=== block 1 ===
**Block 1: M2 wires**

Drawn at 1.5 px/µm.
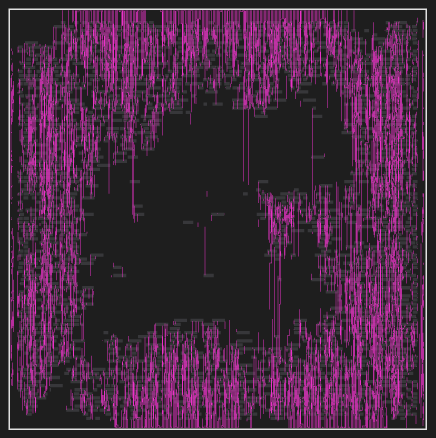
**Block 1: cells coloured by class**

Drawn at 1.5 px/µm. Fill, decap, tap and diode cells in grey.
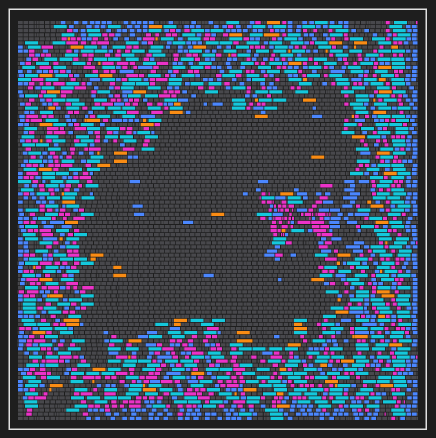
`config.mk`:
```
export PLATFORM = sky130hd
export DESIGN_NAME = line_burst_adaptor
export DESIGN_NICKNAME = d
export VERILOG_FILES = /design/src/rtl/line_burst_adaptor.sv
export SDC_FILE = /design/constraint.sdc
export NUM_CORES = 1
export LEC_CHECK = 0
export ABC_AREA = 0
export CORE_AREA = 5 5 272 274
export CTS_CLUSTER_DIAMETER = 60
export DETAILED_ROUTE_END_ITERATION = 8
export DIE_AREA = 0 0 277 279
export MAX_ROUTING_LAYER = met4
export PLACE_DENSITY = 0.67
export SYNTH_ARGS = -nofsm -noshare
export SYNTH_HDL_FRONTEND = slang
export SYNTH_SLANG_ARGS = --single-unit
```
`constraint.sdc`:
```
create_clock -name clk -period 2.2 [get_ports clk]
set_input_delay 0.22 -clock clk [delete_from_list [all_inputs] [get_ports clk]]
set_output_delay 0.22 -clock clk [all_outputs]
set_load 0.02 [all_outputs]
```
`src/rtl/line_burst_adaptor.sv`:
```
// line_burst_adaptor: splits one LLC line read/write into a BEATS-long memory burst
module line_burst_adaptor #(
  parameter int LINE_W = 256,
  parameter int BURST_W = 64,
  parameter int ADDR_W = 32
) (
  input  logic              clk,
  input  logic              reset_n,
  input  logic [LINE_W-1:0] line_i,
  output logic [LINE_W-1:0] line_o,
  input  logic [ADDR_W-1:0] address_i,
  input  logic              read_i,
  input  logic              write_i,
  output logic              resp_o,
  input  logic [BURST_W-1:0] burst_i,
  output logic [BURST_W-1:0] burst_o,
  output logic [ADDR_W-1:0] address_o,
  output logic              read_o,
  output logic              write_o,
  input  logic              resp_i
);
  localparam int BEATS = LINE_W / BURST_W;
  localparam int CW = $clog2(BEATS);
  typedef enum logic [1:0] {IDLE, RD, WR, DONE} state_t;
  state_t state;
  logic [CW-1:0] cnt;
  logic [LINE_W-1:0] line_q;
  logic last;
  assign last = cnt == CW'(BEATS - 1);
  assign burst_o = state == WR ? line_q[cnt*BURST_W +: BURST_W] : '0;
  always_ff @(posedge clk or negedge reset_n) begin
    if (!reset_n) begin
      state <= IDLE;
      cnt <= '0;
      resp_o <= 1'b0;
      read_o <= 1'b0;
      write_o <= 1'b0;
      line_o <= '0;
      line_q <= '0;
      address_o <= '0;
    end else begin
      resp_o <= 1'b0;
      case (state)
        IDLE: if (read_i || write_i) begin
          state <= write_i ? WR : RD;
          read_o <= !write_i;
          write_o <= write_i;
          address_o <= address_i & ~ADDR_W'(LINE_W/8 - 1);
          cnt <= '0;
          if (write_i) line_q <= line_i;
        end
        RD: if (resp_i) begin
          line_o[cnt*BURST_W +: BURST_W] <= burst_i;
          cnt <= cnt + 1'b1;
          if (last) begin
            read_o <= 1'b0;
            resp_o <= 1'b1;
            state <= DONE;
          end
        end
        WR: if (resp_i) begin
          cnt <= cnt + 1'b1;
          if (last) begin
            write_o <= 1'b0;
            resp_o <= 1'b1;
            state <= DONE;
          end
        end
        default: state <= IDLE;
      endcase
    end
  end
endmodule
```
==> impl_metrics.toml <==
# generated from flow reports
[final_layout]
n_all_buffers = 810

[sta]
setup_ws_ns = -0.304
setup_violations = 190
min_period_ns = 2.50

[run_status]
violations = "setup timing"
status = "finished, violations left"

[logic_synthesis]
top_area_frac = 0.624
ys.flops = 546
synth_area_leader_cell = "dfrtp_1"

[setup_path]
crit_path_end = "burst_o[17]"
cp_data_arrival_time_ns = 2.28
endpoint_kind = "primary output"
r2r_end = "line_o[19]"
cp_max_fo = 6

[global_routing]
grt_overflow = 0

[clock_tree]
cts.sinks = 546
root_buffer = "clkbuf_16"

[drt]
met2_length_um = 38900
wl_per_cell_um = 24.1
drt_drc_violations_left = 0

[placement]
dpl.hpwl_um = 53100
Notes on 'M2 wires' of block 1 above:
main direction = vertical
wire length on this layer = 38.9 mm
nets with wire on the layer = 2,392
share of all routed wire = 51%
longest straight run = 116 µm
Via Count: 15,800
GRT met2 Usage: 0.338

Notes on 'cells coloured by class' of block 1 above:
clock drivers and dummy loads -> orange  # cells 109, share of their area 6.1%
other buffers and delay cells -> blue  # cells 810, share of their area 27%
combinational and other logic -> magenta  # cells 732, share of their area 25%
flops -> cyan  # cells 546, share of their area 42%
Core Area: 0.0711 mm²
sequential cell area share: 0.404
Finished Cell Area: 0.0338 mm²
Util after Layout: 0.475

==> cells by family (layout without fill, tap and decap cells) <==
group | Yosys count | count (layout)
AOI/OAI and AO/OA | 269 | 269
other | 1 | 15
DFF | 546 | 546
muxes | 349 | 349
buffers and inverters | 116 | 924
and+or+nand+nor | 93 | 93
adders and majority gates | 11 | 11
==> critical path: stages (launching register included) <==
cell and delay, ns:
dfrtp_4 0.50, buf_12 0.17, buf_12 0.14, buf_16 0.14, mux4_2 0.42, and2_4 0.17, buf_6 0.12

=== block 2 ===
**Block 2: clock wires, drivers and flops**

Drawn at 4 px/µm.
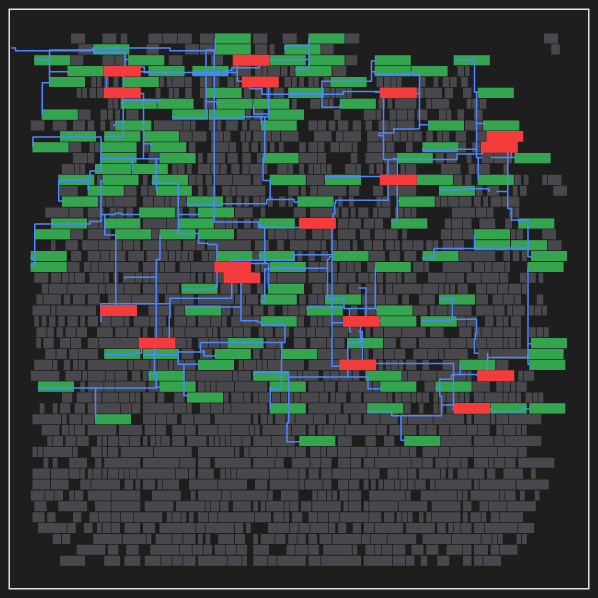
**Block 2: M2 wires**

Drawn at 2 px/µm.
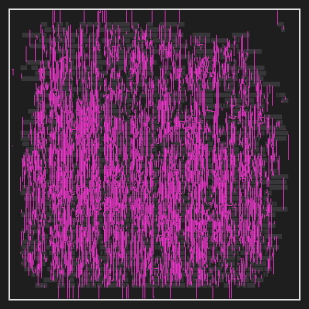
**Block 2: I/O pins on the die edge**

Drawn at 2 px/µm. Pins as bars across the die edge, other pins in grey.
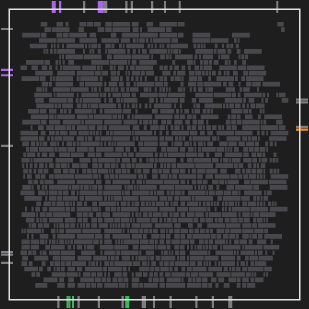
==> config.mk <==
export PLATFORM = sky130hd
export DESIGN_NAME = gravity_center_seq
export DESIGN_NICKNAME = d
export VERILOG_FILES = /design/src/rtl/gravity_center_seq.sv
export SDC_FILE = /design/constraint.sdc
export NUM_CORES = 1
export LEC_CHECK = 0
export ABC_AREA = 0
export CAP_MARGIN = 20
export CORE_MARGIN = 5
export CORE_UTILIZATION = 57
export CTS_CLUSTER_SIZE = 12
export DETAILED_ROUTE_END_ITERATION = 10
export GPL_ROUTABILITY_DRIVEN = 0
export GPL_TIMING_DRIVEN = 1
export MAX_ROUTING_LAYER = met4
export PLACE_DENSITY_LB_ADDON = 0.25
export SLEW_MARGIN = 5
export SYNTH_ARGS = -nofsm -noshare
export SYNTH_HDL_FRONTEND = slang
export SYNTH_SLANG_ARGS = --single-unit
==> constraint.sdc <==
create_clock -name clk -period 4 [get_ports clk]
set_clock_uncertainty 0.1 [all_clocks]
set_input_delay 0.4 -clock clk [delete_from_list [all_inputs] [get_ports clk]]
set_output_delay 0.4 -clock clk [all_outputs]
set_load 0.005 [all_outputs]
==> src/rtl/gravity_center_seq.sv <==
// Sequenced gravity-center engine: per-sample MAC accumulation, then a shared
// restoring divider (one quotient bit per cycle) produces rounded Xc/Yc.
// Optional macro GC_FLUSH_EN adds a 'flush' input that closes a frame early.
module gravity_center_seq #(
  parameter int N  = 5,
  parameter int XW = 8,
  parameter int WW = 4
) (
  input  logic          clk,
  input  logic          rst,
`ifdef GC_FLUSH_EN
  input  logic          flush,
`endif
  input  logic          in_valid,
  output logic          in_ready,
  input  logic [XW-1:0] X,
  input  logic [XW-1:0] Y,
  input  logic [WW-1:0] W,
  output logic          out_valid,
  input  logic          out_ready,
  output logic [XW-1:0] Xc,
  output logic [XW-1:0] Yc,
  output logic          busy
);

  localparam int CNTW = $clog2(N + 1);
  localparam int SXW  = XW + WW + $clog2(N + 1);
  localparam int SWW  = WW + $clog2(N + 1);
  localparam int DW   = SXW + 1;
  localparam int DCW  = $clog2(SXW + 2);

  typedef enum logic [1:0] {ACC, DIV, OUT} state_t;

  state_t          state;
  logic [CNTW-1:0] count;
  logic [SXW-1:0]  sum_x, sum_y;
  logic [SWW-1:0]  sum_w;
  logic [DW-1:0]   dvd_x, dvd_y;
  logic [SWW-1:0]  rem_x, rem_y;
  logic [XW-1:0]   quo_x, quo_y;
  logic [DCW-1:0]  div_cnt;

  logic            hs;
  logic            last_smp;
  logic            close_frame;
  logic [SXW-1:0]  nsum_x, nsum_y;
  logic [SWW-1:0]  nsum_w;
  logic [DW-1:0]   dx_init, dy_init;
  logic [SWW:0]    rsh_x, rsh_y;
  logic            ge_x, ge_y;
  logic [SWW-1:0]  rnew_x, rnew_y;

  assign busy = (state != ACC);

  // Next accumulator values and frame-close decision for the current edge.
  always_comb begin
    hs       = (state == ACC) && in_valid && in_ready;
    nsum_x   = sum_x;
    nsum_y   = sum_y;
    nsum_w   = sum_w;
    if (hs) begin
      nsum_x = sum_x + SXW'(X) * SXW'(W);
      nsum_y = sum_y + SXW'(Y) * SXW'(W);
      nsum_w = sum_w + SWW'(W);
    end
    last_smp = hs && (count == CNTW'(N - 1));
`ifdef GC_FLUSH_EN
    close_frame = (state == ACC) && (last_smp || flush);
`else
    close_frame = last_smp;
`endif
    // Adding half the divisor makes the truncating divide round to nearest.
    dx_init  = {1'b0, nsum_x} + DW'(nsum_w >> 1);
    dy_init  = {1'b0, nsum_y} + DW'(nsum_w >> 1);
  end

  // One restoring-division step per axis; remainder always stays below sum_w.
  always_comb begin
    rsh_x  = {rem_x, dvd_x[DW-1]};
    rsh_y  = {rem_y, dvd_y[DW-1]};
    ge_x   = (rsh_x >= {1'b0, sum_w});
    ge_y   = (rsh_y >= {1'b0, sum_w});
    rnew_x = ge_x ? (rsh_x[SWW-1:0] - sum_w) : rsh_x[SWW-1:0];
    rnew_y = ge_y ? (rsh_y[SWW-1:0] - sum_w) : rsh_y[SWW-1:0];
  end

  // Controller: accumulate, divide, hold result until consumed.
  always_ff @(posedge clk or posedge rst) begin
    if (rst) begin
      state     <= ACC;
      count     <= '0;
      sum_x     <= '0;
      sum_y     <= '0;
      sum_w     <= '0;
      dvd_x     <= '0;
      dvd_y     <= '0;
      rem_x     <= '0;
      rem_y     <= '0;
      quo_x     <= '0;
      quo_y     <= '0;
      div_cnt   <= '0;
      Xc        <= '0;
      Yc        <= '0;
      out_valid <= 1'b0;
      in_ready  <= 1'b0;
    end else begin
      case (state)
        ACC: begin
          sum_x <= nsum_x;
          sum_y <= nsum_y;
          sum_w <= nsum_w;
          if (close_frame) begin
            count    <= '0;
            in_ready <= 1'b0;
            if (nsum_w == '0) begin
              // Zero total weight: result is forced to 0 on the next edge.
              state <= OUT;
            end else begin
              state   <= DIV;
              dvd_x   <= dx_init;
              dvd_y   <= dy_init;
              rem_x   <= '0;
              rem_y   <= '0;
              quo_x   <= '0;
              quo_y   <= '0;
              div_cnt <= '0;
            end
          end else begin
            in_ready <= 1'b1;
            if (hs) count <= count + 1'b1;
          end
        end
        DIV: begin
          if (div_cnt == DCW'(SXW + 1)) begin
            // Upper quotient bits are zero since the result is a weighted mean.
            Xc        <= quo_x;
            Yc        <= quo_y;
            out_valid <= 1'b1;
            state     <= OUT;
          end else begin
            dvd_x   <= {dvd_x[DW-2:0], 1'b0};
            dvd_y   <= {dvd_y[DW-2:0], 1'b0};
            rem_x   <= rnew_x;
            rem_y   <= rnew_y;
            quo_x   <= {quo_x[XW-2:0], ge_x};
            quo_y   <= {quo_y[XW-2:0], ge_y};
            div_cnt <= div_cnt + 1'b1;
          end
        end
        OUT: begin
          if (!out_valid) begin
            Xc        <= '0;
            Yc        <= '0;
            out_valid <= 1'b1;
          end else if (out_ready) begin
            out_valid <= 1'b0;
            sum_x     <= '0;
            sum_y     <= '0;
            sum_w     <= '0;
            in_ready  <= 1'b1;
            state     <= ACC;
          end
        end
        default: state <= ACC;
      endcase
    end
  end

endmodule

==> impl_metrics.toml <==
# generated from flow reports
[run_status]
status = "finished, violations left"
violations = "setup timing"

[sta]
setup_ws_ns = -0.589
setup_violations = 30

[die]
ioPinCount = 43
fp-utilization = 0.576
row_count = 49
nWellTaps = 229

[final_layout]
logic_area_mm2 = 0.00753
nNonClkInverters = 119
clock_area_frac = 0.0408
layout.nonclk_buf_frac = 0.142
multi_input_comb_cells = 876

[global_routing]
track_usage = 0.286
grt_overflow = 0

[logic_synthesis]
synth_warnings = 0
yosysCellCount = 1175
xor_share = 0.0323
top_area_frac = 0.308
ys_chip_area_mm2 = 0.0103

[setup_path]
max_stage_delay_ns = 0.53
path_cells = "buf_8, buf_4, buf_6, and2_4, fa_1, fa_1, inv_2, fa_1, inv_2, ha_4, and2_4, nand3b_1, a211oi_4, nor3_2, o31ai_4, nor3b_4, buf_4, xnor2_2, o21ai_1, o21a_1"

[clock_tree]
cts_setup_buffers = 32
cts.clk_slew.worst_paths_ns = 0.06
Notes on 'clock wires, drivers and flops' of block 2 above:
clock wires -> blue  # length 1,830 µm
clock drivers -> red  # count 17
flip-flops -> green  # count 127
routed clock nets = 18
Latency at later pin: 0.42 ns

Notes on 'M2 wires' of block 2 above:
wire length on this layer = 15,500 µm
nets with wire on the layer = 1,341
main direction = vertical
longest straight run = 42.8 µm
share of all routed wire = 50%
final WL: 31,200 µm
GRT met2 Usage: 0.468
Via Count: 9,756

Notes on 'I/O pins on the die edge' of block 2 above:
`in_ready` -> orange  # pins 1, direction output, edge east
`W` -> green  # pins 4, direction input, edge south
`Yc` -> purple  # pins 8, direction output, edge 6 north, 2 west
all pins by edge = 17 south, 15 north, 7 west, 4 east
Die Wd: 144 µm
chip height: 144 µm
port bufs: 42

-- metrics by stage --
| step | setup WS (ns) | instances | hold WS (ns) |
|---|---|---|---|
| after floorplan | -0.522 | 1175 | 0.339 |
| after CTS | -0.479 | 1595 | 0.376 |
| after global placement | -1.24 | 1534 | 0.360 |
| after detailed placement | -1.39 | 1534 | 0.360 |
| final | -0.589 | 1612 | 0.368 |
| after global routing | -0.743 | 1612 | 0.400 |

=== block 3 ===
**Block 3: cells coloured by class**

Drawn at 2 px/µm. Fill, decap, tap and diode cells in grey.
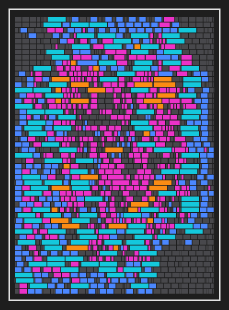
**Block 3: M2 wires**

Drawn at 2 px/µm.
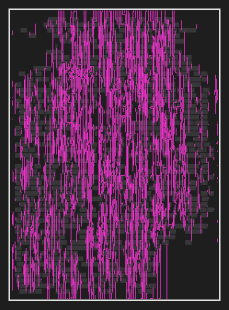
### config.mk
export PLATFORM = sky130hd
export DESIGN_NAME = mem_access_unit
export DESIGN_NICKNAME = d
export VERILOG_FILES = /design/src/rtl/mem_access_unit.sv
export SDC_FILE = /design/constraint.sdc
export NUM_CORES = 1
export LEC_CHECK = 0
export ABC_CLOCK_PERIOD_IN_PS = 2250
export CORE_ASPECT_RATIO = 1.4
export CORE_MARGIN = 2
export CORE_UTILIZATION = 45
export CTS_CLUSTER_DIAMETER = 100
export DETAILED_ROUTE_END_ITERATION = 10
export GPL_TIMING_DRIVEN = 0
export PLACE_DENSITY = 0.82
export SYNTH_ARGS = -nofsm -noshare
export SYNTH_HDL_FRONTEND = slang
export SYNTH_SLANG_ARGS = --single-unit
export TNS_END_PERCENT = 10
### constraint.sdc
create_clock -name clk -period 2.25 [get_ports clk]
set_clock_uncertainty 0.15 [all_clocks]
set_input_delay 0.225 -clock clk [delete_from_list [all_inputs] [get_ports clk]]
set_output_delay 0.225 -clock clk [all_outputs]
set_load 0.005 [all_outputs]
### src/rtl/mem_access_unit.sv
// ---------------------------------------------------------------------------
// mem_access_unit
//   Initiator-side load/store unit for a word-addressed data memory.
//   It accepts byte-addressed MIPS loads and stores over a valid/ready
//   handshake. Sub-word loads use lane extraction. Sub-word stores use a
//   read-modify-write sequence. Illegal, misaligned and out-of-range
//   requests are answered with an error response and never reach memory.
//
// Ports
//   clk, rst_n   : clock (rising edge) and asynchronous active-low reset
//   req_valid    : request present
//   req_ready    : unit idle and able to accept a request
//   req_op       : bit3 = store; LB/LH/LW/LBU/LHU/SB/SH/SW encodings
//   req_addr     : byte address
//   req_wdata    : store data (SB uses [7:0], SH uses [15:0])
//   resp_valid   : one-cycle completion pulse
//   resp_rdata   : extended load result, 0 for stores and errors
//   resp_err     : error flag, qualified by resp_valid
//   mem_addr     : memory word index
//   mem_wdata    : full word written to memory
//   mem_enaR     : memory read enable
//   mem_enaW     : memory write enable
//   mem_rdata    : combinational memory read data
// ---------------------------------------------------------------------------
module mem_access_unit #(
  parameter int ADDR_WORDS = 1024,
  parameter bit BIG_ENDIAN = 1'b1
) (
  input  logic        clk,
  input  logic        rst_n,
  input  logic        req_valid,
  output logic        req_ready,
  input  logic [3:0]  req_op,
  input  logic [31:0] req_addr,
  input  logic [31:0] req_wdata,
  output logic        resp_valid,
  output logic [31:0] resp_rdata,
  output logic        resp_err,
  output logic [31:0] mem_addr,
  output logic [31:0] mem_wdata,
  output logic        mem_enaR,
  output logic        mem_enaW,
  input  logic [31:0] mem_rdata
);

  localparam logic [31:0] ADDR_LIMIT = 32'(ADDR_WORDS);
  localparam logic [3:0]  OP_SW      = 4'b1010;

  typedef enum logic [2:0] {
    S_IDLE   = 3'd0,
    S_RD     = 3'd1,
    S_WR     = 3'd2,
    S_RMW_RD = 3'd3,
    S_RMW_WR = 3'd4,
    S_RESP   = 3'd5
  } state_t;

  state_t      state_r;
  state_t      next_state_s;
  logic [2:0]  op_r;        // op without the store bit; the state encodes it
  logic [1:0]  boff_r;      // byte offset inside the word
  logic [15:0] wdata_r;     // sub-word store data kept for the merge
  logic [31:0] mem_addr_r;
  logic [31:0] mem_wdata_r;
  logic [31:0] resp_rdata_r;
  logic        resp_err_r;
  logic        accept_err_s;

  // Bit position of the addressed lane inside the 32-bit word.
  function automatic logic [4:0] lane_shift(input logic [1:0] boff, input logic half);
    logic [4:0] sh;
    if (BIG_ENDIAN) begin
      sh = half ? {~boff[1], 4'b0000} : {~boff, 3'b000};
    end else begin
      sh = half ? {boff[1], 4'b0000} : {boff, 3'b000};
    end
    return sh;
  endfunction

  // Pick the addressed lane out of a memory word and extend it.
  function automatic logic [31:0] load_extract(input logic [31:0] word,
                                               input logic [2:0]  op,
                                               input logic [1:0]  boff);
    logic [31:0] sh_word;
    logic [31:0] res;
    sh_word = word >> lane_shift(boff, op[0]);
    case (op[1:0])
      2'b00:   res = op[2] ? {24'h00_0000, sh_word[7:0]}
                           : {{24{sh_word[7]}}, sh_word[7:0]};
      2'b01:   res = op[2] ? {16'h0000, sh_word[15:0]}
                           : {{16{sh_word[15]}}, sh_word[15:0]};
      2'b10:   res = word;
      default: res = 32'h0000_0000;
    endcase
    return res;
  endfunction

  // Replace the addressed byte/halfword of the old word with store data.
  function automatic logic [31:0] lane_merge(input logic [31:0] old_word,
                                             input logic [15:0] wd,
                                             input logic        half,
                                             input logic [1:0]  boff);
    logic [4:0]  sh;
    logic [31:0] mask;
    logic [31:0] data;
    sh   = lane_shift(boff, half);
    mask = half ? 32'h0000_FFFF : 32'h0000_00FF;
    data = half ? {16'h0000, wd} : {24'h00_0000, wd[7:0]};
    return (old_word & ~(mask << sh)) | (data << sh);
  endfunction

  // Request validity: legal opcode, natural alignment, word index in range.
  function automatic logic req_error(input logic [3:0] op, input logic [31:0] addr);
    logic legal;
    logic misaligned;
    logic out_of_range;
    case (op)
      4'b0000, 4'b0001, 4'b0010, 4'b0100, 4'b0101,
      4'b1000, 4'b1001, 4'b1010: legal = 1'b1;
      default:                   legal = 1'b0;
    endcase
    misaligned   = ((op[1:0] == 2'b01) && addr[0]) ||
                   ((op[1:0] == 2'b10) && (addr[1:0] != 2'b00));
    out_of_range = ({2'b00, addr[31:2]} >= ADDR_LIMIT);
    return !legal || misaligned || out_of_range;
  endfunction

  assign accept_err_s = req_error(req_op, req_addr);

  // State register.
  always_ff @(posedge clk or negedge rst_n) begin
    if (!rst_n) begin
      state_r <= S_IDLE;
    end else begin
      state_r <= next_state_s;
    end
  end

  // Next-state decode; errors skip memory and go straight to RESP.
  always_comb begin
    next_state_s = S_IDLE;
    case (state_r)
      S_IDLE: begin
        if (!req_valid) begin
          next_state_s = S_IDLE;
        end else if (accept_err_s) begin
          next_state_s = S_RESP;
        end else if (!req_op[3]) begin
          next_state_s = S_RD;
        end else if (req_op[1:0] == 2'b10) begin
          next_state_s = S_WR;
        end else begin
          next_state_s = S_RMW_RD;
        end
      end
      S_RD:     next_state_s = S_RESP;
      S_WR:     next_state_s = S_RESP;
      S_RMW_RD: next_state_s = S_RMW_WR;
      S_RMW_WR: next_state_s = S_RESP;
      S_RESP:   next_state_s = S_IDLE;
      default:  next_state_s = S_IDLE;
    endcase
  end

  // Handshake and memory strobes decoded from the state register only, so
  // they drop as soon as reset asserts and are never both high.
  always_comb begin
    req_ready  = 1'b0;
    resp_valid = 1'b0;
    mem_enaR   = 1'b0;
    mem_enaW   = 1'b0;
    case (state_r)
      S_IDLE:   req_ready  = 1'b1;
      S_RD:     mem_enaR   = 1'b1;
      S_WR:     mem_enaW   = 1'b1;
      S_RMW_RD: mem_enaR   = 1'b1;
      S_RMW_WR: mem_enaW   = 1'b1;
      S_RESP:   resp_valid = 1'b1;
      default:  req_ready  = 1'b0;
    endcase
  end

  // Request latch, write-word build and response capture.
  always_ff @(posedge clk or negedge rst_n) begin
    if (!rst_n) begin
      op_r         <= 3'b000;
      boff_r       <= 2'b00;
      wdata_r      <= 16'h0000;
      mem_addr_r   <= 32'h0000_0000;
      mem_wdata_r  <= 32'h0000_0000;
      resp_rdata_r <= 32'h0000_0000;
      resp_err_r   <= 1'b0;
    end else begin
      case (state_r)
        S_IDLE: begin
          if (req_valid) begin
            op_r       <= req_op[2:0];
            boff_r     <= req_addr[1:0];
            wdata_r    <= req_wdata[15:0];
            mem_addr_r <= {2'b00, req_addr[31:2]};
            if (req_op == OP_SW) begin
              mem_wdata_r <= req_wdata;
            end
            if (accept_err_s) begin
              resp_err_r   <= 1'b1;
              resp_rdata_r <= 32'h0000_0000;
            end
          end
        end
        S_RD: begin
          resp_err_r   <= 1'b0;
          resp_rdata_r <= load_extract(mem_rdata, op_r, boff_r);
        end
        S_RMW_RD: begin
          // Old word arrives combinationally; the merged word is written next cycle.
          mem_wdata_r <= lane_merge(mem_rdata, wdata_r, op_r[0], boff_r);
        end
        S_WR, S_RMW_WR: begin
          resp_err_r   <= 1'b0;
          resp_rdata_r <= 32'h0000_0000;
        end
        default: begin
          resp_err_r <= resp_err_r;
        end
      endcase
    end
  end

  assign mem_addr   = mem_addr_r;
  assign mem_wdata  = mem_wdata_r;
  assign resp_rdata = resp_rdata_r;
  assign resp_err   = resp_err_r;

endmodule

==> impl_metrics.toml <==
# generated from flow reports
[run_status]
status = "finished, final reports clean"

[setup_path]
path_cells = "buf_6, and3b_1, buf_1, o22a_2, buf_6, buf_8, mux2_4"
r2r_start = "state_r[2]"
endpoint_kind = "register"
crit_path_end = "mem_wdata[30]"
path_depth = 7

[clock_tree]
clkLatencyLatePin_ns = 0.41
cts_setup_buffers = 0

[final_layout]
nNonClkInverters = 10
drive_gt1_frac = 0.200
clock_buffers = 18

[power]
comb_power_share = 0.469
sw_frac_of_total = 0.346
p_switching_w = 0.00428
pwr-share-seq = 0.307

[global_routing]
antenna_found_initial = 0
grt_pass1_vias = 5906

[placement]
dp.cells = 968

[die]
ioPinCount = 204

[sta]
setup_tns_ns = 0

[logic_synthesis]
top_cell = "dfrtp_1"

[drt]
drt_iter0_drc = 330
## Picture notes: 'cells coloured by class' of block 3
clock drivers and dummy loads -> orange  # cells 32, share of their area 6.7%
combinational and other logic -> magenta  # cells 408, share of their area 34%
flops -> cyan  # cells 119, share of their area 33%
other buffers and delay cells -> blue  # cells 257, share of their area 26%
Util after Layout: 0.670
Core Area: 0.0138 mm²
row count: 51

## Picture notes: 'M2 wires' of block 3
share of all routed wire = 49%
wire length on this layer = 10,200 µm
longest straight run = 59.0 µm
nets with wire on the layer = 827
Via Count: 5,658
GRT met2 Usage: 0.464
final WL: 20,700 µm

registers in the layout, indices dropped and copies added (netlist names):
| register | cells |
|---|---|
| boff_r | 2 |
| mem_addr | 30 |
| mem_wdata | 32 |
| op_r | 3 |
| resp_err | 1 |
| resp_rdata | 32 |
| state_r | 3 |
| wdata_r | 16 |
routing by layer:
| metal | GRT usage | up-vias |
|---|---|---|
| met1 | 0.317 | 2772 |
| met2 | 0.464 | 287 |
| li1 | - | 2532 |
| met3 | 0.0757 | 67 |
| met5 | 0 | - |
| met4 | 0.144 | 0 |

=== block 4 ===
**Block 4: clock wires, drivers and flops**

Drawn at 4 px/µm.
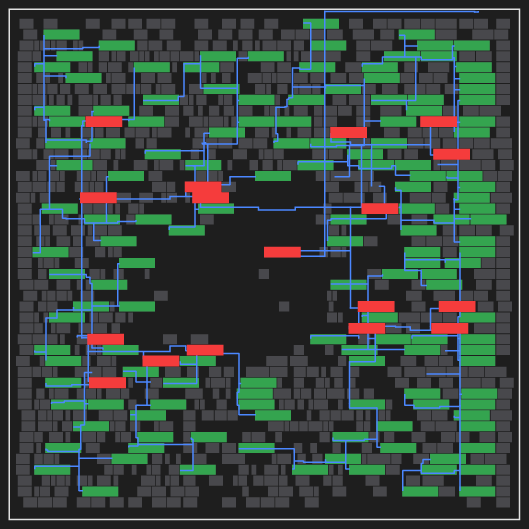
**Block 4: cells coloured by class**

Drawn at 3 px/µm. Fill, decap, tap and diode cells in grey.
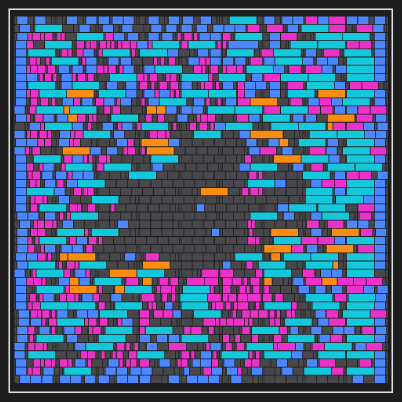
$ cat config.mk
export PLATFORM = sky130hd
export DESIGN_NAME = mem_bus_arbiter_flat
export DESIGN_NICKNAME = d
export VERILOG_FILES = /design/src/rtl/mem_bus_arbiter_if.sv /design/src/rtl/mem_bus_arbiter.sv /design/src/flat_wrapper.sv
export SDC_FILE = /design/constraint.sdc
export NUM_CORES = 1
export LEC_CHECK = 0
export CAP_MARGIN = 20
export CORE_MARGIN = 1
export CORE_UTILIZATION = 42
export CTS_CLUSTER_DIAMETER = 30
export DETAILED_ROUTE_END_ITERATION = 6
export GPL_TIMING_DRIVEN = 1
export PLACE_DENSITY = 0.81
export SLEW_MARGIN = 10
export SYNTH_ARGS = -nofsm -noshare
export SYNTH_HDL_FRONTEND = slang
export SYNTH_SLANG_ARGS = --single-unit
$ cat constraint.sdc
create_clock -name clk -period 6.45 [get_ports clk]
set_input_delay 1.6125 -clock clk [delete_from_list [all_inputs] [get_ports clk]]
set_output_delay 1.6125 -clock clk [all_outputs]
set_load 0.02 [all_outputs]
$ cat src/rtl/mem_bus_arbiter_if.sv
// Bus bundle for mem_bus_arbiter: CPU port, DMA port, memory macro side,
// plus status and debug observation signals.
//   cpu_*      : CPU request side (req/we/addr/wdata in, rdata/ack out)
//   dma_*      : DMA/loader request side, same meaning as cpu_*
//   mem_*      : memory macro side (en/we/addr/wdata out, rdata in)
//   owner/busy : current/last grant and transaction-in-flight flag
//   state_dbg  : arbiter FSM state (0 IDLE, 1 ACCESS, 2 RESP)
//   starve_dbg : consecutive CPU grants taken while DMA was waiting
// Handshake: a requester raises req with we/addr/wdata stable and holds
// them until it sees a one-cycle ack; it drops req at the edge where ack=1.
// Modport slave is the arbiter view, master is the requester/memory view.
interface mem_bus_arbiter_if #(
  parameter int AW = 32,
  parameter int DW = 32
) ();
  logic          cpu_req;
  logic          cpu_we;
  logic [AW-1:0] cpu_addr;
  logic [DW-1:0] cpu_wdata;
  logic [DW-1:0] cpu_rdata;
  logic          cpu_ack;

  logic          dma_req;
  logic          dma_we;
  logic [AW-1:0] dma_addr;
  logic [DW-1:0] dma_wdata;
  logic [DW-1:0] dma_rdata;
  logic          dma_ack;

  logic          mem_en;
  logic          mem_we;
  logic [AW-1:0] mem_addr;
  logic [DW-1:0] mem_wdata;
  logic [DW-1:0] mem_rdata;

  logic          owner;
  logic          busy;
  logic [1:0]    state_dbg;
  logic [3:0]    starve_dbg;

  modport slave (
    input  cpu_req, cpu_we, cpu_addr, cpu_wdata,
    output cpu_rdata, cpu_ack,
    input  dma_req, dma_we, dma_addr, dma_wdata,
    output dma_rdata, dma_ack,
    output mem_en, mem_we, mem_addr, mem_wdata,
    input  mem_rdata,
    output owner, busy, state_dbg, starve_dbg
  );

  modport master (
    output cpu_req, cpu_we, cpu_addr, cpu_wdata,
    input  cpu_rdata, cpu_ack,
    output dma_req, dma_we, dma_addr, dma_wdata,
    input  dma_rdata, dma_ack,
    input  mem_en, mem_we, mem_addr, mem_wdata,
    output mem_rdata,
    input  owner, busy, state_dbg, starve_dbg
  );
endinterface

$ cat src/rtl/mem_bus_arbiter.sv
// Arbiter sharing one unified memory between the multi-cycle CPU and a
// DMA/loader port. CPU has fixed priority; after MAX_WAIT consecutive CPU
// grants with dma_req pending, DMA wins the next arbitration. Each
// transaction: IDLE (arbitrate) -> ACCESS for MEM_LAT cycles with mem_en
// high -> RESP with a one-cycle ack to the owner -> IDLE.
// Ports:
//   clk : rising-edge clock
//   rst : asynchronous active-high reset
//   bus : mem_bus_arbiter_if.slave (CPU, DMA, memory, status, debug)
module mem_bus_arbiter #(
  parameter int AW       = 32,
  parameter int DW       = 32,
  parameter int MEM_LAT  = 2,
  parameter int MAX_WAIT = 4
) (
  input  logic                clk,
  input  logic                rst,
  mem_bus_arbiter_if.slave    bus
);

  typedef enum logic [1:0] {
    IDLE   = 2'd0,
    ACCESS = 2'd1,
    RESP   = 2'd2
  } state_t;

  localparam logic [3:0] LAT  = 4'(MEM_LAT);
  localparam logic [3:0] WMAX = 4'(MAX_WAIT);

  state_t        state;
  logic [3:0]    cnt;
  logic [3:0]    starve_cnt;
  logic          dma_win;

  logic          mem_en_q;
  logic          mem_we_q;
  logic [AW-1:0] mem_addr_q;
  logic [DW-1:0] mem_wdata_q;
  logic          owner_q;
  logic          busy_q;
  logic          cpu_ack_q;
  logic          dma_ack_q;
  logic [DW-1:0] cpu_rdata_q;
  logic [DW-1:0] dma_rdata_q;

  // DMA only wins when the CPU is quiet or has used up its allowance.
  assign dma_win = bus.dma_req && (!bus.cpu_req || (starve_cnt == WMAX));

  always_ff @(posedge clk or posedge rst) begin
    if (rst) begin
      state       <= IDLE;
      cnt         <= '0;
      starve_cnt  <= '0;
      mem_en_q    <= 1'b0;
      mem_we_q    <= 1'b0;
      mem_addr_q  <= '0;
      mem_wdata_q <= '0;
      owner_q     <= 1'b0;
      busy_q      <= 1'b0;
      cpu_ack_q   <= 1'b0;
      dma_ack_q   <= 1'b0;
      cpu_rdata_q <= '0;
      dma_rdata_q <= '0;
    end else begin
      case (state)
        IDLE: begin
          if (bus.cpu_req || bus.dma_req) begin
            owner_q  <= dma_win;
            mem_en_q <= 1'b1;
            busy_q   <= 1'b1;
            cnt      <= 4'd1;
            state    <= ACCESS;
            if (dma_win) begin
              mem_we_q    <= bus.dma_we;
              mem_addr_q  <= bus.dma_addr;
              mem_wdata_q <= bus.dma_wdata;
              starve_cnt  <= '0;
            end else begin
              mem_we_q    <= bus.cpu_we;
              mem_addr_q  <= bus.cpu_addr;
              mem_wdata_q <= bus.cpu_wdata;
              // Count only CPU grants that actually made DMA wait.
              if (!bus.dma_req)
                starve_cnt <= '0;
              else if (starve_cnt != WMAX)
                starve_cnt <= starve_cnt + 4'd1;
            end
          end
        end

        ACCESS: begin
          if (cnt < LAT) begin
            cnt <= cnt + 4'd1;
          end else begin
            // mem_rdata is valid in this last access cycle.
            if (!mem_we_q) begin
              if (owner_q) dma_rdata_q <= bus.mem_rdata;
              else         cpu_rdata_q <= bus.mem_rdata;
            end
            if (owner_q) dma_ack_q <= 1'b1;
            else         cpu_ack_q <= 1'b1;
            mem_en_q <= 1'b0;
            mem_we_q <= 1'b0;
            state    <= RESP;
          end
        end

        RESP: begin
          // Requests are ignored here; the requester drops req this edge.
          cpu_ack_q <= 1'b0;
          dma_ack_q <= 1'b0;
          busy_q    <= 1'b0;
          cnt       <= '0;
          state     <= IDLE;
        end

        default: state <= IDLE;
      endcase
    end
  end

  assign bus.mem_en     = mem_en_q;
  assign bus.mem_we     = mem_we_q;
  assign bus.mem_addr   = mem_addr_q;
  assign bus.mem_wdata  = mem_wdata_q;
  assign bus.owner      = owner_q;
  assign bus.busy       = busy_q;
  assign bus.cpu_ack    = cpu_ack_q;
  assign bus.dma_ack    = dma_ack_q;
  assign bus.cpu_rdata  = cpu_rdata_q;
  assign bus.dma_rdata  = dma_rdata_q;
  assign bus.state_dbg  = state;
  assign bus.starve_dbg = starve_cnt;

endmodule

$ cat src/flat_wrapper.sv
// flat-port wrapper written by rule: the top's interface ports become plain ports
module mem_bus_arbiter_flat 
#(
  parameter int AW       = 32,
  parameter int DW       = 32,
  parameter int MEM_LAT  = 2,
  parameter int MAX_WAIT = 4
)
  (clk, rst, bus_cpu_req, bus_cpu_we, bus_cpu_addr, bus_cpu_wdata, bus_cpu_rdata, bus_cpu_ack, bus_dma_req, bus_dma_we, bus_dma_addr, bus_dma_wdata, bus_dma_rdata, bus_dma_ack, bus_mem_en, bus_mem_we, bus_mem_addr, bus_mem_wdata, bus_mem_rdata, bus_owner, bus_busy, bus_state_dbg, bus_starve_dbg);
  mem_bus_arbiter_if #(.AW(AW), .DW(DW)) bus_i ();
  input  logic clk;
  input  logic rst;
  input wire logic [$bits(bus_i.cpu_req)-1:0] bus_cpu_req;
  input wire logic [$bits(bus_i.cpu_we)-1:0] bus_cpu_we;
  input wire logic [$bits(bus_i.cpu_addr)-1:0] bus_cpu_addr;
  input wire logic [$bits(bus_i.cpu_wdata)-1:0] bus_cpu_wdata;
  output wire logic [$bits(bus_i.cpu_rdata)-1:0] bus_cpu_rdata;
  output wire logic [$bits(bus_i.cpu_ack)-1:0] bus_cpu_ack;
  input wire logic [$bits(bus_i.dma_req)-1:0] bus_dma_req;
  input wire logic [$bits(bus_i.dma_we)-1:0] bus_dma_we;
  input wire logic [$bits(bus_i.dma_addr)-1:0] bus_dma_addr;
  input wire logic [$bits(bus_i.dma_wdata)-1:0] bus_dma_wdata;
  output wire logic [$bits(bus_i.dma_rdata)-1:0] bus_dma_rdata;
  output wire logic [$bits(bus_i.dma_ack)-1:0] bus_dma_ack;
  output wire logic [$bits(bus_i.mem_en)-1:0] bus_mem_en;
  output wire logic [$bits(bus_i.mem_we)-1:0] bus_mem_we;
  output wire logic [$bits(bus_i.mem_addr)-1:0] bus_mem_addr;
  output wire logic [$bits(bus_i.mem_wdata)-1:0] bus_mem_wdata;
  input wire logic [$bits(bus_i.mem_rdata)-1:0] bus_mem_rdata;
  output wire logic [$bits(bus_i.owner)-1:0] bus_owner;
  output wire logic [$bits(bus_i.busy)-1:0] bus_busy;
  output wire logic [$bits(bus_i.state_dbg)-1:0] bus_state_dbg;
  output wire logic [$bits(bus_i.starve_dbg)-1:0] bus_starve_dbg;
  assign bus_i.cpu_req = bus_cpu_req;
  assign bus_i.cpu_we = bus_cpu_we;
  assign bus_i.cpu_addr = bus_cpu_addr;
  assign bus_i.cpu_wdata = bus_cpu_wdata;
  assign bus_cpu_rdata = bus_i.cpu_rdata;
  assign bus_cpu_ack = bus_i.cpu_ack;
  assign bus_i.dma_req = bus_dma_req;
  assign bus_i.dma_we = bus_dma_we;
  assign bus_i.dma_addr = bus_dma_addr;
  assign bus_i.dma_wdata = bus_dma_wdata;
  assign bus_dma_rdata = bus_i.dma_rdata;
  assign bus_dma_ack = bus_i.dma_ack;
  assign bus_mem_en = bus_i.mem_en;
  assign bus_mem_we = bus_i.mem_we;
  assign bus_mem_addr = bus_i.mem_addr;
  assign bus_mem_wdata = bus_i.mem_wdata;
  assign bus_i.mem_rdata = bus_mem_rdata;
  assign bus_owner = bus_i.owner;
  assign bus_busy = bus_i.busy;
  assign bus_state_dbg = bus_i.state_dbg;
  assign bus_starve_dbg = bus_i.starve_dbg;
  mem_bus_arbiter #(.AW(AW), .DW(DW), .MEM_LAT(MEM_LAT), .MAX_WAIT(MAX_WAIT)) u_core (.clk(clk), .rst(rst), .bus(bus_i));
endmodule
==> impl_metrics.toml <==
# generated from flow reports
[run_status]
status = "finished, final reports clean"

[clock_tree]
cts_tree = "yes"
ctsLongestPathBuffers = 2
cts_max_level = 4
cts.clk_slew.worst_paths_ns = 0.06

[setup_path]
cp_max_fo = 75
cp_data_arrival_time_ns = 3.62
r2r_end = "u_core.bus.cpu_rdata[7]"
worstPathRequired_ns = 6.77
startpoint_type = "input port"
r2r_start = "u_core.bus.state_dbg[1]"
crit_path_end = "u_core.bus.mem_addr[27]"
endpoint_kind = "register"
r2r_setup_slack_ns = 3.73

[final_layout]
drive_gt1_frac = 0.129
stdcell_count = 1101
clock_area_frac = 0.0550
seq_area_mm2 = 0.00360
most-common-layout-cells = "clkdlybuf4s50_1, dfrtp_1, nand2_1"
largest_class = "sequential cells"
logic_area_mm2 = 0.00273
fillCellCount = 1159
diodes = 0
nNonClkInverters = 11
final_common_cell = "clkdlybuf4s50_1"
n_all_buffers = 314

[placement]
postPlaceCellArea_mm2 = 0.00976
dp.cells = 1068
dpl.hpwl_um = 13800
place.gp.congestion = 0.817
port_buffers = 305

[sta]
setup_violations = 0
rsz0062_at_grt = "no"
max_freq_ghz = 0.304
slew_headroom = 0.282
worstMarginPinSlew_ns = 1.08
final_hold_viol_count = 0

[logic_synthesis]
topCellsByArea = "dfrtp_1, nand2_1, o211ai_1, mux2_4, nand4_1"
ys.flops = 144
mux_area_frac = 0.132
syn_area_mm2 = 0.00658
adder_share = 0.0133
synth_area_leader_cell = "dfrtp_1"
avgSynthCellArea_um2 = 11.0
simple_gate_share = 0.156
top_area_frac = 0.548
xor_share = 0.00133

[global_routing]
grt_busiest_layer = "met2"
track_usage = 0.253
grt_max_degree = 110

[power]
pwr-share-seq = 0.307
p_switching_w = 0.00199
sw_frac_of_total = 0.387
power_top_consumer = "combinational logic"

[die]
die_x_um = 127
fp-utilization = 0.431
chipHeight_um = 127

[drt]
met2_length_um = 10100
wl_per_cell_um = 18.4
drt_drc_violations_left = 0
route.top_layer_used = "met4"
vias_per_cell = 5.32
postRouteAntennaNets = 0
dr.pass1.iters = 4

[run]
drv_cap = 0
warning_count = 31

[min_path]
hp-start = "u_core.bus.dma_rdata[25]"
## Picture notes: 'clock wires, drivers and flops' of block 4
clock wires -> blue  # length 1,760 µm
clock drivers -> red  # count 17
flip-flops -> green  # count 144
routed clock nets = 18
flops lie = spread over the die
Clock Power Share: 0.184
Worst Skew: 0.00868 ns
Latency at later pin: 0.42 ns
P_clk: 0.000946 W

## Picture notes: 'cells coloured by class' of block 4
clock drivers and dummy loads -> orange  # cells 32, share of their area 5.6%
other buffers and delay cells -> blue  # cells 314, share of their area 31%
flops -> cyan  # cells 144, share of their area 36%
combinational and other logic -> magenta  # cells 400, share of their area 28%
Core Area: 0.0153 mm²
Util after Layout: 0.678
row count: 45
sequential cell area share: 0.348
Finished Cell Area: 0.0104 mm²

==> through the flow <==
step / hold slack [ns] / total power [W] / worst slack (ns)
global route: 0.503 / 0.00540 / 2.99
finish: 0.486 / 0.00513 / 3.16
floorplan: 0.531 / 0.00300 / 0.971
global placement: 0.468 / 0.00415 / 2.77
CTS: 0.488 / 0.00517 / 3.13
detailed placement: 0.474 / 0.00421 / 2.72
==> critical path, stage by stage <==
cell and delay, ns:
buf_2 0.09, buf_4 0.65, o21a_2 0.36, buf_4 0.54
nand2_1 0.14, o211ai_1 0.20

=== block 5 ===
**Block 5: clock wiring as the flow saved it**

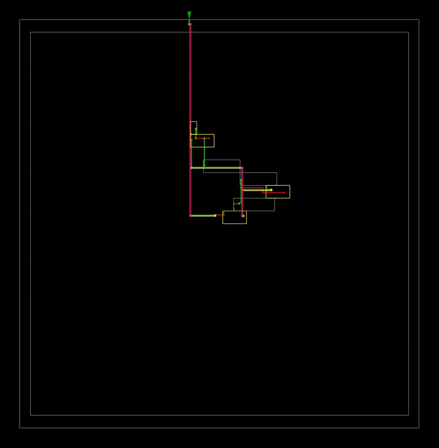
**Block 5: I/O pins on the die edge**

Drawn at 3 px/µm. Pins as bars across the die edge, other pins in grey.
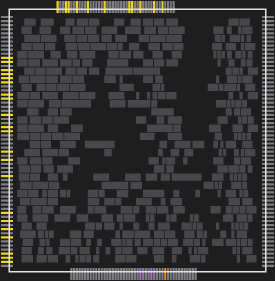
`config.mk`:
```
export PLATFORM = sky130hd
export DESIGN_NAME = ahb_arbiter
export DESIGN_NICKNAME = d
export VERILOG_FILES = /design/src/rtl/ahb_arbiter.sv
export SDC_FILE = /design/constraint.sdc
export NUM_CORES = 1
export LEC_CHECK = 0
export CAP_MARGIN = 20
export CORE_AREA = 2 2 83 85
export CTS_CLUSTER_DIAMETER = 50
export DETAILED_ROUTE_END_ITERATION = 12
export DIE_AREA = 0 0 85 87
export GPL_TIMING_DRIVEN = 0
export PLACE_DENSITY = 0.7
export SETUP_SLACK_MARGIN = 0.15
export SYNTH_ARGS = -nofsm -noshare
export SYNTH_HDL_FRONTEND = slang
export SYNTH_SLANG_ARGS = --single-unit
```
`constraint.sdc`:
```
create_clock -name hclk -period 1.9 [get_ports hclk]
set_input_delay 0.475 -clock hclk [delete_from_list [all_inputs] [get_ports hclk]]
set_output_delay 0.475 -clock hclk [all_outputs]
set_load 0.01 [all_outputs]
```
`src/rtl/ahb_arbiter.sv`:
```
// ahb_arbiter: two-master AHB bus arbiter with address/data-phase muxing.
//
// Owner FSM: PARK (no requester, master 0 parked on the bus), OWN0, OWN1.
// Ownership only changes at an arbitration point. That is a ready edge where
// the current owner has dropped its request or is driving IDLE. In PARK, every
// ready edge is an arbitration point. Grants are decoded from registered state
// only. hwdata follows the data-phase owner, which trails the address-phase
// owner by one accepted transfer.
//
// Build option:
//   AHB_ARB_ROUND_ROBIN_EN - when defined, a simultaneous request goes to the
//                            master that did not own the bus last. When
//                            undefined, master 0 wins every tie.
module ahb_arbiter (
  input  logic        hclk,
  input  logic        hreset,
  input  logic        hbusreq0,
  input  logic        hbusreq1,
  input  logic [1:0]  htrans0,
  input  logic [1:0]  htrans1,
  input  logic [31:0] haddr0,
  input  logic [31:0] haddr1,
  input  logic        hwrite0,
  input  logic        hwrite1,
  input  logic [31:0] hwdata0,
  input  logic [31:0] hwdata1,
  input  logic        hreadyin0,
  input  logic        hreadyin1,
  input  logic        hreadyout,
  output logic        hgrant0,
  output logic        hgrant1,
  output logic        hmaster,
  output logic        hmaster_d,
  output logic [1:0]  htrans,
  output logic [31:0] haddr,
  output logic        hwrite,
  output logic [31:0] hwdata,
  output logic        hreadyin
);

  localparam logic [1:0] ST_PARK    = 2'b00;
  localparam logic [1:0] ST_OWN0    = 2'b01;
  localparam logic [1:0] ST_OWN1    = 2'b10;
  localparam logic [1:0] TRANS_IDLE = 2'b00;

  logic [1:0] r_state;
  logic [1:0] w_next_state;
  logic       r_lastm;
  logic       r_hmaster_d;
  logic       w_owner_req;
  logic       w_owner_idle;
  logic       w_arb_point;
  logic       w_tie_winner;

  // Current owner's request/transfer type, used to detect the arbitration point.
  always_comb begin
    if (r_state == ST_OWN1) begin
      w_owner_req  = hbusreq1;
      w_owner_idle = (htrans1 == TRANS_IDLE);
    end else begin
      w_owner_req  = hbusreq0;
      w_owner_idle = (htrans0 == TRANS_IDLE);
    end
    w_arb_point = hreadyout &&
                  ((r_state == ST_PARK) || !w_owner_req || w_owner_idle);
  end

  // Tie-break. The fixed-priority build still tracks lastm but ignores it.
`ifdef AHB_ARB_ROUND_ROBIN_EN
  assign w_tie_winner = ~r_lastm;
`else
  assign w_tie_winner = 1'b0 & r_lastm;
`endif

  // Next-state selection. Hold the state except at an arbitration point.
  always_comb begin
    // NOTE: default assignment first so every path drives w_next_state (no latch).
    w_next_state = r_state;
    if (r_state == 2'b11) begin
      w_next_state = ST_PARK;
    end else if (w_arb_point) begin
      case ({hbusreq1, hbusreq0})
        2'b01:   w_next_state = ST_OWN0;
        2'b10:   w_next_state = ST_OWN1;
        2'b11:   w_next_state = w_tie_winner ? ST_OWN1 : ST_OWN0;
        default: w_next_state = ST_PARK;
      endcase
    end
  end

  // Owner state, last-owner memory and data-phase owner.
  always_ff @(posedge hclk) begin
    // NOTE: non-blocking assignments so every register samples pre-edge values.
    if (hreset) begin
      r_state     <= ST_PARK;
      r_lastm     <= 1'b1;
      r_hmaster_d <= 1'b0;
    end else begin
      r_state <= w_next_state;
      if (hreadyout) begin
        r_hmaster_d <= hmaster;
      end
      if (w_arb_point && (w_next_state != ST_PARK)) begin
        r_lastm <= (w_next_state == ST_OWN1);
      end
    end
  end

  // Grants and owner indication, decoded purely from registered state.
  assign hgrant1   = (r_state == ST_OWN1);
  assign hgrant0   = ~hgrant1;
  assign hmaster   = (r_state == ST_OWN1);
  assign hmaster_d = r_hmaster_d;

  // Address-phase mux by hmaster. Data mux by the data-phase owner.
  always_comb begin
    htrans   = hmaster ? htrans1   : htrans0;
    haddr    = hmaster ? haddr1    : haddr0;
    hwrite   = hmaster ? hwrite1   : hwrite0;
    hreadyin = hmaster ? hreadyin1 : hreadyin0;
    hwdata   = r_hmaster_d ? hwdata1 : hwdata0;
    if (r_state == ST_PARK) begin
      htrans = TRANS_IDLE;
    end
  end

endmodule

```
==> impl_metrics.toml <==
# generated from flow reports
[final_layout]
regMostFlops = "r_state"
final_util = 0.590
multi_input_comb_cells = 151
final_common_cell = "clkdlybuf4s50_1"
seq_area_frac = 0.0171
largest_class = "buffers"
most-common-layout-cells = "clkdlybuf4s50_1, nand2_1, buf_6"
seq_area_um2 = 66.3
fin_nets = 552
nNonClkInverters = 1
stdcell_count = 490

[power]
pwr.group.sequential_w = 0.0000734
p_per_area_mw_per_mm2 = 351
leakagePower_nw = 1.87
p_switching_w = 0.000447
pwr-share-seq = 0.054

[drt]
wl_per_cell_um = 14.0
met2_length_um = 3600
via_count = 2080
dr_wl_met3_um = 671
vias_per_cell = 4.24

[clock_tree]
ctsHoldBuffers = 0
cts_tree = "yes"
cts_made_buffers = 3
ctsLongestPathBuffers = 2
cts.clk_slew.worst_paths_ns = 0.03
cts_max_level = 1
root_buffer = "clkbuf_8"

[logic_synthesis]
top_cell = "nand2_1"
syn_inst = 168
ys.flops = 3
synthArstFlopShare = 0
synth_nets = 309
topCellsByArea = "nand2_1, mux2_2, dfxtp_1, buf_2, buf_6"
avgSynthCellArea_um2 = 6.00
yosysCellCount = 168
ys.flop_type = "dfxtp_1"

[global_routing]
met2_usage = 0.327
antenna_found_initial = 0
grt_max_degree = 11

[run_status]
status = "finished, final reports clean"

[min_path]
hp-start = "r_state[1]"
whs_endpoint = "r_state[0]"
min_path_type = "reg -> reg"

[setup_path]
r2r_setup_slack_ns = 0.63
startpoint_type = "register"
crit_buf_inv = 4
crit_slowest_cell = "dfxtp_2"
crit_path_end = "hwdata[21]"
critical_path_class = "reg -> out"

[sta]
max_freq_ghz = 0.539
finClkSkew_ns = 0.00202
hold_slack_ns = 0.631
rsz0062_at_grt = "yes"
min_period_ns = 1.86
setup_ws_ns = 0.0449

[die]
chipArea_mm2 = 0.00740
row_count = 30
ioPinCount = 213
core_mm2 = 0.00657
Notes on 'clock wiring as the flow saved it' of block 5 above:
Latency at later pin: 0.22 ns
clk sink count: 3
clk_buf instances: 4
Seq Cell Count: 3

Notes on 'I/O pins on the die edge' of block 5 above:
`hwdata0` -> yellow  # pins 32, direction input, edge 21 west, 11 north
`htrans1` -> purple  # pins 2, direction input, edge south
`hwrite` -> orange  # pins 1, direction output, edge south
chip height: 87 µm
Die Wd: 85 µm
port bufs: 212

## worst reg2reg max path, cell delays in order (launching register included)
cell and delay [ns]:
dfxtp_4 0.33, nand2b_4 0.11, buf_8 0.12, inv_8 0.04, buf_6 0.11, buf_16 0.13
buf_4 0.13, mux2i_1 0.13, nor2_1 0.05
## cell families after synthesis
kind of cell | Yosys count | share of synthesized area
AND/OR/NAND/NOR | 108 | 0.407
multiplexers | 34 | 0.378
buffers and inverters | 14 | 0.0907
AND-OR/OR-AND | 9 | 0.0646
flip-flops | 3 | 0.0596

=== block 6 ===
`config.mk`:
```
export PLATFORM = sky130hd
export DESIGN_NAME = tmr_mch
export DESIGN_NICKNAME = d
export VERILOG_FILES = /design/src/rtl/tmr_mch_pkg.sv /design/src/rtl/tmr_mch_ch.sv /design/src/rtl/tmr_mch.sv
export SDC_FILE = /design/constraint.sdc
export NUM_CORES = 1
export LEC_CHECK = 0
export CAP_MARGIN = 30
export CORE_MARGIN = 10
export CORE_UTILIZATION = 55
export CTS_CLUSTER_DIAMETER = 40
export DETAILED_ROUTE_END_ITERATION = 8
export PLACE_DENSITY = 0.84
export SLEW_MARGIN = 15
export SYNTH_ARGS = -nofsm -noshare
export SYNTH_HDL_FRONTEND = slang
export SYNTH_SLANG_ARGS = --single-unit
```
`constraint.sdc`:
```
create_clock -name clk_i -period 4 [get_ports clk_i]
set_input_delay 0.8 -clock clk_i [delete_from_list [all_inputs] [get_ports clk_i]]
set_output_delay 0.8 -clock clk_i [all_outputs]
set_load 0.02 [all_outputs]
```
`src/rtl/tmr_mch_pkg.sv`:
```
// tmr_mch_pkg -- shared definitions for the multi-channel timer.
//   Register byte offsets, CTRL/CHCTRL bit positions and the channel MODE
//   encoding. Imported by tmr_mch and tmr_mch_ch.
package tmr_mch_pkg;

    localparam logic [7:0] ADDR_CTRL    = 8'h00;
    localparam logic [7:0] ADDR_PSCR    = 8'h04;
    localparam logic [7:0] ADDR_CNT     = 8'h08;
    localparam logic [7:0] ADDR_RELOAD  = 8'h0C;
    localparam logic [7:0] ADDR_STAT    = 8'h10;
    // Channel n: CHCTRL at ADDR_CH_BASE + 8n, CHVAL at ADDR_CH_BASE + 8n + 4
    localparam logic [7:0] ADDR_CH_BASE = 8'h20;

    localparam int CTRL_EN    = 0;
    localparam int CTRL_OSM   = 1;
    localparam int CTRL_OVIE  = 2;
    localparam int CHCTRL_IE  = 2;

    typedef enum logic [1:0] {
        MODE_OFF      = 2'b00,
        MODE_CMP      = 2'b01,
        MODE_CAP_RISE = 2'b10,
        MODE_CAP_FALL = 2'b11
    } ch_mode_e;

endpackage

```
`src/rtl/tmr_mch_ch.sv`:
```
// tmr_mch_ch -- one capture/compare channel of the timer.
//   clk_i, rst_i     : clock, synchronous active-high reset
//   cnt_i, tick_i    : shared counter value and effective count tick
//   ctrl_wr_i        : CHCTRL write strobe, ctrl_wdata_i = {IE, MODE}
//   val_wr_i         : CHVAL write strobe, val_wdata_i = new value
//   flag_clr_i       : W1C request for this channel's CHIF
//   capch_i          : asynchronous capture pin
//   chctrl_o/chval_o : register readback
//   chif_o           : channel interrupt flag
//   pwm_o            : registered compare output
//   irq_o            : chif & ie (registered again by the top)
module tmr_mch_ch #(
    parameter int CNT_WIDTH = 32
) (
    input  logic                 clk_i,
    input  logic                 rst_i,
    input  logic [CNT_WIDTH-1:0] cnt_i,
    input  logic                 tick_i,
    input  logic                 ctrl_wr_i,
    input  logic [2:0]           ctrl_wdata_i,
    input  logic                 val_wr_i,
    input  logic [CNT_WIDTH-1:0] val_wdata_i,
    input  logic                 flag_clr_i,
    input  logic                 capch_i,
    output logic [2:0]           chctrl_o,
    output logic [CNT_WIDTH-1:0] chval_o,
    output logic                 chif_o,
    output logic                 pwm_o,
    output logic                 irq_o
);
    import tmr_mch_pkg::*;

    ch_mode_e             mode;
    logic                 ie;
    logic [CNT_WIDTH-1:0] chval;
    logic                 chif;
    logic                 pwm;
    logic                 sync_p0, sync_p1, dly_p2, cap_vld_p2;
    logic                 is_cap, edge_hit, cmp_hit, cap_set;

    assign is_cap  = (mode == MODE_CAP_RISE) || (mode == MODE_CAP_FALL);
    assign cmp_hit = tick_i && (mode == MODE_CMP) && (cnt_i == chval);
    // Mode is re-checked at load so a capture in flight dies if the
    // channel is switched away from capture meanwhile.
    assign cap_set = cap_vld_p2 && is_cap;

    always_comb begin
        edge_hit = 1'b0;
        case (mode)
            MODE_CAP_RISE: edge_hit = sync_p1 & ~dly_p2;
            MODE_CAP_FALL: edge_hit = ~sync_p1 & dly_p2;
            default:       edge_hit = 1'b0;
        endcase
    end

    always_ff @(posedge clk_i) begin
        if (rst_i) begin
            mode       <= MODE_OFF;
            ie         <= 1'b0;
            chval      <= '0;
            chif       <= 1'b0;
            pwm        <= 1'b0;
            sync_p0    <= 1'b0;
            sync_p1    <= 1'b0;
            dly_p2     <= 1'b0;
            cap_vld_p2 <= 1'b0;
        end else begin
            // p0/p1: two-flop synchroniser for the asynchronous pin
            sync_p0 <= capch_i;
            sync_p1 <= sync_p0;
            // p2: previous synchronised level and registered edge pulse
            dly_p2     <= sync_p1;
            cap_vld_p2 <= edge_hit;

            if (ctrl_wr_i) begin
                mode <= ch_mode_e'(ctrl_wdata_i[1:0]);
                ie   <= ctrl_wdata_i[CHCTRL_IE];
            end

            // Hardware capture beats a simultaneous software write
            if (cap_set)
                chval <= cnt_i;
            else if (val_wr_i)
                chval <= val_wdata_i;

            // Hardware set beats a simultaneous W1C
            chif <= (chif & ~flag_clr_i) | cap_set | cmp_hit;

            pwm <= (mode == MODE_CMP) && (cnt_i < chval);
        end
    end

    assign chctrl_o = {ie, mode};
    assign chval_o  = chval;
    assign chif_o   = chif;
    assign pwm_o    = pwm;
    assign irq_o    = chif & ie;

endmodule

```
`src/rtl/tmr_mch.sv`:
```
// tmr_mch -- prescaled up-counter with reload, one-shot mode and
// CH_NUM capture/compare channels behind a simple register bus.
//   clk_i, rst_i : clock, synchronous active-high reset
//   addr_i       : byte address (bits [1:0] ignored)
//   wr_i/wdata_i : write strobe and data
//   rd_i/rdata_o : read strobe, data registered one cycle later
//   capch_i      : asynchronous capture pins, one per channel
//   pwm_o        : registered compare outputs, one per channel
//   irq_o        : registered level interrupt
module tmr_mch #(
    parameter int CH_NUM     = 4,
    parameter int CNT_WIDTH  = 32,
    parameter int PSCR_WIDTH = 20
) (
    input  logic              clk_i,
    input  logic              rst_i,
    input  logic [7:0]        addr_i,
    input  logic              wr_i,
    input  logic [31:0]       wdata_i,
    input  logic              rd_i,
    output logic [31:0]       rdata_o,
    input  logic [CH_NUM-1:0] capch_i,
    output logic [CH_NUM-1:0] pwm_o,
    output logic              irq_o
);
    import tmr_mch_pkg::*;

    logic                  en, osm, ovie, ovif;
    logic [PSCR_WIDTH-1:0] pscr, div, div_top;
    logic [CNT_WIDTH-1:0]  cnt, reload;
    logic                  tick, cnt_tick, wrap;

    logic [5:0]            word;
    logic                  ch_hit;
    logic [1:0]            ch_idx;
    logic                  ctrl_wr, pscr_wr, cnt_wr, reload_wr, stat_wr;

    logic [CH_NUM-1:0]     chctrl_wr, chval_wr, chif, ch_pwm, ch_irq;
    logic [2:0]            chctrl [CH_NUM];
    logic [CNT_WIDTH-1:0]  chval  [CH_NUM];
    logic [31:0]           rd_mux;

    // Byte-lane bits and write-data bits beyond the implemented widths
    logic                  unused_bits;
    assign unused_bits = ^{addr_i[1:0], wdata_i};

    assign word      = addr_i[7:2];
    assign ch_hit    = (addr_i[7:5] == ADDR_CH_BASE[7:5]);
    assign ch_idx    = addr_i[4:3];
    assign ctrl_wr   = wr_i && (word == ADDR_CTRL[7:2]);
    assign pscr_wr   = wr_i && (word == ADDR_PSCR[7:2]);
    assign cnt_wr    = wr_i && (word == ADDR_CNT[7:2]);
    assign reload_wr = wr_i && (word == ADDR_RELOAD[7:2]);
    assign stat_wr   = wr_i && (word == ADDR_STAT[7:2]);

    // PSCR=0 behaves as PSCR=1: terminal count 0, tick every enabled cycle
    assign div_top  = (pscr == '0) ? '0 : pscr - PSCR_WIDTH'(1);
    assign tick     = en && (div == div_top);
    // A software CNT write swallows a coincident tick entirely
    assign cnt_tick = tick && !cnt_wr;
    assign wrap     = cnt_tick && (cnt == reload);

    always_ff @(posedge clk_i) begin
        if (rst_i) begin
            en      <= 1'b0;
            osm     <= 1'b0;
            ovie    <= 1'b0;
            pscr    <= '0;
            reload  <= '1;
            cnt     <= '0;
            div     <= '0;
            ovif    <= 1'b0;
            irq_o   <= 1'b0;
            rdata_o <= '0;
        end else begin
            if (ctrl_wr) begin
                en   <= wdata_i[CTRL_EN];
                osm  <= wdata_i[CTRL_OSM];
                ovie <= wdata_i[CTRL_OVIE];
            end
            // One-shot stop overrides a coincident CTRL write
            if (wrap && osm)
                en <= 1'b0;

            if (pscr_wr)
                pscr <= wdata_i[PSCR_WIDTH-1:0];
            if (reload_wr)
                reload <= wdata_i[CNT_WIDTH-1:0];

            // Prescaler restarts on CNT write, on enable rising, and at top
            if (cnt_wr || (ctrl_wr && wdata_i[CTRL_EN] && !en) || tick)
                div <= '0;
            else if (en)
                div <= div + PSCR_WIDTH'(1);

            if (cnt_wr)
                cnt <= wdata_i[CNT_WIDTH-1:0];
            else if (cnt_tick)
                cnt <= wrap ? '0 : cnt + CNT_WIDTH'(1);

            ovif <= (ovif & ~(stat_wr & wdata_i[0])) | wrap;

            irq_o   <= (ovif & ovie) | (|ch_irq);
            rdata_o <= rd_i ? rd_mux : '0;
        end
    end

    always_comb begin
        rd_mux = '0;
        case (word)
            ADDR_CTRL[7:2]:   rd_mux = 32'({ovie, osm, en});
            ADDR_PSCR[7:2]:   rd_mux = 32'(pscr);
            ADDR_CNT[7:2]:    rd_mux = 32'(cnt);
            ADDR_RELOAD[7:2]: rd_mux = 32'(reload);
            ADDR_STAT[7:2]:   rd_mux = 32'({chif, ovif});
            default: begin
                if (ch_hit) begin
                    for (int n = 0; n < CH_NUM; n++) begin
                        if (ch_idx == 2'(n))
                            rd_mux = addr_i[2] ? 32'(chval[n]) : 32'(chctrl[n]);
                    end
                end
            end
        endcase
    end

    for (genvar g = 0; g < CH_NUM; g++) begin : g_ch
        assign chctrl_wr[g] = wr_i && ch_hit && (ch_idx == 2'(g)) && !addr_i[2];
        assign chval_wr[g]  = wr_i && ch_hit && (ch_idx == 2'(g)) &&  addr_i[2];

        tmr_mch_ch #(
            .CNT_WIDTH (CNT_WIDTH)
        ) u_ch (
            .clk_i        (clk_i),
            .rst_i        (rst_i),
            .cnt_i        (cnt),
            .tick_i       (cnt_tick),
            .ctrl_wr_i    (chctrl_wr[g]),
            .ctrl_wdata_i (wdata_i[2:0]),
            .val_wr_i     (chval_wr[g]),
            .val_wdata_i  (wdata_i[CNT_WIDTH-1:0]),
            .flag_clr_i   (stat_wr && wdata_i[g+1]),
            .capch_i      (capch_i[g]),
            .chctrl_o     (chctrl[g]),
            .chval_o      (chval[g]),
            .chif_o       (chif[g]),
            .pwm_o        (ch_pwm[g]),
            .irq_o        (ch_irq[g])
        );
    end

    assign pwm_o = ch_pwm;

endmodule

```
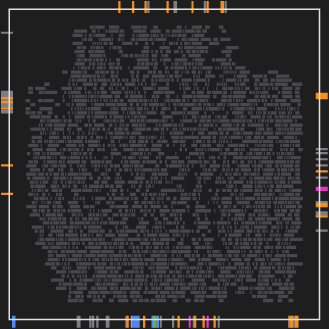
**Above:** block 6 (I/O pins on the die edge).
Drawn at 1.5 px/µm. Pins as bars across the die edge, other pins in grey.
`pwm_o` -> magenta  # pins 4, direction output, edge 2 east, 2 south
`rd_i` -> green  # pins 1, direction input, edge south
`addr_i` -> blue  # pins 8, direction input, edge south
`rdata_o` -> orange  # pins 32, direction output, edge 12 south, 8 north, 7 east, 5 west
port bufs: 82
chip height: 206 µm
Die Wd: 206 µm

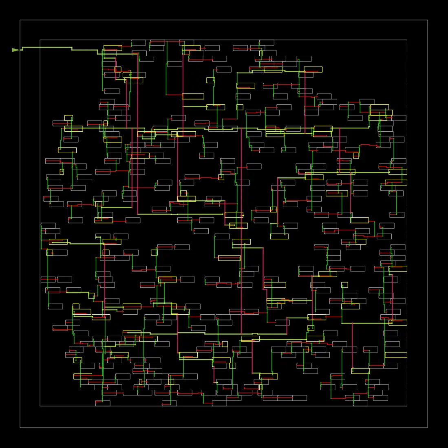
**Above:** block 6 (clock wiring as the flow saved it).
Worst Skew: 0.0279 ns
Seq Cell Count: 305
clk_buf instances: 57
Latency at later pin: 0.60 ns

[metal layers]
| metal | global-route usage | up-vias | wire length, µm |
|---|---|---|---|
| met5 | 0 | - | 23 |
| met2 | 0.498 | 1393 | 30600 |
| li1 | - | 8671 | - |
| met1 | 0.408 | 9202 | 26300 |
| met4 | 0.197 | 4 | 4440 |
| met3 | 0.0835 | 336 | 9180 |
==> impl_metrics.toml <==
# generated from flow reports
[logic_synthesis]
synthArstFlopShare = 0
ys.flop_type = "dfxtp_1"
yosysCellCount = 2425
adder_share = 0.0862
avgSynthCellArea_um2 = 7.84
ys_types = 78
synth_area_leader_cell = "dfxtp_1"
topCellsByArea = "dfxtp_1, ha_1, nand2_1, nor2_1, a311oi_1"
ys_chip_area_mm2 = 0.0190
synth_warnings = 0
simple_gate_share = 0.234
ys.flops = 305
xor_share = 0.0344
logic_family = "simple AND/OR/NAND/NOR gates"

[min_path]
whs_endpoint = "g_ch[2].u_ch.sync_p1"
hp-start = "g_ch[2].u_ch.sync_p0"

[final_layout]
final_common_cell = "nand2_1"
multi_input_comb_cells = 1766
stdcell_count = 2936
drive_gt1_frac = 0.0971
seq_area_mm2 = 0.00611
layout.nonclk_buf_frac = 0.0709
final_util = 0.645
seq_area_frac = 0.276
final_area_mm2 = 0.0221
diodes = 0
clock_area_frac = 0.0788

[die]
nWellTaps = 455
ioPinCount = 85
fp-utilization = 0.554
core_mm2 = 0.0343
row_count = 68

[placement]
dp.cells = 2846
place.gp.congestion = 0.999

[power]
pwr-share-seq = 0.363
p_per_area_mw_per_mm2 = 387
ir_drop_v = 0.000386
p_total_w = 0.00856
sw_frac_of_total = 0.272
leakagePower_nw = 8.63
clkPwrFrac = 0.533
comb_power_share = 0.104

[clock_tree]
cts_tree = "yes"
root_buffer = "clkbuf_16"
cts_made_buffers = 49
cts.clk_slew.worst_paths_ns = 0.06

[run_status]
status = "finished, final reports clean"

[run]
warning_count = 28

[global_routing]
grt_pass1_vias = 18900

[drt]
dr.pass1.iters = 6
drt_drc_violations_left = 0

[setup_path]
critPathLaunch = "pscr[0]"
cp_data_arrival_time_ns = 4.23
critical_path_class = "reg -> reg"
path_depth = 12
crit_path_end = "g_ch[3].u_ch.chif_o"
startpoint_type = "register"

[sta]
setup_ws_ns = 0.286
hold_slack_ns = 0.440
setup_violations = 0
setup_tns_ns = 0

=== block 7 ===
**Block 7: clock wiring as the flow saved it**

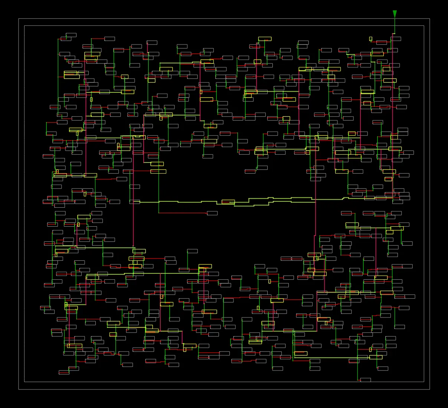
`src/rtl/modexp_pkg.sv`:
```
// Shared constants for the 512-bit modular-exponentiation datapath.
// The core, the operand loader and the result unloader all size their
// buses from these values, so the bus width is defined in one place.
// Also holds the unloader's state encoding.
package modexp_pkg;

    localparam int MODEXP_DATA_W = 512;
    localparam int MODEXP_BUS_W  = 128;
    localparam int MODEXP_BEATS  = MODEXP_DATA_W / MODEXP_BUS_W;

    typedef enum logic {
        IDLE = 1'b0,
        SEND = 1'b1
    } unload_state_t;

endpackage

```
`src/rtl/modexp_result_unloader_piso_shift.sv`:
```
// piso_shift: parallel-in / serial-out shift register.
// Loads a DATA_W word and presents its low BUS_W bits; each shift moves the
// word right by BUS_W, filling with zeros. Load has priority over shift.
// Ports:
//   clk, rst   clock, synchronous active-high reset (clears the register)
//   load       capture din
//   shift      advance by one BUS_W slice
//   din        DATA_W parallel input
//   dout       BUS_W current slice (low bits of the register)
module piso_shift #(
    parameter int DATA_W = 512,
    parameter int BUS_W  = 128
) (
    input  logic              clk,
    input  logic              rst,
    input  logic              load,
    input  logic              shift,
    input  logic [DATA_W-1:0] din,
    output logic [BUS_W-1:0]  dout
);

    logic [DATA_W-1:0] sreg;

    always_ff @(posedge clk) begin
        if (rst) begin
            sreg <= '0;
        end else if (load) begin
            sreg <= din;
        end else if (shift) begin
            sreg <= sreg >> BUS_W;
        end
    end

    assign dout = sreg[BUS_W-1:0];

endmodule

```
`src/rtl/modexp_result_unloader.sv`:
```
// modexp_result_unloader: captures the exponentiation core's result on the
// rising edge of its done level and streams it out least-significant slice
// first as BEATS beats with valid/ready flow control.
// Ports:
//   clk, rst    clock, synchronous active-high reset
//   res_done    core done level (stays high after completion)
//   res_data    core result, valid while res_done is high
//   out_data    current beat
//   out_valid   beat available
//   out_ready   consumer accepts the beat
//   out_last    current beat is the final one
//   busy        a captured result is still draining
//   res_zero    last captured result was zero (fault hint)
//   overrun     sticky: a result arrived while busy and was dropped
module modexp_result_unloader
    import modexp_pkg::*;
#(
    parameter int DATA_W = MODEXP_DATA_W,
    parameter int BUS_W  = MODEXP_BUS_W,
    parameter int BEATS  = DATA_W / BUS_W
) (
    input  logic              clk,
    input  logic              rst,
    input  logic              res_done,
    input  logic [DATA_W-1:0] res_data,
    output logic [BUS_W-1:0]  out_data,
    output logic              out_valid,
    input  logic              out_ready,
    output logic              out_last,
    output logic              busy,
    output logic              res_zero,
    output logic              overrun
);

    localparam int CNT_W = (BEATS > 1) ? $clog2(BEATS) : 1;
    localparam logic [CNT_W-1:0] LAST_BEAT = CNT_W'(BEATS - 1);

    unload_state_t    state;
    logic [CNT_W-1:0] cnt;
    logic             done_q;

    logic capture;
    logic hs;
    logic final_hs;
    logic load;
    logic shift;

    assign capture  = res_done & ~done_q;
    assign hs       = out_valid & out_ready;
    assign final_hs = hs & (cnt == LAST_BEAT);
    // A new result is accepted only when nothing is in flight or the
    // in-flight stream finishes this very cycle (back-to-back).
    assign load     = capture & ((state == IDLE) | final_hs);
    assign shift    = hs & ~load;

    always_ff @(posedge clk) begin
        if (rst) begin
            state    <= IDLE;
            cnt      <= '0;
            done_q   <= 1'b0;
            res_zero <= 1'b0;
            overrun  <= 1'b0;
        end else begin
            done_q <= res_done;
            if (load) begin
                cnt      <= '0;
                res_zero <= (res_data == '0);
                state    <= SEND;
            end else if (final_hs) begin
                state <= IDLE;
            end else if (hs) begin
                cnt <= cnt + CNT_W'(1);
            end
            if (capture & ~load) begin
                overrun <= 1'b1;
            end
        end
    end

    piso_shift #(
        .DATA_W (DATA_W),
        .BUS_W  (BUS_W)
    ) u_piso (
        .clk   (clk),
        .rst   (rst),
        .load  (load),
        .shift (shift),
        .din   (res_data),
        .dout  (out_data)
    );

    assign out_valid = (state == SEND);
    assign busy      = (state == SEND);
    assign out_last  = (state == SEND) & (cnt == LAST_BEAT);

endmodule

```
`config.mk`:
```
export PLATFORM = sky130hd
export DESIGN_NAME = modexp_result_unloader
export DESIGN_NICKNAME = d
export VERILOG_FILES = /design/src/rtl/modexp_pkg.sv /design/src/rtl/modexp_result_unloader_piso_shift.sv /design/src/rtl/modexp_result_unloader.sv
export SDC_FILE = /design/constraint.sdc
export NUM_CORES = 1
export LEC_CHECK = 0
export CORE_ASPECT_RATIO = 0.9
export CORE_MARGIN = 4
export CORE_UTILIZATION = 34
export DETAILED_ROUTE_END_ITERATION = 10
export PLACE_DENSITY = 0.58
export SLEW_MARGIN = 5
export SYNTH_ARGS = -nofsm -noshare
export SYNTH_HDL_FRONTEND = slang
export SYNTH_HIERARCHICAL = 1
export SYNTH_SLANG_ARGS = --single-unit
```
`constraint.sdc`:
```
create_clock -name clk -period 5.12 [get_ports clk]
set_clock_uncertainty 0.05 [all_clocks]
set_input_delay 1.024 -clock clk [delete_from_list [all_inputs] [get_ports clk]]
set_output_delay 1.024 -clock clk [all_outputs]
set_load 0.01 [all_outputs]
```
==> impl_metrics.toml <==
# generated from flow reports
[run_status]
status = "finished, final reports clean"

[final_layout]
final_area_mm2 = 0.0332
seq_area_frac = 0.312
logic_area_mm2 = 0.0126

[setup_path]
r2r_setup_slack_ns = 2.27
cpLargestDelayFamily = "simple AND/OR/NAND/NOR gates"
path_depth = 7

[clock_tree]
post_cts_resized = 0

[logic_synthesis]
common_cells = "dfxtp_1, mux2i_1, nor2b_1"
synth-seq-area-share = 0.412
logic_family = "simple AND/OR/NAND/NOR gates"

[sta]
setup_ws_ns = 1.53

[power]
sw_frac_of_total = 0.265
p_total_w = 0.0108

[global_routing]
grt_busiest_layer = "met2"
grt_pass1_wl_um = 149000

[drt]
wirelength_um = 106000
Notes on 'clock wiring as the flow saved it' of block 7 above:
clk sink count: 518
CTS buffer count: 57
P_clk: 0.00433 W
clk_buf instances: 89

-- sequential cells by signal, summed over array words and instances (netlist names) --
signal	flops
cnt	2
done_q	1
busy	1
overrun	1
res_zero	1
u_piso/sreg	512
-- worst min path at each step --
stage,slack (ns),from,endpoint
finish,0.41,res_zero,res_zero
global route,0.45,res_zero,res_zero
CTS,0.42,res_zero,res_zero
detailed placement,0.41,res_zero,res_zero
global placement,0.41,overrun,overrun
floorplan,0.42,res_zero,res_zero

=== block 8 ===
File: config.mk
export PLATFORM = sky130hd
export DESIGN_NAME = imem_arbiter
export DESIGN_NICKNAME = d
export VERILOG_FILES = /design/src/rtl/imem_arbiter.sv
export SDC_FILE = /design/constraint.sdc
export NUM_CORES = 1
export LEC_CHECK = 0
export ABC_AREA = 1
export CAP_MARGIN = 0
export CORE_AREA = 3 3 93 95
export DETAILED_ROUTE_END_ITERATION = 8
export DIE_AREA = 0 0 96 98
export HOLD_SLACK_MARGIN = 0.02
export PLACE_DENSITY_LB_ADDON = 0.1
export SYNTH_ARGS = -nofsm -noshare
export SYNTH_HDL_FRONTEND = slang
export SYNTH_SLANG_ARGS = --single-unit
File: constraint.sdc
create_clock -name clk -period 2.99 [get_ports clk]
set_clock_uncertainty 0.05 [all_clocks]
set_input_delay 0.7475 -clock clk [delete_from_list [all_inputs] [get_ports clk]]
set_output_delay 0.7475 -clock clk [all_outputs]
set_load 0.05 [all_outputs]
File: src/rtl/imem_arbiter.sv
// imem_arbiter
// Shares one single-port synchronous instruction SRAM between the core fetch
// port (read-only) and the program loader port (read/write). Arbitration is
// per cycle and combinational. Addresses are checked before the SRAM is
// touched, and the response (read data, write ack or error) is returned
// exactly one cycle after the grant.
//
// Ports
//   clk, rst_n                      clock, asynchronous active-low reset
//   boot_i                          1 = loader-only mode, fetch never granted
//   if_req_i/if_addr_i              fetch request and byte address
//   if_gnt_o                        fetch accepted this cycle
//   if_rvalid_o/if_rdata_o/if_err_o fetch response, one cycle after grant
//   ld_req_i/ld_we_i/ld_addr_i/ld_wdata_i  loader request fields
//   ld_gnt_o                        loader accepted this cycle
//   ld_rvalid_o/ld_rdata_o/ld_err_o loader response, one cycle after grant
//   mem_en_o/mem_we_o/mem_addr_o/mem_wdata_o  SRAM command (word index)
//   mem_rdata_i                     SRAM read data, valid the cycle after a read
//
// Handshake: a requester raises *_req_i and holds it, together with all of
// its request fields, until it sees *_gnt_o high in the same cycle. The
// transfer happens in the cycle where req and gnt are both high. The
// response port (*_rvalid_o) has no back-pressure. It is high for exactly
// one cycle, and *_err_o and *_rdata_o qualify it.
module imem_arbiter #(
    parameter  int ADDR_W    = 32,
    parameter  int DATA_W    = 32,
    parameter  int MEM_DEPTH = 256,
    localparam int AW        = $clog2(MEM_DEPTH)
) (
    input  logic              clk,
    input  logic              rst_n,
    input  logic              boot_i,
    input  logic              if_req_i,
    input  logic [ADDR_W-1:0] if_addr_i,
    output logic              if_gnt_o,
    output logic              if_rvalid_o,
    output logic [DATA_W-1:0] if_rdata_o,
    output logic              if_err_o,
    input  logic              ld_req_i,
    input  logic              ld_we_i,
    input  logic [ADDR_W-1:0] ld_addr_i,
    input  logic [DATA_W-1:0] ld_wdata_i,
    output logic              ld_gnt_o,
    output logic              ld_rvalid_o,
    output logic [DATA_W-1:0] ld_rdata_o,
    output logic              ld_err_o,
    output logic              mem_en_o,
    output logic              mem_we_o,
    output logic [AW-1:0]     mem_addr_o,
    output logic [DATA_W-1:0] mem_wdata_o,
    input  logic [DATA_W-1:0] mem_rdata_i
);

    typedef enum logic {
        OWN_IF = 1'b0,
        OWN_LD = 1'b1
    } owner_e;

    // Upper limit for the word part of a byte address.
    localparam logic [ADDR_W-3:0] DEPTH_LIM = (ADDR_W-2)'(MEM_DEPTH);

    owner_e              last_owner_q;
    logic                rsp_if_q, rsp_ld_q, rsp_err_q, rsp_rd_q;

    logic                if_elig, ld_elig;
    logic                gnt_if, gnt_ld, any_gnt;
    logic [ADDR_W-1:0]   sel_addr;
    logic                acc_err;
    logic                is_write;

    always_comb begin
        if_elig = if_req_i & ~boot_i;
        ld_elig = ld_req_i;

        // The requester that did not own the last grant wins a conflict.
        gnt_if  = if_elig & (~ld_elig | (last_owner_q == OWN_LD));
        gnt_ld  = ld_elig & ~gnt_if;
        any_gnt = gnt_if | gnt_ld;

        sel_addr = gnt_ld ? ld_addr_i : if_addr_i;
        acc_err  = (sel_addr[1:0] != 2'b00) || (sel_addr[ADDR_W-1:2] >= DEPTH_LIM);
        is_write = gnt_ld & ld_we_i;

        // An erroneous access never reaches the SRAM.
        // The bus is driven to 0 whenever it is unused.
        mem_en_o    = any_gnt & ~acc_err;
        mem_we_o    = mem_en_o & is_write;
        mem_addr_o  = mem_en_o ? sel_addr[AW+1:2] : '0;
        mem_wdata_o = (mem_en_o & gnt_ld) ? ld_wdata_i : '0;
    end

    assign if_gnt_o = gnt_if;
    assign ld_gnt_o = gnt_ld;

    always_ff @(posedge clk or negedge rst_n) begin
        if (!rst_n) begin
            last_owner_q <= OWN_LD;
            rsp_if_q     <= 1'b0;
            rsp_ld_q     <= 1'b0;
            rsp_err_q    <= 1'b0;
            rsp_rd_q     <= 1'b0;
        end else begin
            if (any_gnt) begin
                last_owner_q <= gnt_ld ? OWN_LD : OWN_IF;
            end
            rsp_if_q  <= gnt_if;
            rsp_ld_q  <= gnt_ld;
            rsp_err_q <= any_gnt & acc_err;
            // Only a successful read returns SRAM data.
            rsp_rd_q  <= any_gnt & ~acc_err & ~is_write;
        end
    end

    // The SRAM presents its data in the response cycle, so the read data is
    // steered straight through. This avoids adding another cycle of latency.
    assign if_rvalid_o = rsp_if_q;
    assign if_err_o    = rsp_if_q & rsp_err_q;
    assign if_rdata_o  = (rsp_if_q & rsp_rd_q) ? mem_rdata_i : '0;
    assign ld_rvalid_o = rsp_ld_q;
    assign ld_err_o    = rsp_ld_q & rsp_err_q;
    assign ld_rdata_o  = (rsp_ld_q & rsp_rd_q) ? mem_rdata_i : '0;

endmodule

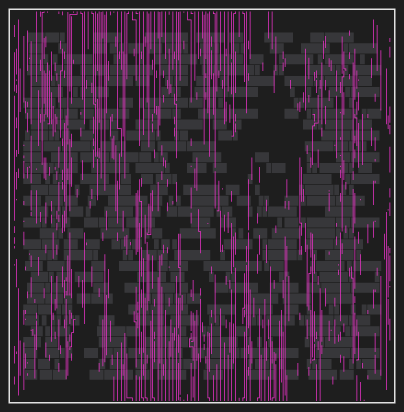
**Above:** block 8 (M2 wires).
Drawn at 4 px/µm.
longest straight run = 44.4 µm
wire length on this layer = 4,830 µm
share of all routed wire = 55%
nets with wire on the layer = 549
GRT met2 Usage: 0.348
final WL: 8730 µm
Via Count: 2,474

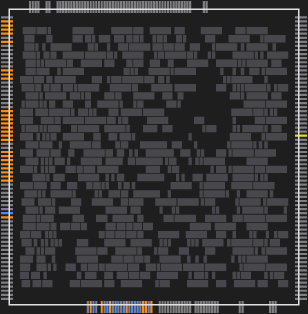
**Above:** block 8 (I/O pins on the die edge).
Drawn at 3 px/µm. Pins as bars across the die edge, other pins in grey.
`if_err_o` -> yellow  # pins 1, direction output, edge east
`mem_addr_o` -> blue  # pins 8, direction output, edge 7 south, 1 west
`if_addr_i` -> orange  # pins 32, direction input, edge 25 west, 7 south
all pins by edge = 70 west, 70 east, 57 north, 49 south
port bufs: 245
chip height: 98 µm
Die Wd: 96 µm

==> impl_metrics.toml <==
# generated from flow reports
[clock_tree]
cts_made_buffers = 3
root_buffer = "clkbuf_8"
cts.clk_slew.worst_paths_ns = 0.03
cts_tree = "yes"
ctsLongestPathBuffers = 2
ctsHoldBuffers = 0

[setup_path]
path_depth = 11
max_stage_delay_ns = 0.24
worst_path_most_repeated_cell = "nand2_8"
cpLargestDelayFamily = "simple AND/OR/NAND/NOR gates"
crit_slowest_cell = "dlygate4sd2_1"
startpoint_type = "input port"
ff2ff_path_depth = 9
crit_buf_inv = 4

[logic_synthesis]
yosysCellCount = 270
synth_warnings = 0
syn_area_mm2 = 0.00129
top_area_frac = 0.364
ys_types = 18
simple_gate_share = 0.582

[final_layout]
area_growth_syn_to_layout_pct = 313
flops = 5
final_util = 0.681
stdcell_count = 627
diodes = 2
fillCellCount = 623
seq_area_um2 = 126
fin_nets = 658
logic_area_mm2 = 0.00101
final_common_cell = "buf_12"
seq_area_frac = 0.0238
n_all_buffers = 258

[min_path]
min_path_type = "reg -> reg"
hp-start = "last_owner_q"
whs_path_depth = 2

[drt]
drt_drc_violations_left = 0
vias_per_cell = 3.95

[global_routing]
track_usage = 0.172
grt_max_degree = 33
grt_overflow = 0

[run]
drv_cap = 0

[run_status]
status = "finished, final reports clean"

[sta]
setup_ws_ns = 0.128
worstMarginPinSlew_ns = 0.573
slew_headroom = 0.617

[die]
row_count = 32
core_mm2 = 0.00781

[power]
leakagePower_nw = 2.66
## kinds of logic after synthesis
logic type / Yosys count
simple gates: 170
compound gates: 10
flops: 5
buf+inv: 85
## layer usage
metal,vias up,routed length [µm],GRT usage
met5,-,13,0
met4,2,108,0.0470
met3,9,992,0.0570
met1,1065,2780,0.155
li1,1249,-,-
met2,149,4830,0.348
## power breakdown
| group | internal, W | switching (W) | leakage (nW) |
|---|---|---|---|
| clock | 0.0000914 | 0.0000315 | 0.0228 |
| sequential | 0.0000733 | 0.00000387 | 0.0607 |
| combinational | 0.000183 | 0.000110 | 2.58 |

=== block 9 ===
**Block 9: clock wiring as the flow saved it**

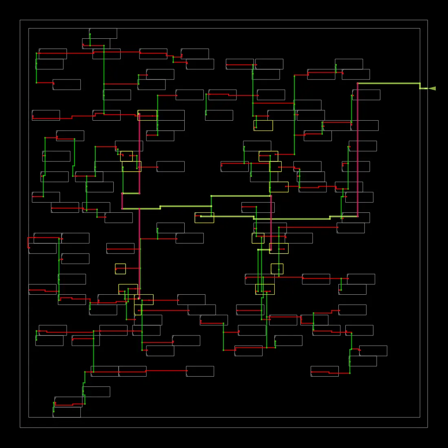
**Block 9: I/O pins on the die edge**

Drawn at 2 px/µm. Pins as bars across the die edge, other pins in grey.
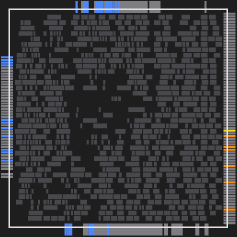
--- config.mk ---
export PLATFORM = sky130hd
export DESIGN_NAME = im_port_arbiter
export DESIGN_NICKNAME = d
export VERILOG_FILES = /design/src/rtl/im_port_arbiter.sv
export SDC_FILE = /design/constraint.sdc
export NUM_CORES = 1
export LEC_CHECK = 0
export CAP_MARGIN = 20
export CORE_MARGIN = 2
export CORE_UTILIZATION = 40
export DETAILED_ROUTE_END_ITERATION = 6
export GPL_TIMING_DRIVEN = 0
export PLACE_DENSITY = 0.78
export SYNTH_ARGS = -nofsm -noshare
export SYNTH_HDL_FRONTEND = slang
export SYNTH_SLANG_ARGS = --single-unit
--- constraint.sdc ---
create_clock -name clk -period 1.94 [get_ports clk]
set_input_delay 0.388 -clock clk [delete_from_list [all_inputs] [get_ports clk]]
set_output_delay 0.388 -clock clk [all_outputs]
set_load 0.01 [all_outputs]
--- src/rtl/im_port_arbiter.sv ---
// rtl/im_port_arbiter.sv - two-requester arbiter in front of one shared asynchronous RAM port
// Optional macro IM_ARB_ROUND_ROBIN_EN: round-robin grant instead of fixed r0 priority.
module im_port_arbiter #(
  parameter int DATA_WIDTH = 32,
  parameter int ADDR_WIDTH = 6
) (
  input  logic                  clk,
  input  logic                  reset,
  input  logic                  r0_req,
  input  logic                  r0_we,
  input  logic [ADDR_WIDTH-1:0] r0_addr,
  input  logic [DATA_WIDTH-1:0] r0_wdata,
  output logic                  r0_ack,
  output logic [DATA_WIDTH-1:0] r0_rdata,
  input  logic                  r1_req,
  input  logic                  r1_we,
  input  logic [ADDR_WIDTH-1:0] r1_addr,
  input  logic [DATA_WIDTH-1:0] r1_wdata,
  output logic                  r1_ack,
  output logic [DATA_WIDTH-1:0] r1_rdata,
  output logic [ADDR_WIDTH-1:0] ram_address,
  output logic [DATA_WIDTH-1:0] ram_wdata,
  input  logic [DATA_WIDTH-1:0] ram_rdata,
  output logic                  ram_cs,
  output logic                  ram_we,
  output logic                  ram_oe,
  output logic                  busy
);

  typedef enum logic [1:0] {
    IDLE    = 2'd0,
    ACCESS  = 2'd1,
    RELEASE = 2'd2
  } state_t;

  state_t                  state_q, state_d;
  logic                    we_q, we_d;
  logic                    idx_q, idx_d;
  logic [ADDR_WIDTH-1:0]   addr_q, addr_d;
  logic [DATA_WIDTH-1:0]   wdata_q, wdata_d;
  logic [DATA_WIDTH-1:0]   rdata0_q, rdata0_d;
  logic [DATA_WIDTH-1:0]   rdata1_q, rdata1_d;
  logic                    any_req;
  logic                    grant_idx;
  logic                    grant;

  assign any_req = r0_req | r1_req;
  assign grant   = (state_q == IDLE) && any_req;

`ifdef IM_ARB_ROUND_ROBIN_EN
  // last_q holds the index of the requester served most recently.
  logic last_q, last_d;

  always_comb begin
    if (r0_req && r1_req) begin
      grant_idx = ~last_q;
    end else begin
      grant_idx = ~r0_req;
    end
  end

  always_comb begin
    last_d = last_q;
    if (grant) begin
      last_d = grant_idx;
    end
  end

  always_ff @(posedge clk) begin
    if (reset) begin
      last_q <= 1'b1;
    end else begin
      last_q <= last_d;
    end
  end
`else
  assign grant_idx = ~r0_req;
`endif

  always_ff @(posedge clk) begin
    if (reset) begin
      state_q <= IDLE;
    end else begin
      state_q <= state_d;
    end
  end

  always_comb begin
    state_d = state_q;
    case (state_q)
      IDLE:    if (any_req) state_d = ACCESS;
      ACCESS:  state_d = RELEASE;
      RELEASE: state_d = IDLE;
      default: state_d = IDLE;
    endcase
  end

  always_comb begin
    ram_cs = 1'b0;
    ram_we = 1'b0;
    ram_oe = 1'b0;
    r0_ack = 1'b0;
    r1_ack = 1'b0;
    busy   = (state_q != IDLE);
    case (state_q)
      ACCESS: begin
        ram_cs = 1'b1;
        ram_we = we_q;
        ram_oe = ~we_q;
      end
      RELEASE: begin
        r0_ack = ~idx_q;
        r1_ack = idx_q;
      end
      default: ;
    endcase
  end

  // The winner's request is frozen at grant time; later input changes are ignored.
  always_comb begin
    we_d     = we_q;
    idx_d    = idx_q;
    addr_d   = addr_q;
    wdata_d  = wdata_q;
    rdata0_d = rdata0_q;
    rdata1_d = rdata1_q;
    if (grant) begin
      idx_d   = grant_idx;
      we_d    = grant_idx ? r1_we    : r0_we;
      addr_d  = grant_idx ? r1_addr  : r0_addr;
      wdata_d = grant_idx ? r1_wdata : r0_wdata;
    end
    if ((state_q == ACCESS) && !we_q) begin
      if (idx_q) begin
        rdata1_d = ram_rdata;
      end else begin
        rdata0_d = ram_rdata;
      end
    end
  end

  always_ff @(posedge clk) begin
    if (reset) begin
      we_q     <= 1'b0;
      idx_q    <= 1'b0;
      addr_q   <= '0;
      wdata_q  <= '0;
      rdata0_q <= '0;
      rdata1_q <= '0;
    end else begin
      we_q     <= we_d;
      idx_q    <= idx_d;
      addr_q   <= addr_d;
      wdata_q  <= wdata_d;
      rdata0_q <= rdata0_d;
      rdata1_q <= rdata1_d;
    end
  end

  assign ram_address = addr_q;
  assign ram_wdata   = wdata_q;
  assign r0_rdata    = rdata0_q;
  assign r1_rdata    = rdata1_q;

endmodule
==> impl_metrics.toml <==
# generated from flow reports
[run_status]
status = "finished, final reports clean"

[setup_path]
r2r_start = "we_q"
path_cells = "nand2b_4, inv_1, and2_1, dlygate4sd2_1"
cpLargestDelayFamily = "flip-flops"
worstPathRequired_ns = 1.55
critical_path_class = "reg -> out"

[logic_synthesis]
yosysCellCount = 479
top_area_frac = 0.488
avgSynthCellArea_um2 = 9.08

[final_layout]
final_common_cell = "clkdlybuf4s50_1"
layout.nonclk_buf_frac = 0.352
seq_area_frac = 0.307
area_growth_syn_to_layout_pct = 59.7
multi_input_comb_cells = 325
final_util = 0.647
nNonClkInverters = 2

[die]
chipArea_mm2 = 0.0117
fp-utilization = 0.405

[clock_tree]
clkLatencyLatePin_ns = 0.36
cts_max_level = 3

[drt]
via_count = 4264
postRouteAntennaNets = 0

[min_path]
hp-start = "r1_rdata[5]"

[global_routing]
grt_overflow = 0
grt_use_met1 = 0.252

[power]
pwr.group.sequential_w = 0.00242

[sta]
setup_ws_ns = 0.155

[placement]
dpl.hpwl_um = 10800
## Picture notes: 'clock wiring as the flow saved it' of block 9
P_clk: 0.00129 W
clk_buf instances: 10
Worst Skew: 0.0105 ns
Seq Cell Count: 106

## Picture notes: 'I/O pins on the die edge' of block 9
`r1_addr` -> orange  # pins 6, direction input, edge east
`r1_we` -> yellow  # pins 1, direction input, edge east
`r1_rdata` -> blue  # pins 32, direction output, edge 14 north, 11 west, 7 south
port bufs: 219
chip height: 108 µm
Die Wd: 108 µm

[state kept, by name, indices dropped and copies added, names as in the netlist]
name and cells:
state_q 2, ram_address 6, we_q 1, r0_rdata 32, idx_q 1, r1_rdata 32, ram_wdata 32
[per-layer routing]
layer,vias to the layer above,share of wire
met4,0,0.019
li1,2104,-
met2,153,0.50
met3,22,0.095
met1,1985,0.39
met5,-,0
[logic make-up after synthesis]
kind of cell | count (synthesis) | synth area share
flops | 106 | 0.488
buf+inv | 48 | 0.0544
mux | 39 | 0.0897
compound gates | 144 | 0.234
simple gates | 142 | 0.135

=== block 10 ===
===== src/rtl/csr_trap_unit.sv =====
// ============================================================================
//  Module      : csr_trap_unit
//  Description : Machine-mode CSR file and trap sequencer for the single-issue
//                RV32I core. Executes CSRRW/CSRRS/CSRRC (register and
//                immediate forms), detects illegal CSR accesses, and
//                prioritises interrupts and exceptions into a single trap
//                decision. On a trap it updates mepc/mcause/mstatus. On MRET
//                it restores mstatus. It owns mcycle/minstret and, optionally,
//                the machine timer.
//
//  Optional    : `define CSR_TIMER_EN adds the mtime/mtimecmp timer. These
//                CSRs are at 0x7C0-0x7C3 and drive mip.MTIP. The
//                TIMER_PRESCALE parameter exists only with this macro.
//
//  Ports       : clk, rst           - clock, synchronous active-high reset
//                instr_valid        - instruction in execute this cycle
//                inst_pc            - PC of that instruction
//                csr_op/csr_source  - CSR operation and operand select
//                csr_addr           - CSR address
//                rs1_idx/rs1_data   - rs1 field (zimm) and register operand
//                exc_request/cause  - ECALL/EBREAK request and its cause
//                inst_invalid       - decoder illegal instruction
//                exc_ret            - MRET
//                ext_irq            - level external interrupt
//                csr_rdata          - pre-write CSR value for rd
//                exception_present  - trap taken this cycle
//                mtvec_out/mepc_out - PC redirect targets
//
//  Revision    : 1.0 - initial release
// ============================================================================
`default_nettype none

module csr_trap_unit #(
    parameter logic [31:0] MTVEC_RESET = 32'h0000_0010,
    parameter logic [31:0] MHARTID     = 32'd0
`ifdef CSR_TIMER_EN
    ,
    parameter int unsigned TIMER_PRESCALE = 1
`endif
) (
    input  logic        clk,
    input  logic        rst,
    input  logic        instr_valid,
    input  logic [31:0] inst_pc,
    input  logic [1:0]  csr_op,
    input  logic        csr_source,
    input  logic [11:0] csr_addr,
    input  logic [4:0]  rs1_idx,
    input  logic [31:0] rs1_data,
    input  logic        exc_request,
    input  logic [31:0] exc_cause,
    input  logic        inst_invalid,
    input  logic        exc_ret,
    input  logic        ext_irq,
    output logic [31:0] csr_rdata,
    output logic        exception_present,
    output logic [31:0] mtvec_out,
    output logic [31:0] mepc_out
);

    localparam logic [11:0] c_MSTATUS   = 12'h300;
    localparam logic [11:0] c_MISA      = 12'h301;
    localparam logic [11:0] c_MIE       = 12'h304;
    localparam logic [11:0] c_MTVEC     = 12'h305;
    localparam logic [11:0] c_MSCRATCH  = 12'h340;
    localparam logic [11:0] c_MEPC      = 12'h341;
    localparam logic [11:0] c_MCAUSE    = 12'h342;
    localparam logic [11:0] c_MIP       = 12'h344;
    localparam logic [11:0] c_MCYCLE    = 12'hB00;
    localparam logic [11:0] c_MINSTRET  = 12'hB02;
    localparam logic [11:0] c_MCYCLEH   = 12'hB80;
    localparam logic [11:0] c_MINSTRETH = 12'hB82;
    localparam logic [11:0] c_MHARTID   = 12'hF14;
    localparam logic [11:0] c_MTIME     = 12'h7C0;
    localparam logic [11:0] c_MTIMEH    = 12'h7C1;
    localparam logic [11:0] c_MTIMECMP  = 12'h7C2;
    localparam logic [11:0] c_MTIMECMPH = 12'h7C3;

    localparam logic [31:0] c_MISA_VAL  = 32'h4000_0100;
    localparam logic [31:0] c_ALIGN4    = 32'hFFFF_FFFC;
    localparam logic [31:0] c_CAUSE_EXT = 32'h8000_000B;
    localparam logic [31:0] c_CAUSE_TMR = 32'h8000_0007;
    localparam logic [31:0] c_CAUSE_ILL = 32'd2;

    // ------------------------------------------------------------------
    // State
    // ------------------------------------------------------------------
    logic        mstatus_mie_q,  mstatus_mie_d;
    logic        mstatus_mpie_q, mstatus_mpie_d;
    logic        mie_meie_q,     mie_meie_d;
    logic        mie_mtie_q,     mie_mtie_d;
    logic [31:0] mtvec_q,        mtvec_d;
    logic [31:0] mscratch_q,     mscratch_d;
    logic [31:0] mepc_q,         mepc_d;
    logic [31:0] mcause_q,       mcause_d;
    logic [63:0] mcycle_q,       mcycle_d;
    logic [63:0] minstret_q,     minstret_d;

    // ------------------------------------------------------------------
    // Combinational decode
    // ------------------------------------------------------------------
    logic [31:0] w_src;
    logic [31:0] w_old;
    logic [31:0] w_new;
    logic [31:0] w_cause;
    logic        w_mapped;
    logic        w_read_only;
    logic        w_wr_attempt;
    logic        w_illegal;
    logic        w_irq_ext;
    logic        w_irq_tmr;
    logic        w_trap;
    logic        w_do_write;
    logic        w_retire;
    logic        w_mret;
    logic        w_mtip;

`ifdef CSR_TIMER_EN
    localparam int unsigned c_PS_W    = (TIMER_PRESCALE > 1) ? $clog2(TIMER_PRESCALE) : 1;
    localparam logic [c_PS_W-1:0] c_PS_LAST = c_PS_W'(TIMER_PRESCALE - 1);

    logic [63:0]       mtime_q,    mtime_d;
    logic [63:0]       mtimecmp_q, mtimecmp_d;
    logic [c_PS_W-1:0] prescale_q, prescale_d;

    assign w_mtip = (mtime_q >= mtimecmp_q);
`else
    assign w_mtip = 1'b0;
`endif

    assign w_src = csr_source ? {27'd0, rs1_idx} : rs1_data;

    // Read mux: also flags unmapped addresses and the read-only registers
    // that live outside the 0xC00-0xFFF read-only address block.
    always_comb begin
        w_old       = 32'd0;
        w_mapped    = 1'b1;
        w_read_only = 1'b0;
        case (csr_addr)
            c_MSTATUS:   w_old = {19'd0, 2'b11, 3'd0, mstatus_mpie_q, 3'd0, mstatus_mie_q, 3'd0};
            c_MISA: begin
                w_old       = c_MISA_VAL;
                w_read_only = 1'b1;
            end
            c_MIE:       w_old = {20'd0, mie_meie_q, 3'd0, mie_mtie_q, 7'd0};
            c_MTVEC:     w_old = mtvec_q;
            c_MSCRATCH:  w_old = mscratch_q;
            c_MEPC:      w_old = mepc_q;
            c_MCAUSE:    w_old = mcause_q;
            c_MIP: begin
                w_old       = {20'd0, ext_irq, 3'd0, w_mtip, 7'd0};
                w_read_only = 1'b1;
            end
            c_MCYCLE:    w_old = mcycle_q[31:0];
            c_MCYCLEH:   w_old = mcycle_q[63:32];
            c_MINSTRET:  w_old = minstret_q[31:0];
            c_MINSTRETH: w_old = minstret_q[63:32];
            c_MHARTID:   w_old = MHARTID;
`ifdef CSR_TIMER_EN
            c_MTIME:     w_old = mtime_q[31:0];
            c_MTIMEH:    w_old = mtime_q[63:32];
            c_MTIMECMP:  w_old = mtimecmp_q[31:0];
            c_MTIMECMPH: w_old = mtimecmp_q[63:32];
`endif
            default:     w_mapped = 1'b0;
        endcase
    end

    always_comb begin
        case (csr_op)
            2'd1:    w_new = w_src;
            2'd2:    w_new = w_old | w_src;
            2'd3:    w_new = w_old & ~w_src;
            default: w_new = w_old;
        endcase
    end

    // Set/clear with rs1 (or zimm) field zero are pure reads.
    assign w_wr_attempt = (csr_op == 2'd1) || ((csr_op != 2'd0) && (rs1_idx != 5'd0));

    assign w_illegal = instr_valid && (csr_op != 2'd0) &&
                       (!w_mapped ||
                        (w_wr_attempt && (w_read_only || (csr_addr[11:10] == 2'b11))));

    assign w_irq_ext = mstatus_mie_q & mie_meie_q & ext_irq;
    assign w_irq_tmr = mstatus_mie_q & mie_mtie_q & w_mtip;

    assign w_trap = instr_valid &
                    (exc_request | inst_invalid | w_illegal | w_irq_ext | w_irq_tmr);

    always_comb begin
        if (w_irq_ext) begin
            w_cause = c_CAUSE_EXT;
        end else if (w_irq_tmr) begin
            w_cause = c_CAUSE_TMR;
        end else if (w_illegal || inst_invalid) begin
            w_cause = c_CAUSE_ILL;
        end else begin
            w_cause = exc_cause;
        end
    end

    // Illegal accesses always trap, so a non-trapping write is legal.
    assign w_do_write = instr_valid & ~w_trap & w_wr_attempt;
    assign w_retire   = instr_valid & ~w_trap;
    assign w_mret     = instr_valid & ~w_trap & exc_ret;

    // ------------------------------------------------------------------
    // Next state
    // ------------------------------------------------------------------
    always_comb begin
        mstatus_mie_d  = mstatus_mie_q;
        mstatus_mpie_d = mstatus_mpie_q;
        mie_meie_d     = mie_meie_q;
        mie_mtie_d     = mie_mtie_q;
        mtvec_d        = mtvec_q;
        mscratch_d     = mscratch_q;
        mepc_d         = mepc_q;
        mcause_d       = mcause_q;
        mcycle_d       = mcycle_q + 64'd1;
        minstret_d     = minstret_q + {63'd0, w_retire};

        if (w_trap) begin
            mepc_d         = inst_pc & c_ALIGN4;
            mcause_d       = w_cause;
            mstatus_mpie_d = mstatus_mie_q;
            mstatus_mie_d  = 1'b0;
        end else if (w_mret) begin
            mstatus_mie_d  = mstatus_mpie_q;
            mstatus_mpie_d = 1'b1;
        end

        // A software write to a counter half replaces this cycle's increment.
        if (w_do_write) begin
            case (csr_addr)
                c_MSTATUS: begin
                    mstatus_mie_d  = w_new[3];
                    mstatus_mpie_d = w_new[7];
                end
                c_MIE: begin
                    mie_meie_d = w_new[11];
                    mie_mtie_d = w_new[7];
                end
                c_MTVEC:     mtvec_d    = w_new & c_ALIGN4;
                c_MSCRATCH:  mscratch_d = w_new;
                c_MEPC:      mepc_d     = w_new & c_ALIGN4;
                c_MCAUSE:    mcause_d   = w_new;
                c_MCYCLE:    mcycle_d   = {mcycle_q[63:32], w_new};
                c_MCYCLEH:   mcycle_d   = {w_new, mcycle_q[31:0]};
                c_MINSTRET:  minstret_d = {minstret_q[63:32], w_new};
                c_MINSTRETH: minstret_d = {w_new, minstret_q[31:0]};
                default: ;
            endcase
        end
    end

    always_ff @(posedge clk) begin
        if (rst) begin
            mstatus_mie_q  <= 1'b0;
            mstatus_mpie_q <= 1'b0;
            mie_meie_q     <= 1'b0;
            mie_mtie_q     <= 1'b0;
            mtvec_q        <= MTVEC_RESET & c_ALIGN4;
            mscratch_q     <= 32'd0;
            mepc_q         <= 32'd0;
            mcause_q       <= 32'd0;
            mcycle_q       <= 64'd0;
            minstret_q     <= 64'd0;
        end else begin
            mstatus_mie_q  <= mstatus_mie_d;
            mstatus_mpie_q <= mstatus_mpie_d;
            mie_meie_q     <= mie_meie_d;
            mie_mtie_q     <= mie_mtie_d;
            mtvec_q        <= mtvec_d;
            mscratch_q     <= mscratch_d;
            mepc_q         <= mepc_d;
            mcause_q       <= mcause_d;
            mcycle_q       <= mcycle_d;
            minstret_q     <= minstret_d;
        end
    end

`ifdef CSR_TIMER_EN
    // ------------------------------------------------------------------
    // Machine timer: mtime advances once every TIMER_PRESCALE clocks.
    // ------------------------------------------------------------------
    always_comb begin
        mtime_d    = mtime_q;
        mtimecmp_d = mtimecmp_q;
        prescale_d = prescale_q + c_PS_W'(1);
        if (prescale_q == c_PS_LAST) begin
            prescale_d = '0;
            mtime_d    = mtime_q + 64'd1;
        end
        if (w_do_write) begin
            case (csr_addr)
                c_MTIME:     mtime_d    = {mtime_q[63:32], w_new};
                c_MTIMEH:    mtime_d    = {w_new, mtime_q[31:0]};
                c_MTIMECMP:  mtimecmp_d = {mtimecmp_q[63:32], w_new};
                c_MTIMECMPH: mtimecmp_d = {w_new, mtimecmp_q[31:0]};
                default: ;
            endcase
        end
    end

    always_ff @(posedge clk) begin
        if (rst) begin
            mtime_q    <= 64'd0;
            mtimecmp_q <= {64{1'b1}};
            prescale_q <= '0;
        end else begin
            mtime_q    <= mtime_d;
            mtimecmp_q <= mtimecmp_d;
            prescale_q <= prescale_d;
        end
    end
`endif

    // ------------------------------------------------------------------
    // Outputs
    // ------------------------------------------------------------------
    assign csr_rdata         = (rst || (csr_op == 2'd0)) ? 32'd0 : w_old;
    assign exception_present = w_trap & ~rst;
    assign mtvec_out         = mtvec_q;
    assign mepc_out          = mepc_q;

endmodule

`default_nettype wire


===== config.mk =====
export PLATFORM = sky130hd
export DESIGN_NAME = csr_trap_unit
export DESIGN_NICKNAME = d
export VERILOG_FILES = /design/src/rtl/csr_trap_unit.sv
export SDC_FILE = /design/constraint.sdc
export NUM_CORES = 1
export LEC_CHECK = 0
export ABC_AREA = 1
export CAP_MARGIN = 20
export CORE_MARGIN = 8
export CORE_UTILIZATION = 35
export CTS_BUF_LIST = sky130_fd_sc_hd__clkbuf_2 sky130_fd_sc_hd__clkbuf_4 sky130_fd_sc_hd__clkbuf_8
export CTS_CLUSTER_DIAMETER = 80
export DETAILED_ROUTE_END_ITERATION = 8
export HOLD_SLACK_MARGIN = 0.06
export REMOVE_ABC_BUFFERS = 1
export SLEW_MARGIN = 20
export SYNTH_ARGS = -nofsm -noshare
export SYNTH_HDL_FRONTEND = slang
export SYNTH_SLANG_ARGS = --single-unit

===== constraint.sdc =====
create_clock -name clk -period 3.9 [get_ports clk]
set_input_delay 0.975 -clock clk [delete_from_list [all_inputs] [get_ports clk]]
set_output_delay 0.975 -clock clk [all_outputs]
set_load 0.01 [all_outputs]

==> impl_metrics.toml <==
# generated from flow reports
[power]
p_int_w = 0.00486
clkPwrFrac = 0.480
p_switching_w = 0.00189
p_total_w = 0.00675
power_top_consumer = "the clock network"
pwr-share-seq = 0.400
sw_frac_of_total = 0.281
leakagePower_nw = 12.5

[clock_tree]
post_cts_resized = 298
cts_setup_buffers = 25
cts_tree = "yes"
cts_max_level = 2
cts.clk_slew.worst_paths_ns = 0.05
ctsHoldBuffers = 0
cts.sinks = 258
root_buffer = "clkbuf_8"

[drt]
vias_per_cell = 5.24
route.top_layer_used = "met4"
dr_wl_met3_um = 10600
wl_per_cell_um = 20.8
drt_drc_violations_left = 0
route.layer.met1.wl_um = 44400
met2_length_um = 43100
drt_iter0_drc = 3016

[final_layout]
stdcell_count = 4933
drive_gt1_frac = 0.150
fin_nets = 4251
most-common-layout-cells = "nand2_1, nor2_1, o21ai_0"
final_util = 0.476

[run_status]
status = "finished, final reports clean"

[placement]
place.gp.congestion = 1.04
dp_slack_ns = -0.920
dp.cells = 4804

[sta]
slew_headroom = 0.341
setup_violations = 0
finClkSkew_ns = 0.0409
min_period_ns = 3.86
worstMarginPinSlew_ns = 0.988

[logic_synthesis]
synth_area_leader_cell = "nand2_1"
mux_area_frac = 0
ys_chip_area_mm2 = 0.0201
top_cell = "nand2_1"
ys_types = 40
simple_gate_share = 0.505
ys.flop_type = "dfxtp_1"
xor_share = 0.0531
topCellsByArea = "nand2_1, dfxtp_1, nor2_1, o21ai_0, xor2_1"
syn_area_mm2 = 0.0201
common_cells = "nand2_1, nor2_1, o21ai_0"
avgSynthCellArea_um2 = 5.42
ys.flops = 258

[setup_path]
crit_buf_inv = 8
r2r_end = "mcycle_q[57]"
cp_data_arrival_time_ns = 2.88
max_stage_delay_ns = 0.49
r2r_start = "mcycle_q[0]"
crit_path_end = "csr_rdata[18]"

[global_routing]
grt_busiest_layer = "met2"
antenna_found_initial = 3
met3_usage = 0.0614
grt_pass1_vias = 23900

[min_path]
min_path_type = "reg -> reg"
whs_path_depth = 2
hp-start = "mscratch_q[6]"

[die]
core_mm2 = 0.0573
fp-utilization = 0.352
row_count = 88
-- registers in the layout (all words and copies together) (netlist names) --
signal / count
mstatus_mpie_q: 1
mcause_q: 32
minstret_q: 64
mie_meie_q: 1
mepc_out: 32
mscratch_q: 32
mtvec_out: 30
mcycle_q: 64
mie_mtie_q: 1
mstatus_mie_q: 1
-- area by class of cell --
class / instances / area, µm²
multi-input combinational: 3053 / 13800
inverter: 217 / 850
clock inverter: 19 / 188
fill: 6196 / 30000
tap: 765 / 957
timing repair buffer: 543 / 5310
sequential: 258 / 5160
antenna: 1 / 2.50
clock buffer: 77 / 997
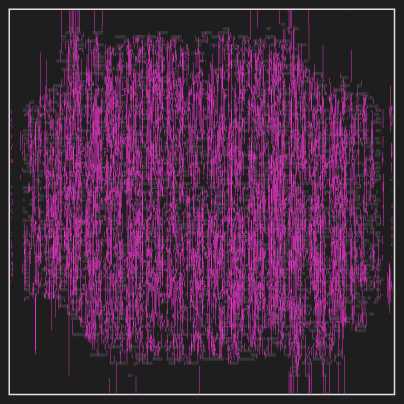
**Above:** block 10 (M2 wires).
Drawn at 1.5 px/µm.
main direction = vertical
wire length on this layer = 43.1 mm
GRT met2 Usage: 0.452
final WL: 103,000 µm
Via Count: 25,800

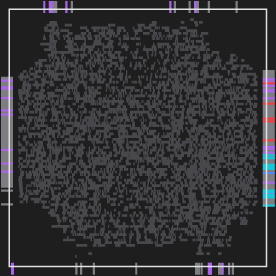
**Above:** block 10 (I/O pins on the die edge).
Drawn at 1 px/µm. Pins as bars across the die edge, other pins in grey.
`rs1_idx` -> red  # pins 5, direction input, edge east
`csr_addr` -> cyan  # pins 12, direction input, edge east
`ext_irq` -> blue  # pins 1, direction input, edge east
`inst_pc` -> purple  # pins 32, direction input, edge 11 east, 9 west, 7 north, 5 south
all pins by edge = 100 east, 83 west, 19 south, 18 north
Die Wd: 256 µm
port bufs: 215
chip height: 256 µm

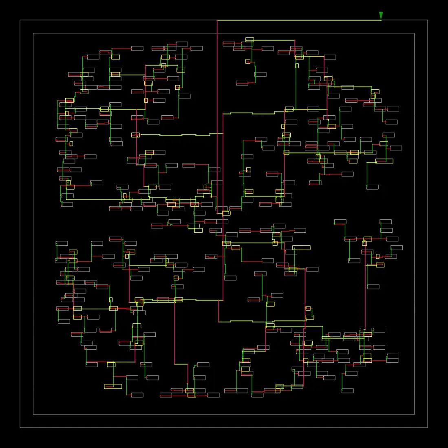
**Above:** block 10 (clock wiring as the flow saved it).
Seq Cell Count: 258
Latency at later pin: 0.69 ns
P_clk: 0.00324 W
CTS buffer count: 52


=== block 11 ===
**Block 11: M2 wires**

Drawn at 4 px/µm.
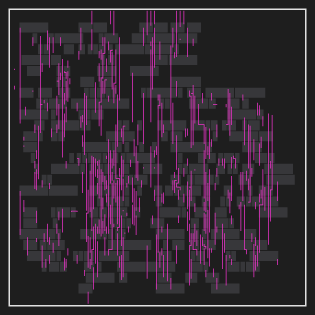
**Block 11: clock wires, drivers and flops**

Drawn at 8 px/µm.
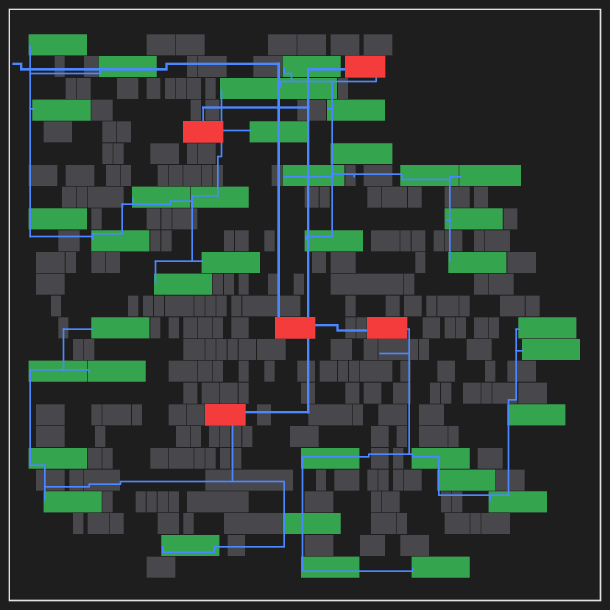
==> config.mk <==
export PLATFORM = sky130hd
export DESIGN_NAME = clkgen_rst_seq
export DESIGN_NICKNAME = d
export VERILOG_FILES = /design/src/rtl/clkgen_rst_seq_pkg.sv /design/src/rtl/sync_ff.sv /design/src/rtl/clkgen_rst_seq.sv
export SDC_FILE = /design/constraint.sdc
export NUM_CORES = 1
export LEC_CHECK = 0
export ABC_AREA = 1
export CAP_MARGIN = 20
export CORE_MARGIN = 2
export CORE_UTILIZATION = 40
export CTS_CLUSTER_SIZE = 25
export DETAILED_ROUTE_END_ITERATION = 10
export PLACE_DENSITY = 0.56
export SKIP_LAST_GASP = 1
export SLEW_MARGIN = 5
export SYNTH_ARGS = -nofsm -noshare
export SYNTH_HDL_FRONTEND = slang
export SYNTH_SLANG_ARGS = --single-unit
==> constraint.sdc <==
create_clock -name CLK -period 2.5 [get_ports CLK]
set_clock_uncertainty 0.05 [all_clocks]
set_input_delay 0.625 -clock CLK [delete_from_list [all_inputs] [get_ports CLK]]
set_output_delay 0.625 -clock CLK [all_outputs]
set_load 0.02 [all_outputs]
==> src/rtl/clkgen_rst_seq_pkg.sv <==
// clkgen_rst_seq_pkg: state encodings, default timing constants and sizing helper
package clkgen_rst_seq_pkg;

    typedef enum logic [2:0] {
        S_MMCM_RST  = 3'd0,
        S_WAIT_LOCK = 3'd1,
        S_STABLE    = 3'd2,
        S_HOLD      = 3'd3,
        S_RUN       = 3'd4,
        S_FAIL      = 3'd5
    } state_t;

    localparam int DEF_SYNC_STAGES      = 2;
    localparam int DEF_MMCM_RST_CYC     = 16;
    localparam int DEF_LOCK_TIMEOUT_CYC = 65536;
    localparam int DEF_LOCK_STABLE_CYC  = 1024;
    localparam int DEF_RST_HOLD_CYC     = 16;
    localparam int DEF_MAX_RETRY        = 7;

    function automatic int max2(input int a, input int b);
        return (a > b) ? a : b;
    endfunction

endpackage

==> src/rtl/sync_ff.sv <==
// sync_ff: multi-flop synchronizer bringing an asynchronous level into the clk domain
module sync_ff #(
    parameter int STAGES = 2
) (
    input  logic clk,
    input  logic rst,
    input  logic d,
    output logic q
);

    logic [STAGES-1:0] ff;

    // shift the input through the chain; rst clears it so the output starts low
    always_ff @(posedge clk) begin
        if (rst) ff <= '0;
        else     ff <= {ff[STAGES-2:0], d};
    end

    assign q = ff[STAGES-1];

endmodule

==> src/rtl/clkgen_rst_seq.sv <==
// clkgen_rst_seq: MMCM reset / lock supervisor that releases system reset after stable lock
module clkgen_rst_seq
    import clkgen_rst_seq_pkg::*;
#(
    parameter int SYNC_STAGES      = DEF_SYNC_STAGES,
    parameter int MMCM_RST_CYC     = DEF_MMCM_RST_CYC,
    parameter int LOCK_TIMEOUT_CYC = DEF_LOCK_TIMEOUT_CYC,
    parameter int LOCK_STABLE_CYC  = DEF_LOCK_STABLE_CYC,
    parameter int RST_HOLD_CYC     = DEF_RST_HOLD_CYC,
    parameter int MAX_RETRY        = DEF_MAX_RETRY
) (
    input  logic       CLK,
    input  logic       RST,
    input  logic       LOCKED_IN,
    input  logic       RETRY_REQ,
    output logic       MMCM_RESETN,
    output logic       SYS_RST,
    output logic       READY,
    output logic       FAIL,
    output logic [2:0] RETRY_CNT,
    output logic [7:0] LOSS_CNT
);

    localparam int CW = $clog2(max2(max2(MMCM_RST_CYC, LOCK_TIMEOUT_CYC),
                                    max2(LOCK_STABLE_CYC, RST_HOLD_CYC))) + 1;

    state_t        state, nxt;
    logic [CW-1:0] cnt;
    logic [2:0]    retry_n;
    logic [7:0]    loss_n;
    logic          locked_s;

    sync_ff #(.STAGES(SYNC_STAGES)) u_sync (
        .clk(CLK),
        .rst(RST),
        .d  (LOCKED_IN),
        .q  (locked_s)
    );

    // next state and counter updates; a lost lock always beats a terminal count
    always_comb begin
        nxt     = state;
        retry_n = RETRY_CNT;
        loss_n  = LOSS_CNT;
        case (state)
            S_MMCM_RST:  if (cnt == CW'(MMCM_RST_CYC - 1)) nxt = S_WAIT_LOCK;
            S_WAIT_LOCK: begin
                if (locked_s) nxt = S_STABLE;
                else if (cnt == CW'(LOCK_TIMEOUT_CYC - 1)) begin
                    retry_n = (RETRY_CNT == 3'd7) ? RETRY_CNT : RETRY_CNT + 3'd1;
                    nxt     = (retry_n == 3'(MAX_RETRY)) ? S_FAIL : S_MMCM_RST;
                end
            end
            S_STABLE:    nxt = !locked_s ? S_WAIT_LOCK :
                               (cnt == CW'(LOCK_STABLE_CYC - 1)) ? S_HOLD : S_STABLE;
            S_HOLD:      nxt = !locked_s ? S_WAIT_LOCK :
                               (cnt == CW'(RST_HOLD_CYC - 1)) ? S_RUN : S_HOLD;
            S_RUN: begin
                if (!locked_s) begin
                    nxt    = S_MMCM_RST;
                    loss_n = (LOSS_CNT == 8'hff) ? LOSS_CNT : LOSS_CNT + 8'd1;
                end
            end
            S_FAIL: begin
                if (RETRY_REQ) begin
                    nxt     = S_MMCM_RST;
                    retry_n = 3'd0;
                end
            end
            default:     nxt = S_MMCM_RST;
        endcase
        if (nxt == S_RUN && state != S_RUN) retry_n = 3'd0;
    end

    // state, shared counter and outputs all registered from the next state
    always_ff @(posedge CLK) begin
        if (RST) begin
            state       <= S_MMCM_RST;
            cnt         <= '0;
            MMCM_RESETN <= 1'b0;
            SYS_RST     <= 1'b1;
            READY       <= 1'b0;
            FAIL        <= 1'b0;
            RETRY_CNT   <= 3'd0;
            LOSS_CNT    <= 8'd0;
        end else begin
            state       <= nxt;
            cnt         <= (nxt != state) ? '0 : cnt + 1'b1;
            MMCM_RESETN <= nxt != S_MMCM_RST;
            SYS_RST     <= nxt != S_RUN;
            READY       <= nxt == S_RUN;
            FAIL        <= nxt == S_FAIL;
            RETRY_CNT   <= retry_n;
            LOSS_CNT    <= loss_n;
        end
    end

endmodule

==> impl_metrics.toml <==
# generated from flow reports
[sta]
drv_slew = 0
worstMarginPinSlew_ns = 0.366
min_period_ns = 2.29
max_freq_ghz = 0.437
rsz0062_at_grt = "yes"

[final_layout]
fin_nets = 285
stdcell_count = 332
most-common-layout-cells = "nand2_1, dfxtp_1, inv_1, nor2_1, clkdlybuf4s50_1"
diodes = 0
final_util = 0.501

[clock_tree]
cts_tree = "yes"
cts.clk_slew.worst_paths_ns = 0.07
ctsLongestPathBuffers = 2
cts_made_buffers = 5

[setup_path]
crit_buf_inv = 0
startpoint_type = "register"
r2r_setup_slack_ns = 0.21
worst_path_most_repeated_cell = "nand2_1"
cp_data_arrival_time_ns = 2.42
r2r_end = "cnt[5]"
endpoint_kind = "register"
critical_path_class = "reg -> reg"
path_cells = "ha_4, nand2_1, nor2_2, nand4_1, nor3_2, ha_2, o21ai_0, nand2_1, nand2_1, nor2_2, nand4_1, nand2_8, nor3_1"
critPathLaunch = "cnt[0]"
crit_slowest_cell = "dfxtp_2"
cp_max_fo = 17

[power]
pwr-share-seq = 0.510
power_top_consumer = "registers"
p_per_area_mw_per_mm2 = 503
p_total_w = 0.00118

[logic_synthesis]
synth_area_leader_cell = "dfxtp_1"
edf_count = 0
topCellsByArea = "dfxtp_1, nand2_1, nor3_2, inv_1, nor2_1"
synthArstFlopShare = 0
ys.flops = 37
top_cell = "nand2_1"

[placement]
dp.cells = 324
dpl.hpwl_um = 2680
port_buffers = 18

[run_status]
status = "finished, final reports clean"

[min_path]
min_path_type = "reg -> reg"

[drt]
wl_per_cell_um = 11.4
drt_iter0_drc = 90
drt_drc_violations_left = 0

[global_routing]
grt_pass1_vias = 1412
track_usage = 0.151

[die]
chipHeight_um = 73.7
die_x_um = 73.7
## Picture notes: 'M2 wires' of block 11
share of all routed wire = 46%
longest straight run = 36.7 µm
final WL: 3770 µm
GRT met2 Usage: 0.236

## Picture notes: 'clock wires, drivers and flops' of block 11
clock wires -> blue  # length 539 µm
flip-flops -> green  # count 37
clock drivers -> red  # count 5
flops lie = spread over the die
routed clock nets = 6
Clock Power Share: 0.457
P_clk: 0.000540 W

## layer usage
metal,share of wire,vias to the layer above
li1,-,866
met1,0.49,722
met2,0.46,16
met3,0.028,6
met4,0.020,0
met5,0,-
## final cells by class
type,count,area [µm²]
Fill cell,445,2340
Clock buffer,7,86.3
Timing Repair Buffer,21,215
Clock inverter,1,30.0
Inverter,36,138
Sequential cell,37,744
Tap cell,54,67.6
Multi-Input combinational cell,176,1070
## state kept, by name, indices dropped and copies added (netlist names), 2 cells and up
register,flops
u_sync.ff,2
cnt,17
RETRY_CNT,3
LOSS_CNT,8
state,3


==> screenshots <==
Cells coloured by class.
Plate I
Drawn at 1.5 px/µm. Fill, decap, tap and diode cells in grey.
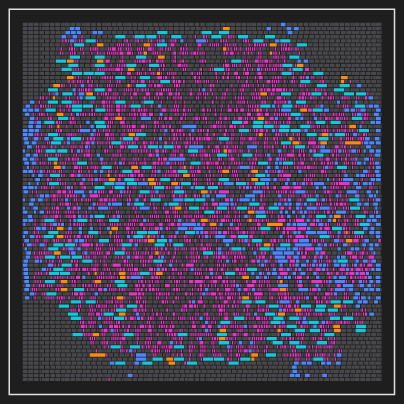
Plate II
Drawn at 4 px/µm. Fill, decap, tap and diode cells in grey.
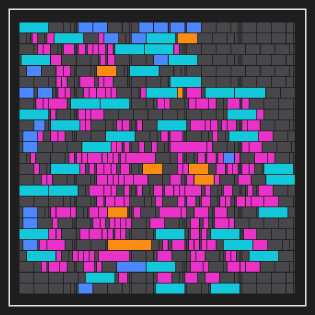
Plate III
Drawn at 1 px/µm. Fill, decap, tap and diode cells in grey.
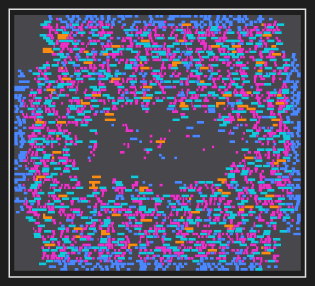
Plate IV
Drawn at 2 px/µm. Fill, decap, tap and diode cells in grey.
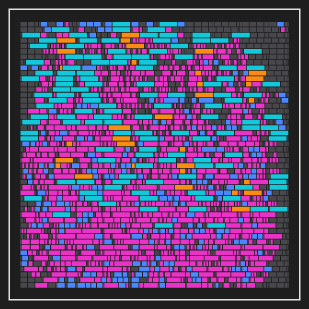
Plate V
Drawn at 4 px/µm. Fill, decap, tap and diode cells in grey.
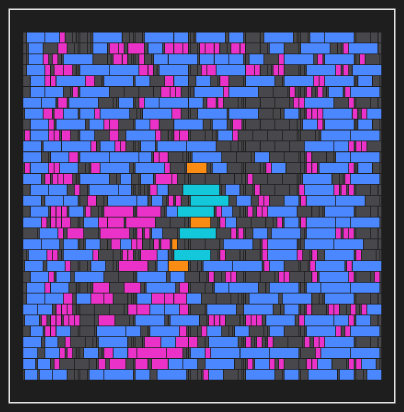
Plate VI
Drawn at 2 px/µm. Fill, decap, tap and diode cells in grey.
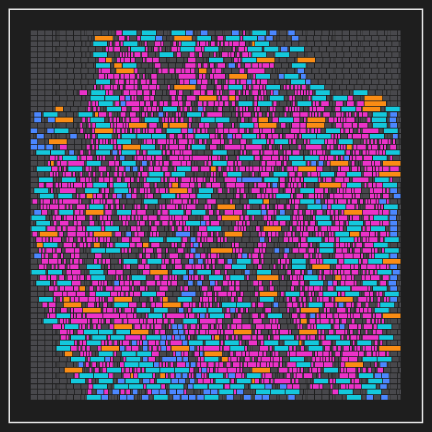
The one with the most cells is Plate I.
| picture | from |
|---|---|
| Plate III | block 7 |
| Plate VI | block 6 |
| Plate V | block 8 |
| Plate I | block 10 |
| Plate IV | block 2 |
| Plate II | block 11 |

Key to Plate I:
flops -> cyan  # cells 258, share of their area 20%
other buffers and delay cells -> blue  # cells 543, share of their area 20%
combinational and other logic -> magenta  # cells 3,270, share of their area 56%
clock drivers and dummy loads -> orange  # cells 96, share of their area 4.5%


==> notes/layouts.md <==
Pictures saved along the way, in no particular order.

Clock wiring as the flow saved it.
picture 1
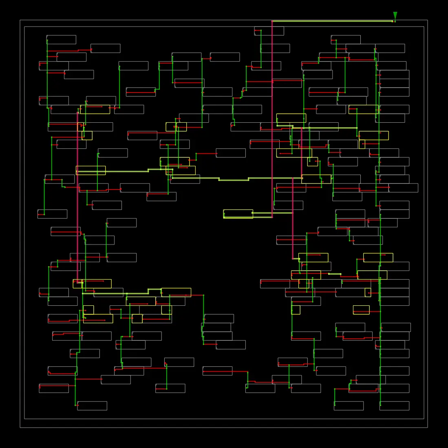
picture 2
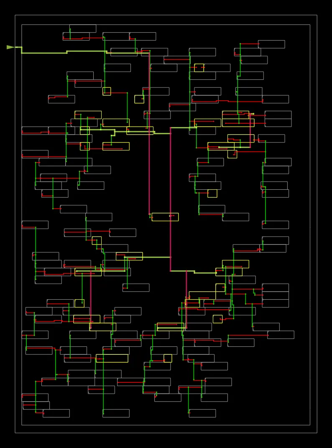
picture 3
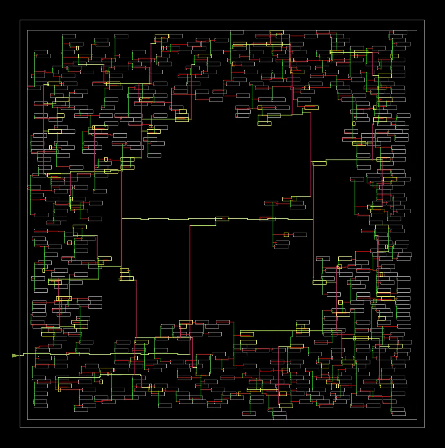
picture 4
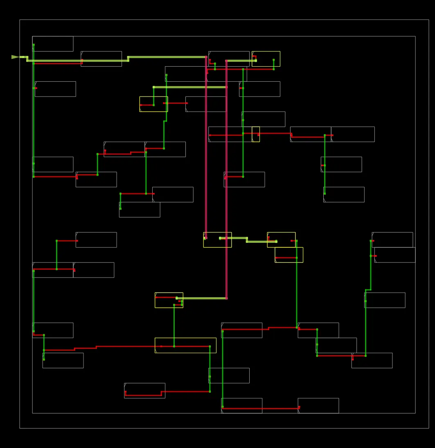
picture 5
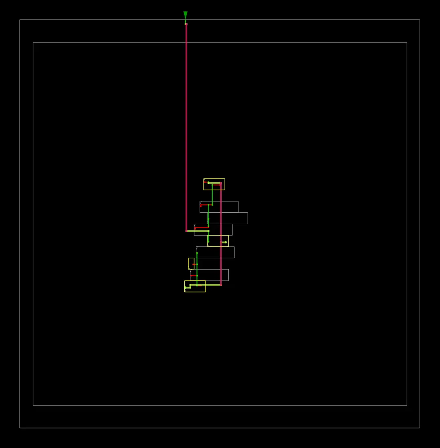
picture 6
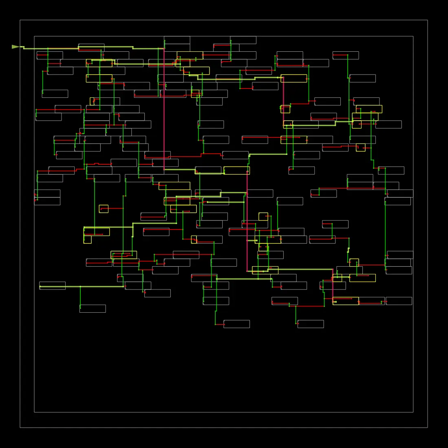
- block 11 = picture 4
- block 4 = picture 1
- block 1 = picture 3
- block 8 = picture 5
- block 2 = picture 6
- block 3 = picture 2
- most sequential cells: picture 3
- fewest sequential cells: picture 5

Power and IR drop assume default switching activity.
